######## router_fsm_flat ########
Fig. 1: router_fsm_flat, M3 wires
Scale: 12 px per um.
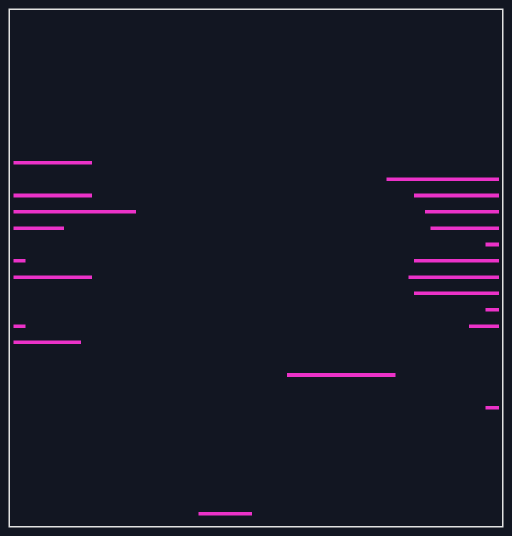

[src/rtl/router_pkg.sv]
// Shared definitions for the router sequencing controller: state encodings,
// the dropped header address and a port-select helper.
package router_pkg;

  // 3-bit binary state encodings, kept as plain constants so legacy blocks
  // that compare against raw codes keep working.
  localparam logic [2:0] DECODE_ADDRESS     = 3'd0;
  localparam logic [2:0] LOAD_FIRST_DATA    = 3'd1;
  localparam logic [2:0] LOAD_DATA          = 3'd2;
  localparam logic [2:0] FIFO_FULL_STATE    = 3'd3;
  localparam logic [2:0] LOAD_AFTER_FULL    = 3'd4;
  localparam logic [2:0] LOAD_PARITY        = 3'd5;
  localparam logic [2:0] CHECK_PARITY_ERROR = 3'd6;
  localparam logic [2:0] WAIT_TILL_EMPTY    = 3'd7;

  // Header address that has no output FIFO; such packets are dropped.
  localparam logic [1:0] ADDR_INVALID = 2'd3;

  localparam int NUM_PORTS = 3;

  // Select the per-port flag for address a; the invalid address selects
  // nothing so it can never qualify a transition.
  function automatic logic port_bit(input logic [NUM_PORTS-1:0] v,
                                    input logic [1:0] a);
    case (a)
      2'd0:    port_bit = v[0];
      2'd1:    port_bit = v[1];
      2'd2:    port_bit = v[2];
      default: port_bit = 1'b0;
    endcase
  endfunction

endpackage

[src/rtl/router_fsm_if.sv]
// Handshake/status bundle between the router controller, the input port,
// the packet register block and the output FIFOs.
interface router_fsm_if;
  logic       pkt_valid;
  logic [1:0] datain;
  logic       fifo_full;
  logic       fifo_empty_0;
  logic       fifo_empty_1;
  logic       fifo_empty_2;
  logic       soft_reset_0;
  logic       soft_reset_1;
  logic       soft_reset_2;
  logic       parity_done;
  logic       low_pkt_valid;

  logic       detect_add;
  logic       lfd_state;
  logic       ld_state;
  logic       laf_state;
  logic       full_state;
  logic       rst_int_reg;
  logic       write_enb_reg;
  logic       busy;

  // Controller side: consumes status, produces phase strobes.
  modport master (
    input  pkt_valid, datain, fifo_full,
    input  fifo_empty_0, fifo_empty_1, fifo_empty_2,
    input  soft_reset_0, soft_reset_1, soft_reset_2,
    input  parity_done, low_pkt_valid,
    output detect_add, lfd_state, ld_state, laf_state, full_state,
    output rst_int_reg, write_enb_reg, busy
  );

  // Datapath side: produces status, consumes phase strobes.
  modport slave (
    output pkt_valid, datain, fifo_full,
    output fifo_empty_0, fifo_empty_1, fifo_empty_2,
    output soft_reset_0, soft_reset_1, soft_reset_2,
    output parity_done, low_pkt_valid,
    input  detect_add, lfd_state, ld_state, laf_state, full_state,
    input  rst_int_reg, write_enb_reg, busy
  );
endinterface

[src/rtl/router_fsm.sv]
// Router sequencing controller: tracks the packet phase and drives Moore
// load/phase strobes, the FIFO write gate and the source busy flag.
module router_fsm
  import router_pkg::*;
(
  input  logic         clock,
  input  logic         reset,
  router_fsm_if.master bus
);

  logic [2:0] state, state_nxt;
  logic [1:0] addr;

  logic [NUM_PORTS-1:0] empty_v, srst_v;
  logic hdr_ok, hdr_empty, addr_empty, srst_hit;

  assign empty_v = {bus.fifo_empty_2, bus.fifo_empty_1, bus.fifo_empty_0};
  assign srst_v  = {bus.soft_reset_2, bus.soft_reset_1, bus.soft_reset_0};

  // Header is usable only when valid and addressed to a real port.
  assign hdr_ok     = bus.pkt_valid && (bus.datain != ADDR_INVALID);
  assign hdr_empty  = port_bit(empty_v, bus.datain);
  assign addr_empty = port_bit(empty_v, addr);
  // Only the timeout of the port we are talking to can abort us.
  assign srst_hit   = port_bit(srst_v, addr);

  // State and latched destination address.
  always_ff @(posedge clock or posedge reset) begin
    if (reset) begin
      state <= DECODE_ADDRESS;
      addr  <= 2'd0;
    end else begin
      state <= state_nxt;
      if (state == DECODE_ADDRESS && hdr_ok) addr <= bus.datain;
    end
  end

  // Next-state rules; soft reset is applied last so it overrides all.
  always_comb begin
    state_nxt = state;
    case (state)
      DECODE_ADDRESS:
        if (hdr_ok) state_nxt = hdr_empty ? LOAD_FIRST_DATA : WAIT_TILL_EMPTY;
      WAIT_TILL_EMPTY:
        if (addr_empty) state_nxt = LOAD_FIRST_DATA;
      LOAD_FIRST_DATA:
        state_nxt = LOAD_DATA;
      LOAD_DATA:
        if (bus.fifo_full)       state_nxt = FIFO_FULL_STATE;
        else if (!bus.pkt_valid) state_nxt = LOAD_PARITY;
      FIFO_FULL_STATE:
        if (!bus.fifo_full) state_nxt = LOAD_AFTER_FULL;
      LOAD_AFTER_FULL:
        if (bus.parity_done)        state_nxt = DECODE_ADDRESS;
        else if (bus.low_pkt_valid) state_nxt = LOAD_PARITY;
        else                        state_nxt = LOAD_DATA;
      LOAD_PARITY:
        state_nxt = CHECK_PARITY_ERROR;
      CHECK_PARITY_ERROR:
        state_nxt = bus.fifo_full ? FIFO_FULL_STATE : DECODE_ADDRESS;
      default:
        state_nxt = DECODE_ADDRESS;
    endcase
    if (srst_hit) state_nxt = DECODE_ADDRESS;
  end

  // Moore output decode straight off the state register.
  always_comb begin
    bus.detect_add    = (state == DECODE_ADDRESS);
    bus.lfd_state     = (state == LOAD_FIRST_DATA);
    bus.ld_state      = (state == LOAD_DATA);
    bus.laf_state     = (state == LOAD_AFTER_FULL);
    bus.full_state    = (state == FIFO_FULL_STATE);
    bus.rst_int_reg   = (state == CHECK_PARITY_ERROR);
    bus.write_enb_reg = (state == LOAD_DATA) || (state == LOAD_PARITY) ||
                        (state == LOAD_AFTER_FULL);
    // Source may only push in address decode and steady payload loading.
    bus.busy          = !((state == DECODE_ADDRESS) || (state == LOAD_DATA));
  end

endmodule

[src/flat_wrapper.sv]
// flat-port wrapper written by rule: the top's interface ports become plain ports
module router_fsm_flat import router_pkg::*;
  (clock, reset, bus_pkt_valid, bus_datain, bus_fifo_full, bus_fifo_empty_0, bus_fifo_empty_1, bus_fifo_empty_2, bus_soft_reset_0, bus_soft_reset_1, bus_soft_reset_2, bus_parity_done, bus_low_pkt_valid, bus_detect_add, bus_lfd_state, bus_ld_state, bus_laf_state, bus_full_state, bus_rst_int_reg, bus_write_enb_reg, bus_busy);
  router_fsm_if bus_i ();
  input  logic clock;
  input  logic reset;
  input wire logic [$bits(bus_i.pkt_valid)-1:0] bus_pkt_valid;
  input wire logic [$bits(bus_i.datain)-1:0] bus_datain;
  input wire logic [$bits(bus_i.fifo_full)-1:0] bus_fifo_full;
  input wire logic [$bits(bus_i.fifo_empty_0)-1:0] bus_fifo_empty_0;
  input wire logic [$bits(bus_i.fifo_empty_1)-1:0] bus_fifo_empty_1;
  input wire logic [$bits(bus_i.fifo_empty_2)-1:0] bus_fifo_empty_2;
  input wire logic [$bits(bus_i.soft_reset_0)-1:0] bus_soft_reset_0;
  input wire logic [$bits(bus_i.soft_reset_1)-1:0] bus_soft_reset_1;
  input wire logic [$bits(bus_i.soft_reset_2)-1:0] bus_soft_reset_2;
  input wire logic [$bits(bus_i.parity_done)-1:0] bus_parity_done;
  input wire logic [$bits(bus_i.low_pkt_valid)-1:0] bus_low_pkt_valid;
  output wire logic [$bits(bus_i.detect_add)-1:0] bus_detect_add;
  output wire logic [$bits(bus_i.lfd_state)-1:0] bus_lfd_state;
  output wire logic [$bits(bus_i.ld_state)-1:0] bus_ld_state;
  output wire logic [$bits(bus_i.laf_state)-1:0] bus_laf_state;
  output wire logic [$bits(bus_i.full_state)-1:0] bus_full_state;
  output wire logic [$bits(bus_i.rst_int_reg)-1:0] bus_rst_int_reg;
  output wire logic [$bits(bus_i.write_enb_reg)-1:0] bus_write_enb_reg;
  output wire logic [$bits(bus_i.busy)-1:0] bus_busy;
  assign bus_i.pkt_valid = bus_pkt_valid;
  assign bus_i.datain = bus_datain;
  assign bus_i.fifo_full = bus_fifo_full;
  assign bus_i.fifo_empty_0 = bus_fifo_empty_0;
  assign bus_i.fifo_empty_1 = bus_fifo_empty_1;
  assign bus_i.fifo_empty_2 = bus_fifo_empty_2;
  assign bus_i.soft_reset_0 = bus_soft_reset_0;
  assign bus_i.soft_reset_1 = bus_soft_reset_1;
  assign bus_i.soft_reset_2 = bus_soft_reset_2;
  assign bus_i.parity_done = bus_parity_done;
  assign bus_i.low_pkt_valid = bus_low_pkt_valid;
  assign bus_detect_add = bus_i.detect_add;
  assign bus_lfd_state = bus_i.lfd_state;
  assign bus_ld_state = bus_i.ld_state;
  assign bus_laf_state = bus_i.laf_state;
  assign bus_full_state = bus_i.full_state;
  assign bus_rst_int_reg = bus_i.rst_int_reg;
  assign bus_write_enb_reg = bus_i.write_enb_reg;
  assign bus_busy = bus_i.busy;
  router_fsm u_core (.clock(clock), .reset(reset), .bus(bus_i));
endmodule
[config.mk]
export PLATFORM = sky130hd
export DESIGN_NAME = router_fsm_flat
export DESIGN_NICKNAME = d
export VERILOG_FILES = /design/src/rtl/router_pkg.sv /design/src/rtl/router_fsm_if.sv /design/src/rtl/router_fsm.sv /design/src/flat_wrapper.sv
export SDC_FILE = /design/constraint.sdc
export NUM_CORES = 1
export LEC_CHECK = 0
export CAP_MARGIN = 20
export CORE_AREA = 2 2 39 41
export DETAILED_ROUTE_END_ITERATION = 10
export DIE_AREA = 0 0 41 43
export PLACE_DENSITY = 0.78
export SETUP_SLACK_MARGIN = 0.2
export SLEW_MARGIN = 10
export SYNTH_ARGS = -nofsm -noshare
export SYNTH_HDL_FRONTEND = slang
export SYNTH_SLANG_ARGS = --single-unit
[constraint.sdc]
create_clock -name clock -period 3.81 [get_ports clock]
set_input_delay 0.762 -clock clock [delete_from_list [all_inputs] [get_ports clock]]
set_output_delay 0.762 -clock clock [all_outputs]
set_load 0.005 [all_outputs]
######## ser_tx ########
--- config.mk ---
export PLATFORM = sky130hd
export DESIGN_NAME = ser_tx
export DESIGN_NICKNAME = d
export VERILOG_FILES = /design/src/rtl/ser_tx.sv
export SDC_FILE = /design/constraint.sdc
export NUM_CORES = 1
export LEC_CHECK = 0
export ABC_AREA = 0
export CORE_AREA = 2 2 77 79
export CTS_BUF_LIST = sky130_fd_sc_hd__clkbuf_2 sky130_fd_sc_hd__clkbuf_4 sky130_fd_sc_hd__clkbuf_8
export DETAILED_ROUTE_END_ITERATION = 10
export DIE_AREA = 0 0 79 81
export PLACE_DENSITY = 0.68
export RECOVER_POWER = 50
export SLEW_MARGIN = 10
export SYNTH_ARGS = -nofsm -noshare
export SYNTH_HDL_FRONTEND = slang
export SYNTH_SLANG_ARGS = --single-unit
--- constraint.sdc ---
create_clock -name clk -period 2.4 [get_ports clk]
set_input_delay 0.6 -clock clk [delete_from_list [all_inputs] [get_ports clk]]
set_output_delay 0.6 -clock clk [all_outputs]
set_load 0.005 [all_outputs]
--- src/rtl/ser_tx.sv ---
// Parallel-to-serial frame transmitter: start bit, LSB-first data, optional even parity, stop bit.
// Latency: start bit begins one cycle after the accept edge. Backpressure: s_ready is high only while idle.
module ser_tx #(
    parameter int DATA_W     = 32,
    parameter int BIT_CYCLES = 4,
    parameter int PARITY_EN  = 0
) (
    input  logic              clk,
    input  logic              rst,
    input  logic              s_valid,
    input  logic [DATA_W-1:0] s_data,
    output logic              s_ready,
    output logic              tx_d,
    output logic              busy,
    output logic              done
);

    localparam int CW = $clog2(BIT_CYCLES) + 1;
    localparam int BW = $clog2(DATA_W) + 1;
    localparam logic [CW-1:0] CYC_LAST = CW'(BIT_CYCLES - 1);
    localparam logic [BW-1:0] BIT_LAST = BW'(DATA_W - 1);

    typedef enum logic [2:0] {
        IDLE,
        START,
        DATA,
        PARITY,
        STOP
    } state_t;

    state_t            state_q, state_d;
    logic [CW-1:0]     cyc_q, cyc_d;
    logic [BW-1:0]     bit_q, bit_d;
    logic [DATA_W-1:0] shift_q, shift_d;
    logic              par_q, par_d;
    logic              tx_q, tx_d_n;
    logic              rdy_q, rdy_d;
    logic              busy_q, busy_d;
    logic              done_q, done_d;
    logic              bit_end;

    always_ff @(posedge clk or posedge rst) begin
        if (rst) begin
            state_q <= IDLE;
            cyc_q   <= '0;
            bit_q   <= '0;
            shift_q <= '0;
            par_q   <= 1'b0;
            tx_q    <= 1'b1;
            rdy_q   <= 1'b0;
            busy_q  <= 1'b0;
            done_q  <= 1'b0;
        end else begin
            state_q <= state_d;
            cyc_q   <= cyc_d;
            bit_q   <= bit_d;
            shift_q <= shift_d;
            par_q   <= par_d;
            tx_q    <= tx_d_n;
            rdy_q   <= rdy_d;
            busy_q  <= busy_d;
            done_q  <= done_d;
        end
    end

    always_comb begin
        state_d = state_q;
        cyc_d   = cyc_q;
        bit_d   = bit_q;
        shift_d = shift_q;
        par_d   = par_q;
        bit_end = (cyc_q == CYC_LAST);

        case (state_q)
            IDLE: begin
                if (s_valid && rdy_q) begin
                    state_d = START;
                    cyc_d   = '0;
                    bit_d   = '0;
                    shift_d = s_data;
                    par_d   = ^s_data;
                end
            end
            START: begin
                if (bit_end) begin
                    state_d = DATA;
                    cyc_d   = '0;
                end else begin
                    cyc_d = cyc_q + CW'(1);
                end
            end
            DATA: begin
                if (bit_end) begin
                    cyc_d   = '0;
                    shift_d = shift_q >> 1;
                    if (bit_q == BIT_LAST) begin
                        bit_d   = '0;
                        state_d = (PARITY_EN != 0) ? PARITY : STOP;
                    end else begin
                        bit_d = bit_q + BW'(1);
                    end
                end else begin
                    cyc_d = cyc_q + CW'(1);
                end
            end
            PARITY: begin
                if (bit_end) begin
                    state_d = STOP;
                    cyc_d   = '0;
                end else begin
                    cyc_d = cyc_q + CW'(1);
                end
            end
            STOP: begin
                if (bit_end) begin
                    state_d = IDLE;
                    cyc_d   = '0;
                end else begin
                    cyc_d = cyc_q + CW'(1);
                end
            end
            default: begin
                state_d = IDLE;
                cyc_d   = '0;
                bit_d   = '0;
            end
        endcase

        // Outputs are registered from the next state so the line changes on the same edge as the state.
        tx_d_n = 1'b1;
        case (state_d)
            START:   tx_d_n = 1'b0;
            DATA:    tx_d_n = shift_d[0];
            PARITY:  tx_d_n = par_d;
            default: tx_d_n = 1'b1;
        endcase
        rdy_d  = (state_d == IDLE);
        busy_d = (state_d != IDLE);
        done_d = (state_d == STOP) && (cyc_d == CYC_LAST);
    end

    assign s_ready = rdy_q;
    assign tx_d    = tx_q;
    assign busy    = busy_q;
    assign done    = done_q;

endmodule
######## pcpi_result_tx ########
===== src/rtl/pcpi_result_tx.sv =====
// Serialises a PCPI result word into 4-bit nibbles, least-significant first,
// using a four-phase handshake against an asynchronous host ack pin.
module pcpi_result_tx #(
  parameter int NIBBLES     = 8,
  parameter int SYNC_STAGES = 2
) (
  input  logic                 clk,
  input  logic                 rst_n,
  input  logic                 res_valid,
  input  logic [4*NIBBLES-1:0] res_data,
  output logic                 res_ready,
  input  logic                 ack,
  output logic [3:0]           nib_out,
  output logic                 nib_valid,
  output logic                 busy,
  output logic                 done
);

  localparam int W     = 4 * NIBBLES;
  localparam int IDX_W = (NIBBLES > 1) ? $clog2(NIBBLES) : 1;
  localparam logic [IDX_W-1:0] LAST_IDX = IDX_W'(NIBBLES - 1);

  typedef enum logic [1:0] {
    IDLE,
    ARM,
    PRESENT,
    RELEASE
  } state_t;

  state_t             state;
  logic [SYNC_STAGES-1:0] ack_sync;
  logic               ack_s;
  logic [W-1:0]       shift;
  logic [W-1:0]       next_shift;
  logic [IDX_W-1:0]   index;

  // Only the last synchronizer flop may influence state.
  always_ff @(posedge clk or negedge rst_n) begin
    if (!rst_n) begin
      ack_sync <= '0;
    end else begin
      ack_sync <= {ack_sync[SYNC_STAGES-2:0], ack};
    end
  end

  assign ack_s      = ack_sync[SYNC_STAGES-1];
  assign next_shift = shift >> 4;

  always_ff @(posedge clk or negedge rst_n) begin
    if (!rst_n) begin
      state     <= IDLE;
      shift     <= '0;
      index     <= '0;
      nib_out   <= 4'h0;
      nib_valid <= 1'b0;
      busy      <= 1'b0;
      done      <= 1'b0;
      res_ready <= 1'b0;
    end else begin
      done <= 1'b0;
      case (state)
        IDLE: begin
          index <= '0;
          if (res_valid && res_ready) begin
            shift     <= res_data;
            state     <= ARM;
            res_ready <= 1'b0;
            busy      <= 1'b1;
          end else begin
            res_ready <= 1'b1;
            busy      <= 1'b0;
          end
        end

        // A stale high ack from the previous word must drop before presenting.
        ARM: begin
          if (!ack_s) begin
            state     <= PRESENT;
            nib_valid <= 1'b1;
            nib_out   <= shift[3:0];
          end
        end

        PRESENT: begin
          if (ack_s) begin
            state     <= RELEASE;
            nib_valid <= 1'b0;
          end
        end

        RELEASE: begin
          if (!ack_s) begin
            if (index < LAST_IDX) begin
              shift     <= next_shift;
              index     <= index + IDX_W'(1);
              nib_out   <= next_shift[3:0];
              nib_valid <= 1'b1;
              state     <= PRESENT;
            end else begin
              state     <= IDLE;
              index     <= '0;
              done      <= 1'b1;
              busy      <= 1'b0;
              res_ready <= 1'b1;
            end
          end
        end

        default: begin
          state <= IDLE;
        end
      endcase
    end
  end

  // Invariants the host relies on: bounded index, nibble stable while valid.
  assert property (@(posedge clk) disable iff (!rst_n) index <= LAST_IDX);
  assert property (@(posedge clk) disable iff (!rst_n)
                   (nib_valid && $past(nib_valid)) |-> $stable(nib_out));

endmodule


===== config.mk =====
export PLATFORM = sky130hd
export DESIGN_NAME = pcpi_result_tx
export DESIGN_NICKNAME = d
export VERILOG_FILES = /design/src/rtl/pcpi_result_tx.sv
export SDC_FILE = /design/constraint.sdc
export NUM_CORES = 1
export LEC_CHECK = 0
export ABC_AREA = 1
export CAP_MARGIN = 20
export CORE_MARGIN = 2
export CORE_UTILIZATION = 56
export DETAILED_ROUTE_END_ITERATION = 10
export PLACE_DENSITY = 0.85
export SETUP_SLACK_MARGIN = 0.1
export SLEW_MARGIN = 40
export SYNTH_ARGS = -nofsm -noshare
export SYNTH_HDL_FRONTEND = slang
export SYNTH_SLANG_ARGS = --single-unit

===== constraint.sdc =====
create_clock -name clk -period 3.9 [get_ports clk]
set_input_delay 1.17 -clock clk [delete_from_list [all_inputs] [get_ports clk]]
set_output_delay 1.17 -clock clk [all_outputs]
set_load 0.01 [all_outputs]

######## extend_byte ########
<file path="src/rtl/extend_byte.sv">
// extend_byte: registered byte-to-word extender for the load/immediate path.
//
// Captures an 8-bit source on a clock edge when in_valid_i is high and
// presents it one cycle later, sign- or zero-extended to OUT_W bits, with
// a matching valid flag. The result holds when no capture occurs.
//
// Optional build macro: EXTEND_BYTE_HALF_EN
//   Adds a 16-bit halfword source selectable per capture via size_sel_i.
//
// Ports:
//   clk_i            rising-edge clock
//   reset_i          synchronous, active-high reset
//   byte_i           source byte (IN_W bits)
//   SIG_ExtByte_i    1 = sign-extend, 0 = zero-extend
//   in_valid_i       sample the source and mode this cycle
//   half_i           source halfword       (EXTEND_BYTE_HALF_EN only)
//   size_sel_i       0 = byte, 1 = half    (EXTEND_BYTE_HALF_EN only)
//   extendedValue_o  registered extended result (OUT_W bits)
//   out_valid_o      result was captured on the previous edge
//
// The keyword "byte" cannot be used as a port name, so all ports carry
// _i/_o suffixes.

module extend_byte #(
  parameter int unsigned OUT_W = 32,
  parameter int unsigned IN_W  = 8
) (
  input  logic             clk_i,
  input  logic             reset_i,
  input  logic [IN_W-1:0]  byte_i,
  input  logic             SIG_ExtByte_i,
  input  logic             in_valid_i,
`ifdef EXTEND_BYTE_HALF_EN
  input  logic [15:0]      half_i,
  input  logic             size_sel_i,
`endif
  output logic [OUT_W-1:0] extendedValue_o,
  output logic             out_valid_o
);

  logic [OUT_W-1:0] value_q, value_d;
  logic             valid_q, valid_d;

  // Sources and mode are read only under in_valid_i, so unknowns on them
  // while idle select the hold path and never reach the registers.
  always_comb begin
    value_d = value_q;
    valid_d = 1'b0;
    if (in_valid_i) begin
      valid_d = 1'b1;
`ifdef EXTEND_BYTE_HALF_EN
      if (size_sel_i) begin
        value_d = {{(OUT_W-16){SIG_ExtByte_i & half_i[15]}}, half_i};
      end else begin
        value_d = {{(OUT_W-IN_W){SIG_ExtByte_i & byte_i[IN_W-1]}}, byte_i};
      end
`else
      value_d = {{(OUT_W-IN_W){SIG_ExtByte_i & byte_i[IN_W-1]}}, byte_i};
`endif
    end
  end

  always_ff @(posedge clk_i) begin
    if (reset_i) begin
      value_q <= '0;
      valid_q <= 1'b0;
    end else begin
      value_q <= value_d;
      valid_q <= valid_d;
    end
  end

  assign extendedValue_o = value_q;
  assign out_valid_o     = valid_q;

endmodule

</file>
<file path="config.mk">
export PLATFORM = sky130hd
export DESIGN_NAME = extend_byte
export DESIGN_NICKNAME = d
export VERILOG_FILES = /design/src/rtl/extend_byte.sv
export SDC_FILE = /design/constraint.sdc
export NUM_CORES = 1
export LEC_CHECK = 0
export CORE_UTILIZATION = 30
export CTS_CLUSTER_DIAMETER = 50
export CTS_CLUSTER_SIZE = 16
export DETAILED_ROUTE_END_ITERATION = 12
export PLACE_DENSITY = 0.77
export SETUP_SLACK_MARGIN = 0.5
export SLEW_MARGIN = 40
export SYNTH_ARGS = -nofsm -noshare
export SYNTH_HDL_FRONTEND = slang
export SYNTH_SLANG_ARGS = --single-unit
</file>
<file path="constraint.sdc">
create_clock -name clk_i -period 1.34 [get_ports clk_i]
set_clock_uncertainty 0.15 [all_clocks]
set_input_delay 0.268 -clock clk_i [delete_from_list [all_inputs] [get_ports clk_i]]
set_output_delay 0.268 -clock clk_i [all_outputs]
set_load 0.03 [all_outputs]
</file>
######## mem_port_arbiter ########
--- src/rtl/mem_port_arbiter.sv ---
// Three-requester arbiter for a single-port, fixed-latency synchronous word memory.
// Fixed priority dbg > dm > if, with a starvation override that forces a fetch grant.
module mem_port_arbiter #(
  parameter int unsigned AW         = 10,
  parameter int unsigned LATENCY    = 1,
  parameter int unsigned STARVE_LIM = 8
) (
  input  logic          clk,
  input  logic          rstn,
  input  logic          if_req,
  input  logic [31:0]   if_addr,
  output logic          if_gnt,
  output logic          if_rvalid,
  input  logic          dm_req,
  input  logic          dm_we,
  input  logic [31:0]   dm_addr,
  input  logic [31:0]   dm_wdata,
  output logic          dm_gnt,
  output logic          dm_rvalid,
  input  logic          dbg_req,
  input  logic          dbg_we,
  input  logic [31:0]   dbg_addr,
  input  logic [31:0]   dbg_wdata,
  output logic          dbg_gnt,
  output logic          dbg_rvalid,
  output logic [31:0]   rdata,
  output logic          mem_en,
  output logic          mem_we,
  output logic [AW-1:0] mem_addr,
  output logic [31:0]   mem_wdata,
  input  logic [31:0]   mem_rdata,
  output logic          busy
);

  localparam int unsigned SW = $clog2(STARVE_LIM + 1);

  typedef enum logic [1:0] {StIdle, StAccess, StResp} state_e;
  typedef enum logic [1:0] {OwnNone, OwnIf, OwnDm, OwnDbg} owner_e;

  state_e          r_state, w_state_d;
  owner_e          r_owner, w_owner_d;
  logic            r_we, w_we_d;
  logic [AW-1:0]   r_addr, w_addr_d;
  logic [31:0]     r_wdata, w_wdata_d;
  logic [3:0]      r_lat_cnt, w_lat_cnt_d;
  logic [SW-1:0]   r_starve_cnt, w_starve_cnt_d;
  logic [31:0]     r_rdata, w_rdata_d;
  logic            r_if_rvalid, w_if_rvalid_d;
  logic            r_dm_rvalid, w_dm_rvalid_d;
  logic            r_dbg_rvalid, w_dbg_rvalid_d;

  logic w_idle;
  logic w_force;
  logic w_unused;

  // Grants are combinational; gating with rstn keeps them low while reset is held.
  assign w_idle  = rstn && (r_state == StIdle);
  assign w_force = if_req && (r_starve_cnt == SW'(STARVE_LIM));

  assign dbg_gnt = w_idle && dbg_req && !w_force;
  assign dm_gnt  = w_idle && dm_req && !dbg_req && !w_force;
  assign if_gnt  = w_idle && if_req && (w_force || (!dbg_req && !dm_req));

  assign mem_en     = (r_state == StAccess);
  assign mem_we     = mem_en && r_we;
  assign mem_addr   = r_addr;
  assign mem_wdata  = r_wdata;
  assign busy       = (r_state != StIdle);
  assign rdata      = r_rdata;
  assign if_rvalid  = r_if_rvalid;
  assign dm_rvalid  = r_dm_rvalid;
  assign dbg_rvalid = r_dbg_rvalid;

  assign w_unused = ^{if_addr[31:AW+2], if_addr[1:0], dm_addr[31:AW+2], dm_addr[1:0],
                      dbg_addr[31:AW+2], dbg_addr[1:0]};

  always_comb begin
    if (!if_req || if_gnt) begin
      w_starve_cnt_d = '0;
    end else if (r_starve_cnt == SW'(STARVE_LIM)) begin
      w_starve_cnt_d = r_starve_cnt;
    end else begin
      w_starve_cnt_d = r_starve_cnt + SW'(1);
    end
  end

  always_comb begin
    w_state_d      = r_state;
    w_owner_d      = r_owner;
    w_we_d         = r_we;
    w_addr_d       = r_addr;
    w_wdata_d      = r_wdata;
    w_lat_cnt_d    = r_lat_cnt;
    w_rdata_d      = r_rdata;
    w_if_rvalid_d  = 1'b0;
    w_dm_rvalid_d  = 1'b0;
    w_dbg_rvalid_d = 1'b0;

    unique case (r_state)
      StIdle: begin
        if (dbg_gnt || dm_gnt || if_gnt) begin
          w_state_d   = StAccess;
          w_lat_cnt_d = 4'(LATENCY - 1);
        end
        if (dbg_gnt) begin
          w_owner_d = OwnDbg;
          w_we_d    = dbg_we;
          w_addr_d  = dbg_addr[AW+1:2];
          w_wdata_d = dbg_wdata;
        end else if (dm_gnt) begin
          w_owner_d = OwnDm;
          w_we_d    = dm_we;
          w_addr_d  = dm_addr[AW+1:2];
          w_wdata_d = dm_wdata;
        end else if (if_gnt) begin
          w_owner_d = OwnIf;
          w_we_d    = 1'b0;
          w_addr_d  = if_addr[AW+1:2];
          w_wdata_d = '0;
        end
      end
      StAccess: begin
        if (r_lat_cnt == 4'd0) begin
          w_rdata_d      = r_we ? 32'd0 : mem_rdata;
          w_if_rvalid_d  = (r_owner == OwnIf);
          w_dm_rvalid_d  = (r_owner == OwnDm);
          w_dbg_rvalid_d = (r_owner == OwnDbg);
          w_state_d      = StResp;
        end else begin
          w_lat_cnt_d = r_lat_cnt - 4'd1;
        end
      end
      StResp: begin
        w_state_d = StIdle;
        w_owner_d = OwnNone;
      end
      default: begin
        w_state_d = StIdle;
        w_owner_d = OwnNone;
      end
    endcase
  end

  always_ff @(posedge clk or negedge rstn) begin
    if (!rstn) begin
      r_state      <= StIdle;
      r_owner      <= OwnNone;
      r_we         <= 1'b0;
      r_addr       <= '0;
      r_wdata      <= '0;
      r_lat_cnt    <= '0;
      r_starve_cnt <= '0;
      r_rdata      <= '0;
      r_if_rvalid  <= 1'b0;
      r_dm_rvalid  <= 1'b0;
      r_dbg_rvalid <= 1'b0;
    end else begin
      r_state      <= w_state_d;
      r_owner      <= w_owner_d;
      r_we         <= w_we_d;
      r_addr       <= w_addr_d;
      r_wdata      <= w_wdata_d;
      r_lat_cnt    <= w_lat_cnt_d;
      r_starve_cnt <= w_starve_cnt_d;
      r_rdata      <= w_rdata_d;
      r_if_rvalid  <= w_if_rvalid_d;
      r_dm_rvalid  <= w_dm_rvalid_d;
      r_dbg_rvalid <= w_dbg_rvalid_d;
    end
  end

endmodule

--- config.mk ---
export PLATFORM = sky130hd
export DESIGN_NAME = mem_port_arbiter
export DESIGN_NICKNAME = d
export VERILOG_FILES = /design/src/rtl/mem_port_arbiter.sv
export SDC_FILE = /design/constraint.sdc
export NUM_CORES = 1
export LEC_CHECK = 0
export ABC_AREA = 1
export CORE_MARGIN = 4
export CORE_UTILIZATION = 30
export DETAILED_ROUTE_END_ITERATION = 10
export PLACE_DENSITY = 0.69
export SYNTH_ARGS = -nofsm -noshare
export SYNTH_HDL_FRONTEND = slang
export SYNTH_SLANG_ARGS = --single-unit
--- constraint.sdc ---
create_clock -name clk -period 4.4 [get_ports clk]
set_clock_uncertainty 0.2 [all_clocks]
set_input_delay 1.32 -clock clk [delete_from_list [all_inputs] [get_ports clk]]
set_output_delay 1.32 -clock clk [all_outputs]
set_load 0.02 [all_outputs]

==> gallery <==
Clock nets.
image #1
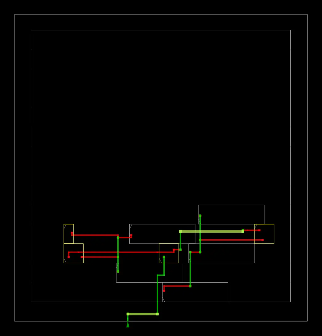
image #2
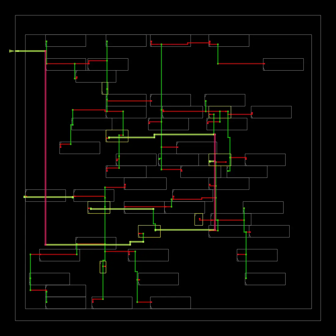
image #3
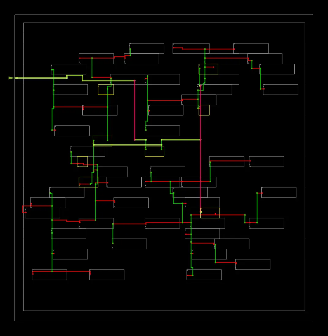
image #4
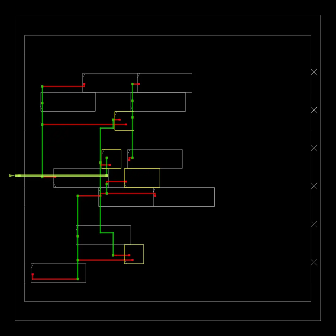
image #5
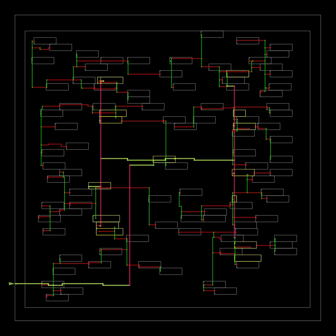
router_fsm_flat is image #1.
extend_byte is image #4.
ser_tx is image #3.
mem_port_arbiter is image #5.
pcpi_result_tx is image #2.

Fig. 2: ser_tx, wire density map
Scale: 4 px per um. The die is cut into 16 by 16 equal tiles; black is low, pale yellow is high, scaled to the fullest tile. Values are wire area over tile area, all layers added.
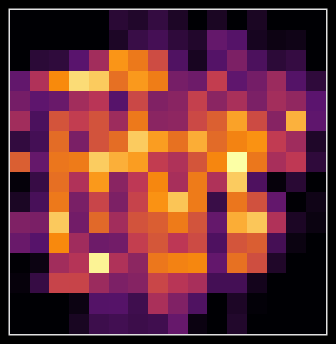
emptiest ninth of the die: south-east
fullest tile: 0.36
densest ninth of the die: centre
nearly empty tiles: 18%
GRT Resource Usage Total: 17.6%
WL final: 5.06 mm
Routed wire per std cell: 13.6 um

==> results.toml, ser_tx <==
# physical design summary
[yosys]
yosys_warnings = 0
seq_area_frac_synth_pct = 50.3

[final_timing]
rsz0062_at_grt = "false"
setup-tns-final_ns = 0

[global_routing]
wire_length_of_the_first_global_routing_pass_mm = 8.83
grt_remaining_overflow = 0
gr_busiest_metal = "met2"

[worst_setup_path]
worst-setup-path-type = "reg2reg"
setup.worst_path.end_class = "flop"
crit_path_top_delay_cell = "sky130_fd_sc_hd__dfrtp_1"
required_ns = 2.57

[floorplanning]
coreArea_um2 = 5680
chipArea_um2 = 6400

[clocking]
cts_resized = 0

[drt]
met2_routed_wirelength_mm = 2.45
route.layer.met1.wl_mm = 2.36

[layout]
fill_cells = 551
num-nonclk-buffers = 44

[run_status]
outcome = "finished, final reports clean"

[placed_design]
final_estimated_routing_congestion_in_global_placement = 0.808

[power_and_ir_drop]
post-layout-total-power_mw = 2.74
## ser_tx: flip-flops by register name, summed over array words and instances, names as in the netlist
| register | cells |
|---|---|
| shift_q | 32 |
| bit_q | 6 |
| s_ready | 1 |
| busy | 1 |
| cyc_q | 3 |
| tx_d | 1 |
| done | 1 |
| par_q | 1 |
| state_q | 3 |
## ser_tx: power by group
group	total, mW	internal, mW	leakage (nW)	switching, mW
Sequential	1.30	1.12	0.641	0.181
Combinational	0.937	0.404	0.699	0.533
Clock	0.505	0.212	0.0423	0.293
Total	2.74	1.74	1.38	1.01
## ser_tx: kinds of logic (layout without fill, tap and decap cells)
kind of cell | count (synthesis) | in the layout | synth area share [%]
AND/OR/NAND/NOR | 99 | 99 | 18.0
flip-flops | 49 | 49 | 50.3
AND-OR/OR-AND | 59 | 59 | 16.8
buffers and inverters | 17 | 58 | 2.67
adder cells (fa/ha/maj) | 2 | 2 | 1.03
XOR/XNOR | 31 | 31 | 11.1
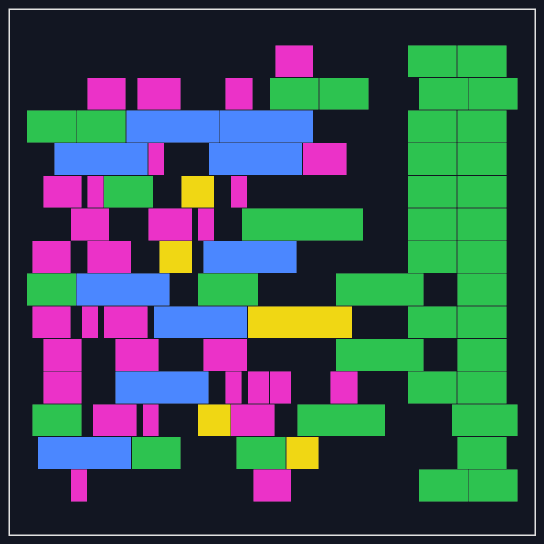
Fig. 3. Cells by drive strength (extend_byte).
Scale: 12 px per um.
| size | colour | cells |
|---|---|---|
| _0 and _1 cells | magenta | 30 |
| _2 cells | blue | 9 |
| _6 and larger | green | 38 |
| _3 and _4 cells | yellow | 5 |

==> results.toml, extend_byte <==
# physical design summary
[drt]
detail_route.iter0.violations = 6
firstDrtPassIters = 8
drc = 6
drt-total-wl_mm = 1.04
met2_routed_wirelength_um = 516

[worst_setup_path]
setup.worst_path.end_class = "output port"
required_ns = 0.92
worst_path_largest_cell_delay_ns = 0.37

[yosys]
syn-instance-count = 55
seq_area_frac_synth_pct = 38.4

[final_timing]
finalWorstSetupSlack_ns = 0.0000638
setup-tns-final_ns = 0

[clocking]
cts-htree-levels = 1

[layout]
seq_share_pct = 22.3
multiInputCombCellCount = 20

[floorplanning]
fp.dieH_um = 43.7

[power_and_ir_drop]
sw_frac_of_total_pct = 29.7

[run_status]
outcome = "finished with violations"
violations_in_the_final_reports = "design-rule violations"
==> extend_byte: Yosys cell counts <==
cell and instances:
sky130_fd_sc_hd__nand3_1 1, sky130_fd_sc_hd__nand2b_1 1, sky130_fd_sc_hd__buf_4 23, sky130_fd_sc_hd__nor2_1 8, sky130_fd_sc_hd__clkbuf_2 1, sky130_fd_sc_hd__dfxtp_1 10, sky130_fd_sc_hd__nor2b_1 1, sky130_fd_sc_hd__buf_6 1
sky130_fd_sc_hd__mux2i_1 8, sky130_fd_sc_hd__a21oi_1 1
==> extend_byte: worst paths after layout <==
kind	start	end	slack, ns
max	extendedValue_o[8]$_SDFFE_PP0P_	extendedValue_o[15]	0.00006
min	byte_i[3]	extendedValue_o[3]$_SDFFE_PP0P_	0.21
min reg2reg	extendedValue_o[6]$_SDFFE_PP0P_	extendedValue_o[6]$_SDFFE_PP0P_	0.35
max reg2reg	extendedValue_o[8]$_SDFFE_PP0P_	extendedValue_o[8]$_SDFFE_PP0P_	0.42
==> extend_byte: what timing repair did <==
item / 4_1_cts / 5_1_grt
resized: 53 / 0
setup buffers: 2 / 0
hold buffers: 0 / 0
gates cloned: 1 / 0
endpoints found under the setup margin: 43 / 34
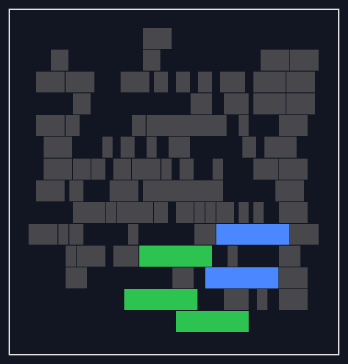
Fig. 4. Sequential cells coloured by netlist name (router_fsm_flat).
Scale: 8 px per um. Other cells in grey.
| signal | colour | placed flops |
|---|---|---|
| u_core.state | green | 3 |
| u_core.addr | blue | 2 |

About Fig. 1:
nets with wire on the layer: 21
main direction: horizontal
wire length on this layer: 105 um
share of all routed wire: 7.9%
longest straight run: 9.90 um
WL final: 1.32 mm
number of vias in the routed layout: 515
met3 track demand over resource: 6.81%

==> results.toml, router_fsm_flat <==
# physical design summary
[drt]
route.detailed.vias_per_inst = 5.36
route.layer.met1.wl_um = 621
antenna_violating_nets_post_route = 0

[yosys]
ys_sh_adder_pct = 0
numSynthFlops = 5
synth.most_common_cell = "sky130_fd_sc_hd__inv_1"

[run_status]
outcome = "finished, final reports clean"

[power_and_ir_drop]
power.switching_mw = 0.198
ir_drop_uv = 410
power_per_cell_area_nw_per_um2 = 655

[final_timing]
final.setup_skew_ns = 0.00226
finalSetupViolations = 0
achievable-frequency_ghz = 0.389

[layout]
biggestRegsByFlops = "u_core.state: 3 flops, u_core.addr: 2 flops"

[global_routing]
gr-usage-all-layers_pct = 16.5
global_route.usage.met2_pct = 27.8

[worst_setup_path]
timing.critical_path.buf_inv = 1
router_fsm_flat: cells in the final DEF (no fill, tap or decap), types with 2 or more instances in the layout:
cell type and count:
sky130_fd_sc_hd__a21oi_1 4, sky130_fd_sc_hd__and3_1 2, sky130_fd_sc_hd__clkbuf_4 3, sky130_fd_sc_hd__mux2_2 3, sky130_fd_sc_hd__nand2_1 3, sky130_fd_sc_hd__o21ai_0 5, sky130_fd_sc_hd__clkdlybuf4s50_1 21, sky130_fd_sc_hd__inv_1 7
sky130_fd_sc_hd__nor3_1 2, sky130_fd_sc_hd__nor2_1 3, sky130_fd_sc_hd__and3b_1 4, sky130_fd_sc_hd__dfrtp_1 5
router_fsm_flat: power by group through the flow:
stage	combinational (mW)	sequential (mW)	clock (mW)
CTS	0.295	0.128	0.0655
global route	0.324	0.134	0.0683
floorplan	0.219	0.0936	0
detailed placement	0.292	0.128	0
global placement	0.290	0.127	0
finish	0.293	0.128	0.0622
router_fsm_flat: stage by stage:
stage	hold slack, ns	instance area, um2	utilization [%]	std cells
after floorplan	0.490	503	-	58
after global placement	0.537	711	51.4	92
after detailed placement	0.544	711	51.4	92
after CTS	0.554	737	53.3	96
after global routing	0.575	737	53.3	96
final	0.546	737	53.3	96
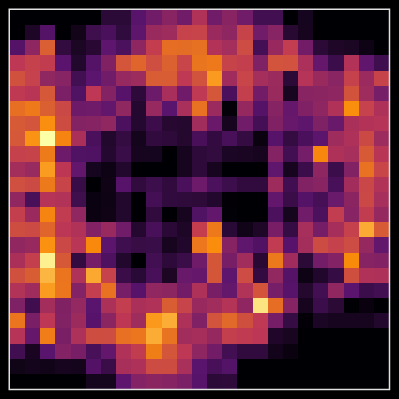
Fig. 5. Wire density map (mem_port_arbiter).
Scale: 3 px per um. The die is cut into 25 by 25 equal tiles; black is low, pale yellow is high, scaled to the fullest tile. Values are wire area over tile area, all layers added.
tiles over half the peak: 22%
mean over tiles: 0.14
fullest tile: 0.44
nearly empty tiles: 13%
emptiest ninth of the die: south-east

==> results.toml, mem_port_arbiter <==
# physical design summary
[worst_hold_path]
worstHoldPathType = "reg2reg"
min_delay_path_depth = 1

[layout]
antenna-diode-count = 0
num-nonclk-buffers = 230

[clocking]
cts_root_buffer = "sky130_fd_sc_hd__clkbuf_16"
cts-root-to-sink-buffers = 2
cts-htree-levels = 3

[yosys]
yosys_warnings = 0
syn-instance-count = 509

[drt]
drt-total-wl_mm = 13.2

[power_and_ir_drop]
clockNetworkPower_mw = 0.947
total_leakage_power_nw = 3.27

[worst_setup_path]
critical_path.max_fanout = 3
cp_top_family = "buffers and inverters"

[final_timing]
finalSetupViolations = 0

[run_status]
outcome = "finished, final reports clean"
## mem_port_arbiter: cell usage in the layout (no fill, tap or decap), drive strengths merged, types with 4 or more instances in the layout
| master | count |
|---|---|
| nand2 | 231 |
| clkdlybuf4s50 | 211 |
| nand3 | 98 |
| dfrtp | 90 |
| inv | 28 |
| buf | 17 |
| nor2 | 12 |
| clkbuf | 11 |
| o21ai | 6 |
| or2 | 5 |
| ha | 4 |
| bufinv | 4 |
| nor3 | 4 |
## mem_port_arbiter: state kept, by name, indices dropped and copies added (netlist names)
signal,cells
if_rvalid,1
rdata,32
r_we,1
r_starve_cnt,4
r_state,2
dbg_rvalid,1
r_lat_cnt,4
r_owner,2
mem_wdata,32
mem_addr,10
dm_rvalid,1
## mem_port_arbiter: kinds of logic after synthesis
group	synth area share [%]
xor+xnor	0.626
simple gates	36.7
compound gates	1.46
flops	53.7
buf+inv	6.35
fa+ha+maj	1.19
## mem_port_arbiter: metal layers
metal,up-vias,routed length [um],share of wire [%],global-route usage (%)
li1,2047,-,-,-
met1,1979,5340,40,19.2
met2,154,6540,49,28.4
met3,18,1120,8.4,5.67
met4,0,238,1.8,5.68
met5,-,0,0,0
Fig. 6: pcpi_result_tx, wire density map
Scale: 6 px per um. The die is cut into 14 by 14 equal tiles; black is low, pale yellow is high, scaled to the fullest tile. Values are wire area over tile area, all layers added.
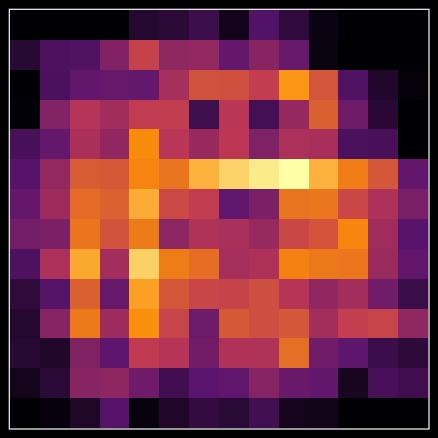
emptiest ninth of the die: north-east
tiles over half the peak: 30%
mean over tiles: 0.18
nearly empty tiles: 10%
Routed wire per std cell: 13.7 um
number of vias in the routed layout: 2256

Fig. 7: pcpi_result_tx, M3 wires
Scale: 6 px per um.
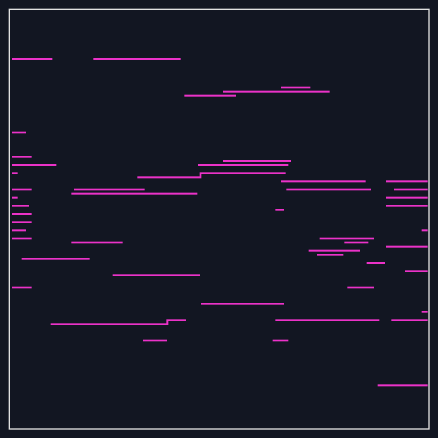
longest straight run: 20.7 um
main direction: horizontal
WL final: 5.56 mm
met3 track demand over resource: 4.51%

==> results.toml, pcpi_result_tx <==
# physical design summary
[yosys]
cells_yosys = 325
parity_gate_share_of_the_synthesized_area_counting_xor_and_xnor_cells_pct = 0.362
numSynthFlops = 47
synth.cellmix.compoundShare_pct = 0.828
largest_family_of_logic_cells_by_area = "simple AND/OR/NAND/NOR gates"

[floorplanning]
io_pins = 44
coreArea_um2 = 4090

[run_status]
outcome = "finished, final reports clean"

[global_routing]
gr-usage-all-layers_pct = 25.0
use_met1_pct = 31.6
grt_pass1_vias = 2239

[layout]
max_flop_register = "shift"
largest_register_ffs = 32

[clocking]
hold_buffers = 0
cts.reportedPaths.clkPinSlew_ns = 0.08
cts_post_setup_buffers_inserted = 0

[worst_hold_path]
holdPathEnd = "ack_sync[1]$_DFF_PN0_"

[worst_setup_path]
worst-endpoint-arrival_ns = 2.77

[drt]
met3RoutedLength_um = 371

[placed_design]
dpl.hpwl_mm = 3.57

[final_timing]
setup-tns-final_ns = 0
[pcpi_result_tx: power by group]
group | total [mW] | internal (mW) | switching (mW) | leakage, nW
combinational | 0.975 | 0.357 | 0.619 | 0.934
sequential | 0.869 | 0.699 | 0.170 | 0.589
clock | 0.282 | 0.126 | 0.156 | 0.0422
[pcpi_result_tx: synth_stat cells, drive strengths merged]
cell    number  area share [%]
a21oi        1            0.21
o21ai        3            0.62
inv         12             1.9
ha           1            0.52
nor2        10             1.7
buf         17             3.7
clkbuf       6            0.93
xor2         1            0.36
nand3       41             8.7
nand2      153              24
nand4       33             8.5
dfrtp       47              49
[pcpi_result_tx: critical path, delay by kind of cell, from the launching register on]
family	cells	cell delay (ns)
flip-flops	1	0.64
buffers and inverters	1	0.08
AND/OR/NAND/NOR	5	1.72
[pcpi_result_tx: area by class of cell]
class / instances / area, um2 / share of cell area (%)
Sequential cell: 47 / 1180 / 40.6
Timing Repair Buffer: 46 / 450 / 15.5
Clock buffer: 7 / 76.3 / 2.63
Multi-Input combinational cell: 243 / 1080 / 37.4
Clock inverter: 1 / 5.00 / 0.172
Inverter: 12 / 45.0 / 1.55
Tap cell: 50 / 62.6 / 2.16

######## uart_rx_param ########
==> config.mk <==
export PLATFORM = sky130hd
export DESIGN_NAME = uart_rx_param
export DESIGN_NICKNAME = d
export VERILOG_FILES = /design/src/rtl/uart_rx_param.sv
export SDC_FILE = /design/constraint.sdc
export NUM_CORES = 1
export LEC_CHECK = 0
export CORE_UTILIZATION = 45
export DETAILED_ROUTE_END_ITERATION = 12
export SYNTH_ARGS = -nofsm -noshare
export SYNTH_HDL_FRONTEND = slang
export SYNTH_SLANG_ARGS = --single-unit
==> constraint.sdc <==
create_clock -name iClk -period 5.35 [get_ports iClk]
set_input_delay 0.535 -clock iClk [delete_from_list [all_inputs] [get_ports iClk]]
set_output_delay 0.535 -clock iClk [all_outputs]
set_load 0.05 [all_outputs]
==> src/rtl/uart_rx_param.sv <==
// Oversampling asynchronous serial receiver with programmable baud divider,
// optional parity, 1 or 2 stop bits, false-start rejection and break handling.
module uart_rx_param #(
    parameter int DATA_BITS  = 8,
    parameter int OVERSAMPLE = 16,
    parameter int DIV_WIDTH  = 16,
    parameter int PARITY_EN  = 1,
    parameter int PARITY_ODD = 0,
    parameter int STOP_BITS  = 1
) (
    input  logic                 iClk,
    input  logic                 iRst_n,
    input  logic [DIV_WIDTH-1:0] iDiv,
    input  logic                 iRx,
    output logic [DATA_BITS-1:0] oData,
    output logic                 oValid,
    output logic                 oParityErr,
    output logic                 oFrameErr,
    output logic                 oBusy
);

    localparam int SW = $clog2(OVERSAMPLE);
    localparam int BW = $clog2(DATA_BITS + 1);
    localparam logic [SW-1:0] SCNT_LAST      = SW'(OVERSAMPLE - 1);
    localparam logic [SW-1:0] SCNT_MID       = SW'(OVERSAMPLE / 2 - 1);
    localparam logic [BW-1:0] BCNT_DATA_LAST = BW'(DATA_BITS - 1);
    localparam logic [BW-1:0] BCNT_STOP_LAST = BW'(STOP_BITS - 1);

    typedef enum logic [2:0] {
        S_IDLE,
        S_START,
        S_DATA,
        S_PARITY,
        S_STOP,
        S_BREAK
    } state_t;

    logic                 rx_meta_q, rx_s_q;
    logic [1:0]           settle_q;
    logic [DIV_WIDTH-1:0] div_cnt_q, div_lim_q;
    logic                 tick;

    state_t               state_q, state_d;
    logic [SW-1:0]        scnt_q, scnt_d;
    logic [BW-1:0]        bcnt_q, bcnt_d;
    logic [DATA_BITS-1:0] shift_q, shift_d;
    logic                 perr_q, perr_d;
    logic                 ferr_q, ferr_d;
    logic                 armed_q, armed_d;
    logic [DATA_BITS-1:0] data_q, data_d;
    logic                 valid_q, valid_d;
    logic                 perr_o_q, perr_o_d;
    logic                 ferr_o_q, ferr_o_d;
    logic                 stop_ferr;

    // settle_q marks when rx_s reflects the real line rather than the reset value,
    // so a line that is already low after reset can never arm the receiver.
    always_ff @(posedge iClk or negedge iRst_n) begin
        if (!iRst_n) begin
            rx_meta_q <= 1'b1;
            rx_s_q    <= 1'b1;
            settle_q  <= 2'b00;
        end else begin
            rx_meta_q <= iRx;
            rx_s_q    <= rx_meta_q;
            settle_q  <= {settle_q[0], 1'b1};
        end
    end

    // The limit is reloaded only on wrap, so a new divider never truncates a tick period.
    assign tick = (div_cnt_q == div_lim_q);

    always_ff @(posedge iClk or negedge iRst_n) begin
        if (!iRst_n) begin
            div_cnt_q <= '0;
            div_lim_q <= '0;
        end else if (tick) begin
            div_cnt_q <= '0;
            div_lim_q <= (iDiv == '0) ? '0 : iDiv - DIV_WIDTH'(1);
        end else begin
            div_cnt_q <= div_cnt_q + DIV_WIDTH'(1);
        end
    end

    always_ff @(posedge iClk or negedge iRst_n) begin
        if (!iRst_n) begin
            state_q  <= S_IDLE;
            scnt_q   <= '0;
            bcnt_q   <= '0;
            shift_q  <= '0;
            perr_q   <= 1'b0;
            ferr_q   <= 1'b0;
            armed_q  <= 1'b0;
            data_q   <= '0;
            valid_q  <= 1'b0;
            perr_o_q <= 1'b0;
            ferr_o_q <= 1'b0;
        end else begin
            state_q  <= state_d;
            scnt_q   <= scnt_d;
            bcnt_q   <= bcnt_d;
            shift_q  <= shift_d;
            perr_q   <= perr_d;
            ferr_q   <= ferr_d;
            armed_q  <= armed_d;
            data_q   <= data_d;
            valid_q  <= valid_d;
            perr_o_q <= perr_o_d;
            ferr_o_q <= ferr_o_d;
        end
    end

    always_comb begin
        state_d   = state_q;
        scnt_d    = scnt_q;
        bcnt_d    = bcnt_q;
        shift_d   = shift_q;
        perr_d    = perr_q;
        ferr_d    = ferr_q;
        armed_d   = armed_q;
        data_d    = data_q;
        valid_d   = 1'b0;
        perr_o_d  = perr_o_q;
        ferr_o_d  = ferr_o_q;
        stop_ferr = ferr_q | ~rx_s_q;

        case (state_q)
            S_IDLE: begin
                if (rx_s_q && settle_q[1]) begin
                    armed_d = 1'b1;
                end
                if (tick && !rx_s_q && armed_q) begin
                    state_d = S_START;
                    scnt_d  = '0;
                    armed_d = 1'b0;
                    perr_d  = 1'b0;
                    ferr_d  = 1'b0;
                end
            end

            S_START: begin
                if (tick) begin
                    if (scnt_q == SCNT_MID) begin
                        if (rx_s_q) begin
                            state_d = S_IDLE;
                        end else begin
                            state_d = S_DATA;
                            scnt_d  = '0;
                            bcnt_d  = '0;
                        end
                    end else begin
                        scnt_d = scnt_q + SW'(1);
                    end
                end
            end

            S_DATA: begin
                if (tick) begin
                    if (scnt_q == SCNT_LAST) begin
                        scnt_d  = '0;
                        shift_d = {rx_s_q, shift_q[DATA_BITS-1:1]};
                        bcnt_d  = bcnt_q + BW'(1);
                        if (bcnt_q == BCNT_DATA_LAST) begin
                            bcnt_d  = '0;
                            state_d = (PARITY_EN != 0) ? S_PARITY : S_STOP;
                        end
                    end else begin
                        scnt_d = scnt_q + SW'(1);
                    end
                end
            end

            S_PARITY: begin
                if (tick) begin
                    if (scnt_q == SCNT_LAST) begin
                        scnt_d  = '0;
                        bcnt_d  = '0;
                        perr_d  = (^shift_q) ^ rx_s_q ^ 1'(PARITY_ODD);
                        state_d = S_STOP;
                    end else begin
                        scnt_d = scnt_q + SW'(1);
                    end
                end
            end

            S_STOP: begin
                if (tick) begin
                    if (scnt_q == SCNT_LAST) begin
                        scnt_d = '0;
                        ferr_d = stop_ferr;
                        if (bcnt_q == BCNT_STOP_LAST) begin
                            bcnt_d   = '0;
                            data_d   = shift_q;
                            valid_d  = 1'b1;
                            perr_o_d = (PARITY_EN != 0) ? perr_q : 1'b0;
                            ferr_o_d = stop_ferr;
                            state_d  = rx_s_q ? S_IDLE : S_BREAK;
                        end else begin
                            bcnt_d = bcnt_q + BW'(1);
                        end
                    end else begin
                        scnt_d = scnt_q + SW'(1);
                    end
                end
            end

            S_BREAK: begin
                if (tick && rx_s_q) begin
                    state_d = S_IDLE;
                end
            end

            default: state_d = S_IDLE;
        endcase
    end

    assign oData      = data_q;
    assign oValid     = valid_q;
    assign oParityErr = perr_o_q;
    assign oFrameErr  = ferr_o_q;
    assign oBusy      = (state_q != S_IDLE);

endmodule

######## cpc_bus_cycle_tracker_flat ########
File: src/rtl/cpc_bus_cycle_tracker_pkg.sv
// Shared constants for the CPC bus cycle tracker: state encoding, cycle types,
// bank-select prefix and the bank-write decode helper.
package cpc_bus_pkg;

    typedef logic [2:0] state_t;

    localparam state_t ST_IDLE  = 3'b000;
    localparam state_t ST_M_ACT = 3'b001;
    localparam state_t ST_M_T3  = 3'b010;
    localparam state_t ST_I_ACT = 3'b011;
    localparam state_t ST_I_T3  = 3'b100;
    localparam state_t ST_END   = 3'b101;

    localparam logic CYC_RD = 1'b0;
    localparam logic CYC_WR = 1'b1;

    localparam logic [1:0] BANK_PREFIX_DFLT = 2'b11;

    // Bank-select writes go to an I/O port with A15 low and carry the prefix in data[7:6].
    function automatic logic is_bank_write(input logic adr15, input logic [1:0] data_hi,
                                           input logic [1:0] prefix);
        return (adr15 == 1'b0) && (data_hi == prefix);
    endfunction

endpackage

File: src/rtl/cpc_bus_cycle_tracker_if.sv
// Raw Z80/CPC bus strobes in, clean cycle qualifiers and bank register out.
// master = bus/stimulus side, slave = the tracker.
interface cpc_bus_cycle_tracker_if #(
    parameter int WAIT_CNT_W = 3
);
    logic                  mreq_b;
    logic                  iorq_b;
    logic                  rd_b;
    logic                  wr_b;
    logic                  m1_b;
    logic                  rfsh_b;
    logic                  ready;
    logic                  adr15;
    logic [7:0]            data;
    logic                  mrd_cyc;
    logic                  mwr_cyc;
    logic                  io_wr_stb;
    logic [7:0]            io_wr_data;
    logic [5:0]            bank_q;
    logic                  bank_wr_stb;
    logic                  adr15_q;
    logic [WAIT_CNT_W-1:0] wait_cnt;

    modport master (
        output mreq_b, iorq_b, rd_b, wr_b, m1_b, rfsh_b, ready, adr15, data,
        input  mrd_cyc, mwr_cyc, io_wr_stb, io_wr_data, bank_q, bank_wr_stb, adr15_q, wait_cnt
    );

    modport slave (
        input  mreq_b, iorq_b, rd_b, wr_b, m1_b, rfsh_b, ready, adr15, data,
        output mrd_cyc, mwr_cyc, io_wr_stb, io_wr_data, bank_q, bank_wr_stb, adr15_q, wait_cnt
    );

endinterface

File: src/rtl/cpc_bus_cycle_tracker_ready_sampler.sv
// Falling-edge sampler for CPC READY; resets to "ready" so no phantom wait
// states appear right after reset.
module cpc_ready_sampler (
    input  logic clk,
    input  logic reset_b,
    input  logic i_ready,
    output logic o_ready_f
);

    logic r_ready_f;

    // READY is sampled mid-T-state, on the falling clock edge
    always_ff @(negedge clk or negedge reset_b) begin
        if (!reset_b) begin
            r_ready_f <= 1'b1;
        end else begin
            r_ready_f <= i_ready;
        end
    end

    assign o_ready_f = r_ready_f;

endmodule

File: src/rtl/cpc_bus_cycle_tracker.sv
// Z80/CPC bus cycle tracker: classifies machine cycles, strobes I/O writes and holds the RAM bank register.
// Build option MWR_HOLD_EN keeps mwr_cyc asserted through the END clock following a memory write.
module cpc_bus_cycle_tracker
    import cpc_bus_pkg::*;
#(
    parameter logic [1:0] BANK_PREFIX = BANK_PREFIX_DFLT,
    parameter int         WAIT_CNT_W  = 3
) (
    input  logic                   clk,
    input  logic                   reset_b,
    cpc_bus_cycle_tracker_if.slave bus
);

    localparam logic [WAIT_CNT_W-1:0] WAIT_MAX = {WAIT_CNT_W{1'b1}};
    localparam logic [WAIT_CNT_W-1:0] WAIT_ONE = WAIT_CNT_W'(1);

    logic                  r_mreq_q;
    logic                  r_iorq_q;
    logic                  w_ready_f;
    logic                  w_mem_start;
    logic                  w_io_start;

    state_t                r_state;
    state_t                w_state_nxt;
    logic                  r_cyc_type;
    logic                  w_cyc_type_nxt;

    logic                  w_mrd_nxt;
    logic                  w_mwr_nxt;
    logic                  w_io_wr_acc;
    logic                  w_bank_hit;
    logic                  w_mem_entry;
    logic                  w_wait_clr;
    logic                  w_wait_inc;

    logic                  r_mrd_cyc;
    logic                  r_mwr_cyc;
    logic                  r_io_wr_stb;
    logic                  r_bank_wr_stb;
    logic                  r_adr15_q;
    logic [7:0]            r_io_wr_data;
    logic [5:0]            r_bank_q;
    logic [WAIT_CNT_W-1:0] r_wait_cnt;

    // Previous-clock copies of MREQ*/IORQ* for falling-edge detection
    always_ff @(posedge clk or negedge reset_b) begin
        if (!reset_b) begin
            r_mreq_q <= 1'b1;
            r_iorq_q <= 1'b1;
        end else begin
            r_mreq_q <= bus.mreq_b;
            r_iorq_q <= bus.iorq_b;
        end
    end

    cpc_ready_sampler u_ready_sampler (
        .clk       (clk),
        .reset_b   (reset_b),
        .i_ready   (bus.ready),
        .o_ready_f (w_ready_f)
    );

    // Refresh and interrupt-acknowledge never open a tracked cycle
    assign w_mem_start = !bus.mreq_b && r_mreq_q && bus.rfsh_b;
    assign w_io_start  = !bus.iorq_b && r_iorq_q && bus.m1_b;

    // State and latched cycle-type register
    always_ff @(posedge clk or negedge reset_b) begin
        if (!reset_b) begin
            r_state    <= ST_IDLE;
            r_cyc_type <= CYC_RD;
        end else begin
            r_state    <= w_state_nxt;
            r_cyc_type <= w_cyc_type_nxt;
        end
    end

    // Next-state and cycle-type decision
    always_comb begin
        w_state_nxt    = r_state;
        w_cyc_type_nxt = r_cyc_type;
        case (r_state)
            ST_IDLE, ST_END: begin
                if (w_mem_start) begin
                    w_state_nxt    = ST_M_ACT;
                    w_cyc_type_nxt = bus.rd_b ? CYC_WR : CYC_RD;
                end else if (w_io_start) begin
                    w_state_nxt = ST_I_ACT;
                end else begin
                    w_state_nxt = ST_IDLE;
                end
            end
            ST_M_ACT: begin
                if (bus.mreq_b) begin
                    w_state_nxt = ST_IDLE;
                end else begin
                    // RD* released and WR* low while MREQ* held: a late WR* fall
                    if ((r_cyc_type == CYC_RD) && bus.rd_b && !bus.wr_b) begin
                        w_cyc_type_nxt = CYC_WR;
                    end else begin
                        w_cyc_type_nxt = r_cyc_type;
                    end
                    w_state_nxt = w_ready_f ? ST_M_T3 : ST_M_ACT;
                end
            end
            ST_M_T3: w_state_nxt = ST_END;
            ST_I_ACT: begin
                if (bus.iorq_b) begin
                    w_state_nxt = ST_IDLE;
                end else begin
                    w_state_nxt = w_ready_f ? ST_I_T3 : ST_I_ACT;
                end
            end
            ST_I_T3: w_state_nxt = ST_END;
            default: w_state_nxt = ST_IDLE;
        endcase
    end

    // Next values for the registered outputs
    always_comb begin
        w_mrd_nxt = 1'b0;
        w_mwr_nxt = 1'b0;
        if ((w_state_nxt == ST_M_ACT) || (w_state_nxt == ST_M_T3)) begin
            w_mrd_nxt = (w_cyc_type_nxt == CYC_RD);
            w_mwr_nxt = (w_cyc_type_nxt == CYC_WR);
        end else begin
            w_mrd_nxt = 1'b0;
`ifdef MWR_HOLD_EN
            w_mwr_nxt = (r_state == ST_M_T3) && (r_cyc_type == CYC_WR);
`else
            w_mwr_nxt = 1'b0;
`endif
        end

        w_io_wr_acc = (r_state == ST_I_ACT) && !bus.iorq_b && w_ready_f && !bus.wr_b;
        w_bank_hit  = w_io_wr_acc && is_bank_write(bus.adr15, bus.data[7:6], BANK_PREFIX);

        w_mem_entry = 1'b0;
        w_wait_clr  = 1'b0;
        if ((r_state == ST_IDLE) || (r_state == ST_END)) begin
            w_mem_entry = (w_state_nxt == ST_M_ACT);
            w_wait_clr  = (w_state_nxt == ST_M_ACT) || (w_state_nxt == ST_I_ACT);
        end else begin
            w_mem_entry = 1'b0;
            w_wait_clr  = 1'b0;
        end

        w_wait_inc = (((r_state == ST_M_ACT) && (w_state_nxt == ST_M_ACT)) ||
                      ((r_state == ST_I_ACT) && (w_state_nxt == ST_I_ACT))) &&
                     (r_wait_cnt != WAIT_MAX);
    end

    // Registered outputs, bank register and wait counter
    always_ff @(posedge clk or negedge reset_b) begin
        if (!reset_b) begin
            r_mrd_cyc     <= 1'b0;
            r_mwr_cyc     <= 1'b0;
            r_io_wr_stb   <= 1'b0;
            r_bank_wr_stb <= 1'b0;
            r_adr15_q     <= 1'b0;
            r_io_wr_data  <= 8'h00;
            r_bank_q      <= 6'h00;
            r_wait_cnt    <= {WAIT_CNT_W{1'b0}};
        end else begin
            r_mrd_cyc     <= w_mrd_nxt;
            r_mwr_cyc     <= w_mwr_nxt;
            r_io_wr_stb   <= w_io_wr_acc;
            r_bank_wr_stb <= w_bank_hit;
            if (w_mem_entry) begin
                r_adr15_q <= bus.adr15;
            end
            if (w_io_wr_acc) begin
                r_io_wr_data <= bus.data;
            end
            if (w_bank_hit) begin
                r_bank_q <= bus.data[5:0];
            end
            if (w_wait_clr) begin
                r_wait_cnt <= {WAIT_CNT_W{1'b0}};
            end else if (w_wait_inc) begin
                r_wait_cnt <= r_wait_cnt + WAIT_ONE;
            end
        end
    end

    assign bus.mrd_cyc     = r_mrd_cyc;
    assign bus.mwr_cyc     = r_mwr_cyc;
    assign bus.io_wr_stb   = r_io_wr_stb;
    assign bus.io_wr_data  = r_io_wr_data;
    assign bus.bank_q      = r_bank_q;
    assign bus.bank_wr_stb = r_bank_wr_stb;
    assign bus.adr15_q     = r_adr15_q;
    assign bus.wait_cnt    = r_wait_cnt;

endmodule
File: src/flat_wrapper.sv
// flat-port wrapper written by rule: the top's interface ports become plain ports
module cpc_bus_cycle_tracker_flat import cpc_bus_pkg::*;
#(
    parameter logic [1:0] BANK_PREFIX = BANK_PREFIX_DFLT,
    parameter int         WAIT_CNT_W  = 3
)
  (clk, reset_b, bus_mreq_b, bus_iorq_b, bus_rd_b, bus_wr_b, bus_m1_b, bus_rfsh_b, bus_ready, bus_adr15, bus_data, bus_mrd_cyc, bus_mwr_cyc, bus_io_wr_stb, bus_io_wr_data, bus_bank_q, bus_bank_wr_stb, bus_adr15_q, bus_wait_cnt);
  cpc_bus_cycle_tracker_if #(.WAIT_CNT_W(WAIT_CNT_W)) bus_i ();
  input  logic clk;
  input  logic reset_b;
  input wire logic [$bits(bus_i.mreq_b)-1:0] bus_mreq_b;
  input wire logic [$bits(bus_i.iorq_b)-1:0] bus_iorq_b;
  input wire logic [$bits(bus_i.rd_b)-1:0] bus_rd_b;
  input wire logic [$bits(bus_i.wr_b)-1:0] bus_wr_b;
  input wire logic [$bits(bus_i.m1_b)-1:0] bus_m1_b;
  input wire logic [$bits(bus_i.rfsh_b)-1:0] bus_rfsh_b;
  input wire logic [$bits(bus_i.ready)-1:0] bus_ready;
  input wire logic [$bits(bus_i.adr15)-1:0] bus_adr15;
  input wire logic [$bits(bus_i.data)-1:0] bus_data;
  output wire logic [$bits(bus_i.mrd_cyc)-1:0] bus_mrd_cyc;
  output wire logic [$bits(bus_i.mwr_cyc)-1:0] bus_mwr_cyc;
  output wire logic [$bits(bus_i.io_wr_stb)-1:0] bus_io_wr_stb;
  output wire logic [$bits(bus_i.io_wr_data)-1:0] bus_io_wr_data;
  output wire logic [$bits(bus_i.bank_q)-1:0] bus_bank_q;
  output wire logic [$bits(bus_i.bank_wr_stb)-1:0] bus_bank_wr_stb;
  output wire logic [$bits(bus_i.adr15_q)-1:0] bus_adr15_q;
  output wire logic [$bits(bus_i.wait_cnt)-1:0] bus_wait_cnt;
  assign bus_i.mreq_b = bus_mreq_b;
  assign bus_i.iorq_b = bus_iorq_b;
  assign bus_i.rd_b = bus_rd_b;
  assign bus_i.wr_b = bus_wr_b;
  assign bus_i.m1_b = bus_m1_b;
  assign bus_i.rfsh_b = bus_rfsh_b;
  assign bus_i.ready = bus_ready;
  assign bus_i.adr15 = bus_adr15;
  assign bus_i.data = bus_data;
  assign bus_mrd_cyc = bus_i.mrd_cyc;
  assign bus_mwr_cyc = bus_i.mwr_cyc;
  assign bus_io_wr_stb = bus_i.io_wr_stb;
  assign bus_io_wr_data = bus_i.io_wr_data;
  assign bus_bank_q = bus_i.bank_q;
  assign bus_bank_wr_stb = bus_i.bank_wr_stb;
  assign bus_adr15_q = bus_i.adr15_q;
  assign bus_wait_cnt = bus_i.wait_cnt;
  cpc_bus_cycle_tracker #(.BANK_PREFIX(BANK_PREFIX), .WAIT_CNT_W(WAIT_CNT_W)) u_core (.clk(clk), .reset_b(reset_b), .bus(bus_i));
endmodule
File: config.mk
export PLATFORM = sky130hd
export DESIGN_NAME = cpc_bus_cycle_tracker_flat
export DESIGN_NICKNAME = d
export VERILOG_FILES = /design/src/rtl/cpc_bus_cycle_tracker_pkg.sv /design/src/rtl/cpc_bus_cycle_tracker_if.sv /design/src/rtl/cpc_bus_cycle_tracker_ready_sampler.sv /design/src/rtl/cpc_bus_cycle_tracker.sv /design/src/flat_wrapper.sv
export SDC_FILE = /design/constraint.sdc
export NUM_CORES = 1
export LEC_CHECK = 0
export CORE_ASPECT_RATIO = 2
export CORE_MARGIN = 4
export CORE_UTILIZATION = 48
export CTS_CLUSTER_DIAMETER = 120
export DETAILED_ROUTE_END_ITERATION = 10
export GPL_TIMING_DRIVEN = 0
export PLACE_DENSITY = 0.78
export SETUP_SLACK_MARGIN = 0.2
export SLEW_MARGIN = 5
export SYNTH_ARGS = -nofsm -noshare
export SYNTH_HDL_FRONTEND = slang
export SYNTH_SLANG_ARGS = --single-unit
File: constraint.sdc
create_clock -name clk -period 5.7 [get_ports clk]
set_clock_uncertainty 0.1 [all_clocks]
set_input_delay 1.14 -clock clk [delete_from_list [all_inputs] [get_ports clk]]
set_output_delay 1.14 -clock clk [all_outputs]
set_load 0.01 [all_outputs]
######## timer_sequencer ########
**src/rtl/timer_sequencer.sv**
```systemverilog
`default_nettype none
// ============================================================================
// Module   : timer_sequencer
// Purpose  : Command-driven timer controller that reports match, overflow,
//            timeout and illegal-command events through a 2-entry FIFO.
// Revision : 1.0
// ============================================================================
module timer_sequencer #(
    parameter int TIMER_WIDTH    = 32,
    parameter int CNT_WIDTH      = 16,
    parameter int TIMEOUT_CYCLES = 1024
) (
    input  logic                   clk,
    input  logic                   rst,
    input  logic                   cmd_valid,
    output logic                   cmd_ready,
    input  logic [1:0]             cmd_op,
    input  logic [TIMER_WIDTH-1:0] cmd_data,
    output logic [TIMER_WIDTH-1:0] timer_load,
    output logic                   timer_start,
    output logic                   timer_stop,
    output logic                   timer_pause,
    input  logic [TIMER_WIDTH-1:0] timer_value,
    input  logic                   timer_active,
    input  logic                   timer_match,
    input  logic                   timer_overflow,
    output logic                   evt_valid,
    input  logic                   evt_ready,
    output logic [1:0]             evt_code,
    output logic [TIMER_WIDTH-1:0] evt_value,
    output logic [CNT_WIDTH-1:0]   match_count,
    output logic [CNT_WIDTH-1:0]   ovf_count,
    output logic                   evt_lost
);

    localparam logic [2:0] c_IDLE     = 3'd0;
    localparam logic [2:0] c_WAIT_ACT = 3'd1;
    localparam logic [2:0] c_RUNNING  = 3'd2;
    localparam logic [2:0] c_PAUSED   = 3'd3;
    localparam logic [2:0] c_STOPPING = 3'd4;

    localparam logic [1:0] c_OP_START  = 2'd0;
    localparam logic [1:0] c_OP_PAUSE  = 2'd1;
    localparam logic [1:0] c_OP_RESUME = 2'd2;
    localparam logic [1:0] c_OP_STOP   = 2'd3;

    localparam logic [1:0] c_EVT_MATCH   = 2'd0;
    localparam logic [1:0] c_EVT_OVF     = 2'd1;
    localparam logic [1:0] c_EVT_TIMEOUT = 2'd2;
    localparam logic [1:0] c_EVT_ILLEGAL = 2'd3;

    localparam int                 c_TMO_W    = $clog2(TIMEOUT_CYCLES) + 1;
    localparam logic [c_TMO_W-1:0] c_TMO_LAST = c_TMO_W'(TIMEOUT_CYCLES - 1);

    logic [2:0]             r_state, w_state_next;
    logic [c_TMO_W-1:0]     r_tmo;
    logic                   r_start, r_stop, r_pause, r_match_d, r_lost;
    logic [TIMER_WIDTH-1:0] r_load;
    logic [CNT_WIDTH-1:0]   r_match_cnt, r_ovf_cnt;
    logic [1:0]             r_fifo_code [2];
    logic [TIMER_WIDTH-1:0] r_fifo_value [2];
    logic                   r_wr_ptr, r_rd_ptr;
    logic [1:0]             r_count;

    logic                   w_fifo_full, w_fifo_empty, w_pop, w_push, w_push_ok;
    logic                   w_accept, w_match_edge, w_timeout, w_lost_set;
    logic                   w_start, w_stop, w_illegal, w_hw_push, w_inc_match, w_inc_ovf;
    logic [1:0]             w_push_code;
    logic [TIMER_WIDTH-1:0] w_push_value;

    assign w_fifo_full  = (r_count == 2'd2);
    assign w_fifo_empty = (r_count == 2'd0);
    assign w_pop        = !w_fifo_empty && evt_ready;
    assign cmd_ready    = ((r_state == c_IDLE) || (r_state == c_RUNNING) ||
                           (r_state == c_PAUSED)) && !w_fifo_full;
    assign w_accept     = cmd_valid && cmd_ready;
    assign w_match_edge = timer_match && !r_match_d;
    assign w_timeout    = (r_tmo == c_TMO_LAST);

    always_ff @(posedge clk or posedge rst) begin
        if (rst) begin
            r_state <= c_IDLE;
        end else begin
            r_state <= w_state_next;
        end
    end

    // Overflow outranks any command accepted in the same RUNNING cycle.
    always_comb begin
        w_state_next = r_state;
        case (r_state)
            c_IDLE: begin
                if (w_accept && cmd_op == c_OP_START) w_state_next = c_WAIT_ACT;
            end
            c_WAIT_ACT: begin
                if (timer_active)   w_state_next = c_RUNNING;
                else if (w_timeout) w_state_next = c_IDLE;
            end
            c_RUNNING: begin
                if (timer_overflow)                        w_state_next = c_IDLE;
                else if (w_accept && cmd_op == c_OP_PAUSE) w_state_next = c_PAUSED;
                else if (w_accept && cmd_op == c_OP_STOP)  w_state_next = c_STOPPING;
            end
            c_PAUSED: begin
                if (w_accept && cmd_op == c_OP_RESUME)    w_state_next = c_RUNNING;
                else if (w_accept && cmd_op == c_OP_STOP) w_state_next = c_STOPPING;
            end
            c_STOPPING: begin
                if (!timer_active || w_timeout) w_state_next = c_IDLE;
            end
            default: w_state_next = c_IDLE;
        endcase
    end

    always_comb begin
        w_start      = 1'b0;
        w_stop       = 1'b0;
        w_illegal    = 1'b0;
        w_hw_push    = 1'b0;
        w_inc_match  = 1'b0;
        w_inc_ovf    = 1'b0;
        w_push_code  = c_EVT_MATCH;
        w_push_value = timer_value;
        case (r_state)
            c_IDLE: begin
                w_start   = w_accept && (cmd_op == c_OP_START);
                w_illegal = w_accept && (cmd_op != c_OP_START);
            end
            c_WAIT_ACT: begin
                if (!timer_active && w_timeout) begin
                    w_hw_push   = 1'b1;
                    w_push_code = c_EVT_TIMEOUT;
                end
            end
            c_RUNNING: begin
                w_illegal   = w_accept && (cmd_op == c_OP_START || cmd_op == c_OP_RESUME);
                w_stop      = w_accept && (cmd_op == c_OP_STOP) && !timer_overflow;
                w_inc_match = w_match_edge;
                if (timer_overflow) begin
                    w_hw_push   = 1'b1;
                    w_push_code = c_EVT_OVF;
                    w_inc_ovf   = 1'b1;
                end else if (w_match_edge) begin
                    w_hw_push   = 1'b1;
                    w_push_code = c_EVT_MATCH;
                end
            end
            c_PAUSED: begin
                w_illegal = w_accept && (cmd_op == c_OP_START || cmd_op == c_OP_PAUSE);
                w_stop    = w_accept && (cmd_op == c_OP_STOP);
            end
            c_STOPPING: begin
                if (timer_active && w_timeout) begin
                    w_hw_push   = 1'b1;
                    w_push_code = c_EVT_TIMEOUT;
                end
            end
            default: ;
        endcase
        // A timer event wins the single push slot; a colliding ILLEGAL is counted as lost.
        if (!w_hw_push && w_illegal) begin
            w_push_code  = c_EVT_ILLEGAL;
            w_push_value = TIMER_WIDTH'(cmd_op);
        end
    end

    assign w_push     = w_hw_push || w_illegal;
    assign w_push_ok  = w_push && (!w_fifo_full || w_pop);
    assign w_lost_set = (w_push && !w_push_ok) || (w_hw_push && w_illegal);

    always_ff @(posedge clk or posedge rst) begin
        if (rst) begin
            r_start     <= 1'b0;
            r_stop      <= 1'b0;
            r_pause     <= 1'b0;
            r_match_d   <= 1'b0;
            r_lost      <= 1'b0;
            r_load      <= '0;
            r_tmo       <= '0;
            r_match_cnt <= '0;
            r_ovf_cnt   <= '0;
        end else begin
            r_start   <= w_start;
            r_stop    <= w_stop;
            r_pause   <= (w_state_next == c_PAUSED);
            r_match_d <= timer_match;
            if (w_start) r_load <= cmd_data;
            if (w_state_next != r_state)
                r_tmo <= '0;
            else if (r_state == c_WAIT_ACT || r_state == c_STOPPING)
                r_tmo <= r_tmo + c_TMO_W'(1);
            if (w_inc_match && r_match_cnt != {CNT_WIDTH{1'b1}})
                r_match_cnt <= r_match_cnt + CNT_WIDTH'(1);
            if (w_inc_ovf && r_ovf_cnt != {CNT_WIDTH{1'b1}})
                r_ovf_cnt <= r_ovf_cnt + CNT_WIDTH'(1);
            if (w_lost_set) r_lost <= 1'b1;
        end
    end

    always_ff @(posedge clk or posedge rst) begin
        if (rst) begin
            r_wr_ptr        <= 1'b0;
            r_rd_ptr        <= 1'b0;
            r_count         <= 2'd0;
            r_fifo_code[0]  <= 2'd0;
            r_fifo_code[1]  <= 2'd0;
            r_fifo_value[0] <= '0;
            r_fifo_value[1] <= '0;
        end else begin
            if (w_push_ok) begin
                r_fifo_code[r_wr_ptr]  <= w_push_code;
                r_fifo_value[r_wr_ptr] <= w_push_value;
                r_wr_ptr               <= ~r_wr_ptr;
            end
            if (w_pop) r_rd_ptr <= ~r_rd_ptr;
            r_count <= r_count + 2'(w_push_ok) - 2'(w_pop);
        end
    end

    assign timer_load  = r_load;
    assign timer_start = r_start;
    assign timer_stop  = r_stop;
    assign timer_pause = r_pause;
    assign evt_valid   = !w_fifo_empty;
    assign evt_code    = r_fifo_code[r_rd_ptr];
    assign evt_value   = r_fifo_value[r_rd_ptr];
    assign match_count = r_match_cnt;
    assign ovf_count   = r_ovf_cnt;
    assign evt_lost    = r_lost;

endmodule
`default_nettype wire

```
**config.mk**
```make
export PLATFORM = sky130hd
export DESIGN_NAME = timer_sequencer
export DESIGN_NICKNAME = d
export VERILOG_FILES = /design/src/rtl/timer_sequencer.sv
export SDC_FILE = /design/constraint.sdc
export NUM_CORES = 1
export LEC_CHECK = 0
export ABC_AREA = 1
export CORE_MARGIN = 2
export CORE_UTILIZATION = 30
export DETAILED_ROUTE_END_ITERATION = 8
export PLACE_DENSITY = 0.58
export SYNTH_ARGS = -nofsm -noshare
export SYNTH_HDL_FRONTEND = slang
export SYNTH_SLANG_ARGS = --single-unit
```
**constraint.sdc**
```tcl
create_clock -name clk -period 8.54 [get_ports clk]
set_input_delay 0.854 -clock clk [delete_from_list [all_inputs] [get_ports clk]]
set_output_delay 0.854 -clock clk [all_outputs]
set_load 0.1 [all_outputs]
```

==> layout pictures side by side <==
Wire density map.
picture 1
Scale: 2 px per um. The die is cut into 32 by 32 equal tiles; black is low, pale yellow is high, scaled to the fullest tile. Values are wire area over tile area, all layers added.
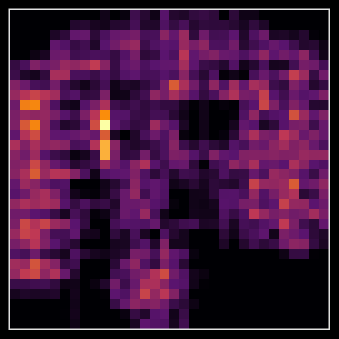
picture 2
Scale: 6 px per um. The die is cut into 9 by 16 equal tiles; black is low, pale yellow is high, scaled to the fullest tile. Values are wire area over tile area, all layers added.
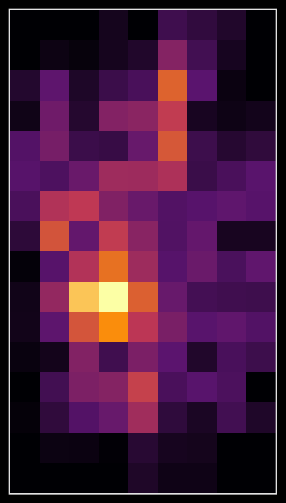
picture 3
Scale: 4 px per um. The die is cut into 18 by 18 equal tiles; black is low, pale yellow is high, scaled to the fullest tile. Values are wire area over tile area, all layers added.
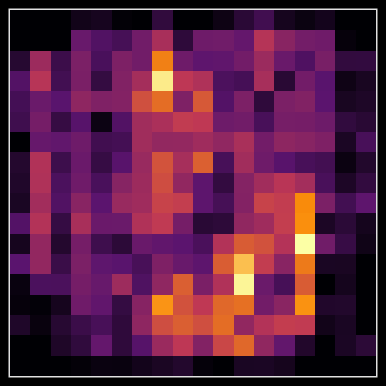
picture 3 -> uart_rx_param
picture 1 -> timer_sequencer
picture 2 -> cpc_bus_cycle_tracker_flat
- smallest die: picture 2
- largest die: picture 1

Fig. 8: timer_sequencer, sequential cells coloured by netlist name
Scale: 2 px per um. Other sequential cells in the stronger grey, the rest of the logic in the fainter grey.
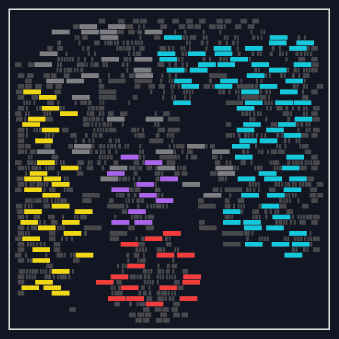
| signal | colour | placed flops |
|---|---|---|
| ovf_count | red | 16 |
| timer_load | yellow | 32 |
| r_tmo | purple | 11 |
| r_fifo_value | cyan | 64 |
not coloured: 32
sequential cell area in the final layout: 3880 um2
Final Core Density: 41.6%
fraction of area in registers: 39.6%

Fig. 9: timer_sequencer, cells by drive strength
Scale: 3 px per um.
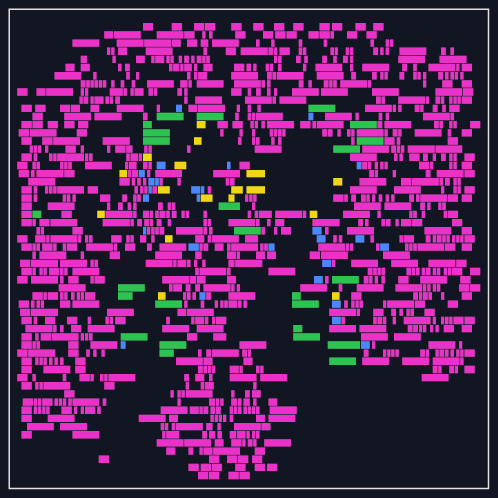
| size | colour | cells |
|---|---|---|
| _3 and _4 cells | yellow | 17 |
| _2 cells | blue | 27 |
| _6 and larger | green | 25 |
| _0 and _1 cells | magenta | 981 |

==> results.toml, timer_sequencer <==
# physical design summary
[global_routing]
use_met1_pct = 20.2
global_route.usage.met2_pct = 21.6

[clocking]
tritoncts = "built"
hold_buffers = 0

[floorplanning]
fp.dieH_um = 159

[layout]
bufAreaShareNonClock_pct = 18.4
multi_input_comb_area_um2 = 2940

[final_timing]
final.setup_skew_ns = 0.0115
tightestPinTransition_ns = 1.15

[run_status]
outcome = "finished, final reports clean"

[yosys]
yosys-top-cells-count = "394 x sky130_fd_sc_hd__nand2_1, 155 x sky130_fd_sc_hd__dfrtp_1, 47 x sky130_fd_sc_hd__inv_1"
syn-num-nets = 948
syn-instance-count = 870

[drt]
firstDrtPassIters = 5
route.layer.met1.wl_mm = 8.67

[worst_setup_path]
worst-endpoint-arrival_ns = 3.04
worst-setup-path-type = "reg2out"
-- timer_sequencer: stage by stage --
step | std cells | cell area (um2) | hold WS (ns) | utilization, % | worst slack, ns
floorplan | 870 | 7230 | 0.449 | - | 3.51
global placement | 1337 | 9230 | 0.458 | 39.2 | 5.03
detailed placement | 1337 | 9230 | 0.452 | 39.2 | 5.02
CTS | 1369 | 9800 | 0.469 | 41.6 | 4.52
global route | 1369 | 9800 | 0.497 | 41.6 | 4.42
finish | 1369 | 9800 | 0.469 | 41.6 | 4.64
-- timer_sequencer: how the worst max path moves through the flow --
stage,from,endpoint,slack (ns),cells past startpoint
finish,r_rd_ptr$_DFFE_PP0P_,evt_value[3],4.64,4
global route,r_rd_ptr$_DFFE_PP0P_,evt_value[31],4.42,4
CTS,r_rd_ptr$_DFFE_PP0P_,evt_value[3],4.52,4
detailed placement,r_rd_ptr$_DFFE_PP0P_,evt_value[31],5.02,4
global placement,r_rd_ptr$_DFFE_PP0P_,evt_value[31],5.03,4
floorplan,rst,evt_lost$_DFFE_PP0P_,3.51,1
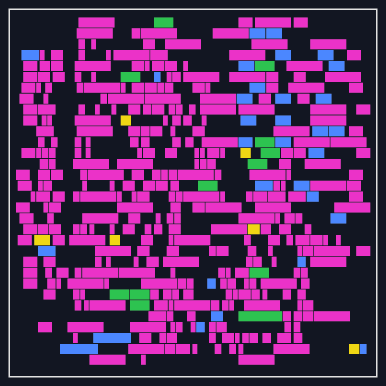
Fig. 10. Cells by drive strength (uart_rx_param).
Scale: 4 px per um.
| size | colour | cells |
|---|---|---|
| _0 and _1 cells | magenta | 342 |
| _6 and larger | green | 12 |
| _2 cells | blue | 31 |
| _3 and _4 cells | yellow | 6 |

Fig. 11: uart_rx_param, sequential cells coloured by netlist name
Scale: 4 px per um. Other sequential cells in the stronger grey, the rest of the logic in the fainter grey.
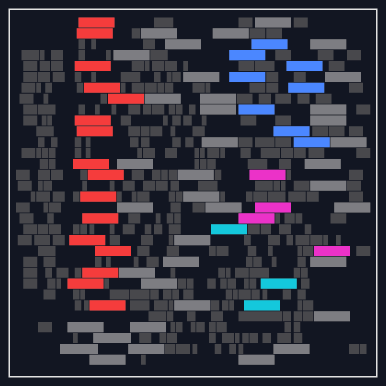
| signal | colour | placed flops |
|---|---|---|
| shift_q | blue | 8 |
| div_lim_q | red | 16 |
| bcnt_q | magenta | 4 |
| state_q | cyan | 3 |

==> results.toml, uart_rx_param <==
# physical design summary
[yosys]
mux_area_share_pct = 6.17
yosys-top-cells-count = "67 x sky130_fd_sc_hd__dfrtp_1, 32 x sky130_fd_sc_hd__o21ai_0, 30 x sky130_fd_sc_hd__nor2_1"
synthTopCellsByArea = "sky130_fd_sc_hd__dfrtp_1 46%, sky130_fd_sc_hd__xor2_1 6.1%, sky130_fd_sc_hd__mux2_2 5.6%"
syn-instance-count = 357

[layout]
antenna-diode-count = 0
stdcell_area_um2 = 4180
fill_cells = 689

[drt]
met2_routed_wirelength_mm = 3.20
antenna_violating_nets_post_route = 0
detail_route.iter0.violations = 90

[floorplanning]
dieWidth_um = 91.5
fp-utilization_pct = 46.7

[worst_hold_path]
min_delay_path_depth = 0
worstHoldPathType = "reg2reg"

[worst_setup_path]
rr_startpoint = "div_cnt_q[9]$_DFF_PN0_"
worst_path_largest_cell_delay_ns = 0.75
required_ns = 4.82
worst-endpoint-arrival_ns = 2.22

[clocking]
hold_buffers = 0

[global_routing]
grt_remaining_overflow = 0
wire_length_of_the_first_global_routing_pass_mm = 12.2

[run_status]
outcome = "finished, final reports clean"
-- uart_rx_param: per-layer routing --
layer  GRT usage (%)  vias to the layer above
li1                -                     1326
met1            23.9                     1283
met2            29.6                       53
met3            4.10                       11
met4            8.20                        0
met5               0                        -
-- uart_rx_param: layout by cell type (no fill, tap or decap), drive strengths merged, types with 10 or more instances in the layout --
cell type	count
xnor2	22
dfrtp	67
clkbuf	11
nand2	26
inv	11
nor2	30
nor3	10
clkdlybuf4s50	29
xor2	25
mux2	18
nand3	13
o21ai	33
-- uart_rx_param: sequential cells by signal, indices dropped and copies added (netlist names) --
register	cells
scnt_q	4
shift_q	8
oValid	1
settle_q	2
oData	8
rx_s_q	1
perr_q	1
oParityErr	1
bcnt_q	4
state_q	3
oFrameErr	1
div_cnt_q	16
div_lim_q	16
rx_meta_q	1
ferr_q	1
armed_q	1
-- uart_rx_param: cell type report --
cell class / instances / share of cell area [%]
multi-input cells: 263 / 42.2
clock buffers: 11 / 3.62
well taps: 102 / 3.05
repair buffers: 32 / 7.42
clock inverters: 5 / 1.41
flip-flops and latches: 69 / 41.3
inverters: 11 / 0.987
Fig. 12: cpc_bus_cycle_tracker_flat, clock nets
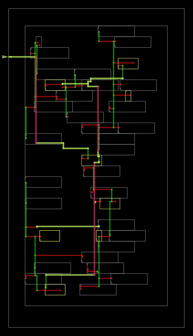
TritonCTS Buffers: 5
insertion delay of the later-clocked pin in the worst-skew pair: 0.33 ns
clk_buf instances: 7
count of sequential standard cells: 29

==> results.toml, cpc_bus_cycle_tracker_flat <==
# physical design summary
[clocking]
tritoncts = "built"
cts.reportedPaths.clkPinSlew_ns = 0.06
cts_root_buffer = "sky130_fd_sc_hd__clkbuf_8"
cts_resized = 0

[worst_setup_path]
worst_path_largest_cell_delay_ns = 0.59
setup.worst_path.start_class = "flop"
reg_to_reg_slack_setup_ns = 0.47
required_ns = 5.76

[layout]
area_delta_synth_final_pct = 40.4
largest_register_ffs = 8
stdcell_area_um2 = 1770
most-common-layout-cells = "38 x sky130_fd_sc_hd__clkdlybuf4s50_1, 26 x sky130_fd_sc_hd__dfrtp_1, 13 x sky130_fd_sc_hd__mux2_2"

[run_status]
outcome = "finished, final reports clean"

[yosys]
synth-main-ff-cell = "sky130_fd_sc_hd__dfrtp_1"
synth.largest_area_cell = "sky130_fd_sc_hd__dfrtp_1"
yosys_stat_chip_area_um2 = 1260

[global_routing]
wire_length_of_the_first_global_routing_pass_mm = 4.71
grt_remaining_overflow = 0

[drt]
met3RoutedLength_um = 242

[worst_hold_path]
hold_path.startpoint = "u_core.bus.bank_q[2]$_DFFE_PN0P_"
min_delay_path_depth = 1
holdPathEnd = "u_core.bus.bank_q[2]$_DFFE_PN0P_"

[final_timing]
report.final.slew_viol_count = 0
finalSetupViolations = 0

[placed_design]
post_dp_cell_area_um2 = 1690
dpl.hpwl_mm = 2.12

[floorplanning]
core.rowCount = 26
-- cpc_bus_cycle_tracker_flat: through the flow --
stage	hold WS (ns)	util, %	cells	setup WS [ns]
after global routing	0.419	69.9	176	0.381
after CTS	0.397	70.1	176	0.463
after global placement	0.366	66.5	168	0.359
final	0.390	69.9	176	0.470
after floorplan	0.387	-	101	0.689
after detailed placement	0.383	66.5	168	0.329
-- cpc_bus_cycle_tracker_flat: area by class of cell --
type / count / area, um2
Buffer: 3 / 16.3
Clock buffer: 7 / 86.3
Clock inverter: 2 / 7.51
Fill cell: 194 / 764
Inverter: 3 / 11.3
Multi-Input combinational cell: 65 / 502
Sequential cell: 29 / 729
Tap cell: 28 / 35.0
Timing Repair Buffer: 39 / 385
-- cpc_bus_cycle_tracker_flat: kinds of logic (layout without fill, tap and decap cells) --
group	Yosys count	count (layout)	share of synthesized area, %
DFF	29	29	57.8
AOI/OAI and AO/OA	18	18	9.52
muxes	15	15	13.4
adders and majority gates	2	2	1.98
xor gates and xnor gates	1	1	0.694
and+or+nand+nor	29	29	14.2
buffers and inverters	7	54	2.48


==> screenshots <==
M3 wires.
(a)
Scale: 4 px per um.
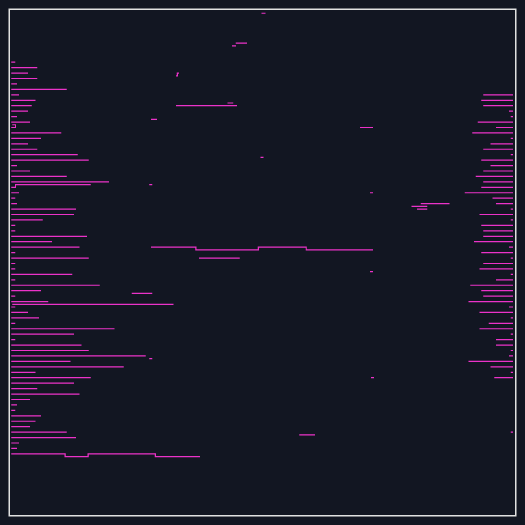
(b)
Scale: 12 px per um.
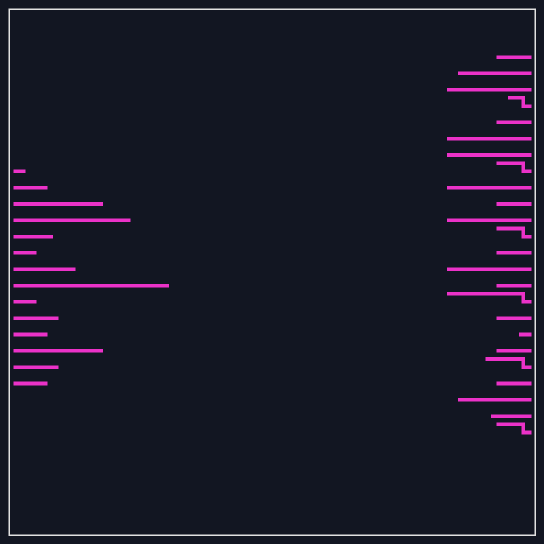
(c)
Scale: 4 px per um.
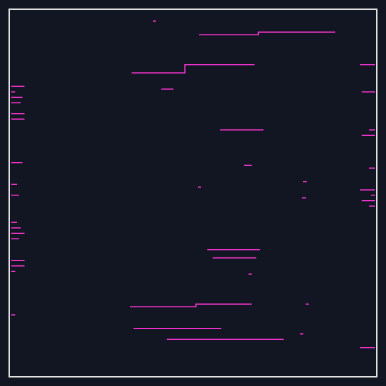
(d)
Scale: 8 px per um.
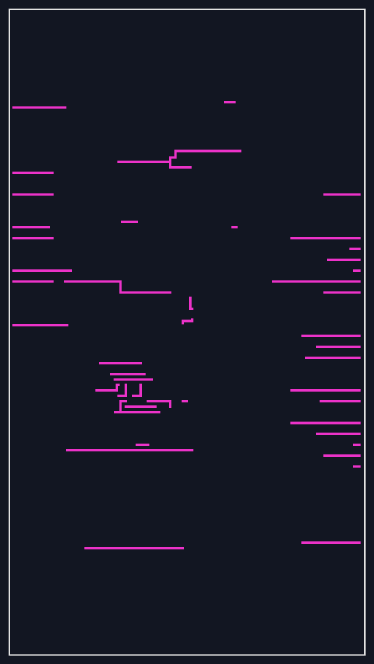
(e)
Scale: 6 px per um.
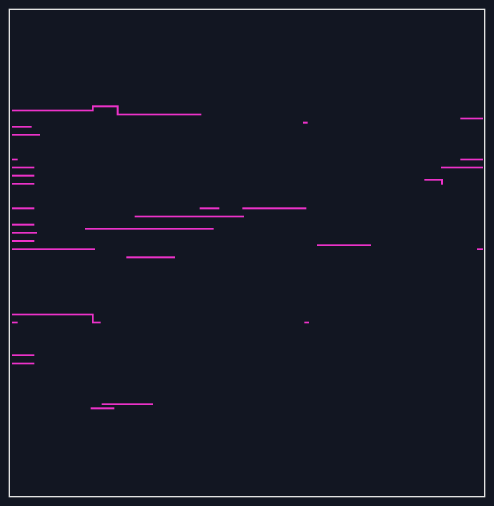
(f)
Scale: 3 px per um.
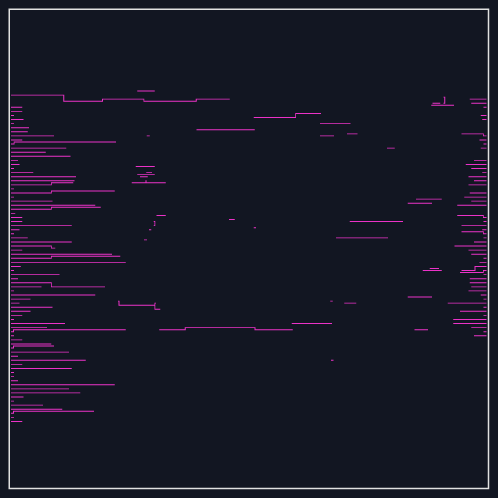
(d) comes from cpc_bus_cycle_tracker_flat.
(e) comes from ser_tx.
(f) comes from timer_sequencer.
(b) comes from extend_byte.
(a) comes from mem_port_arbiter.
(c) comes from uart_rx_param.

Key to (d):
longest straight run: 15.6 um
share of all routed wire: 8.5%


==> layout pictures side by side <==
Cells by drive strength.
shot_01.png
Scale: 6 px per um.
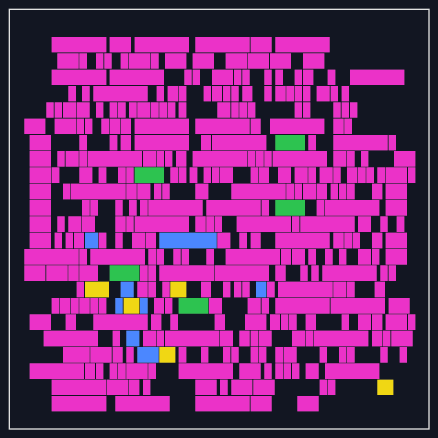
shot_02.png
Scale: 4 px per um.
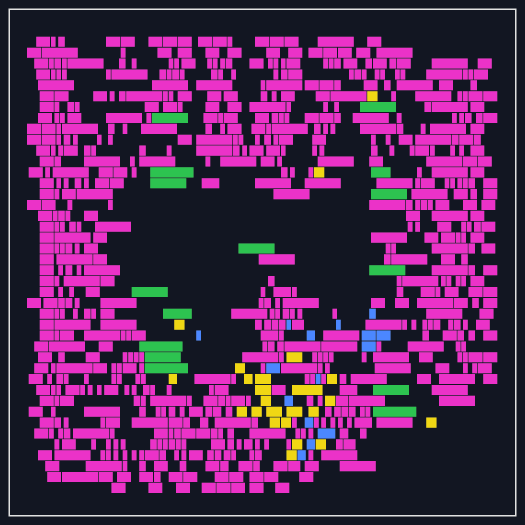
shot_03.png
Scale: 8 px per um.
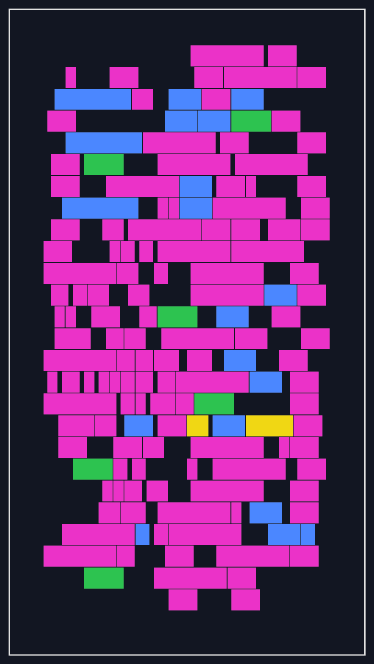
shot_04.png
Scale: 6 px per um.
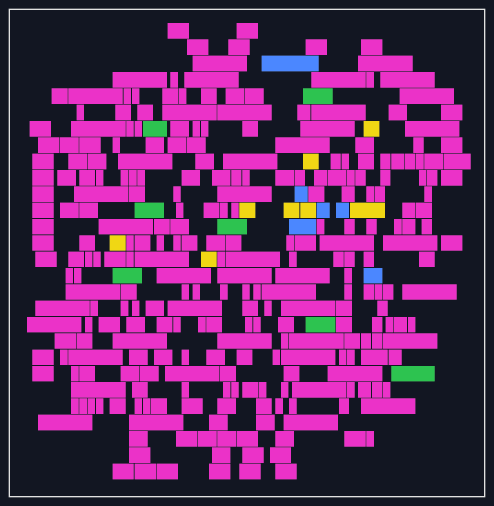
shot_05.png
Scale: 12 px per um.
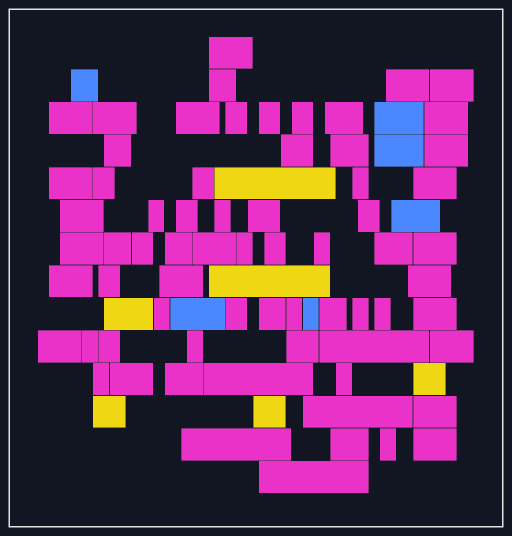
shot_02.png: mem_port_arbiter
shot_01.png: pcpi_result_tx
shot_03.png: cpc_bus_cycle_tracker_flat
shot_05.png: router_fsm_flat
shot_04.png: ser_tx
The one with the most cells is shot_02.png.
The one with the largest die is shot_02.png.

Power is estimated from default activity; no workload was simulated.
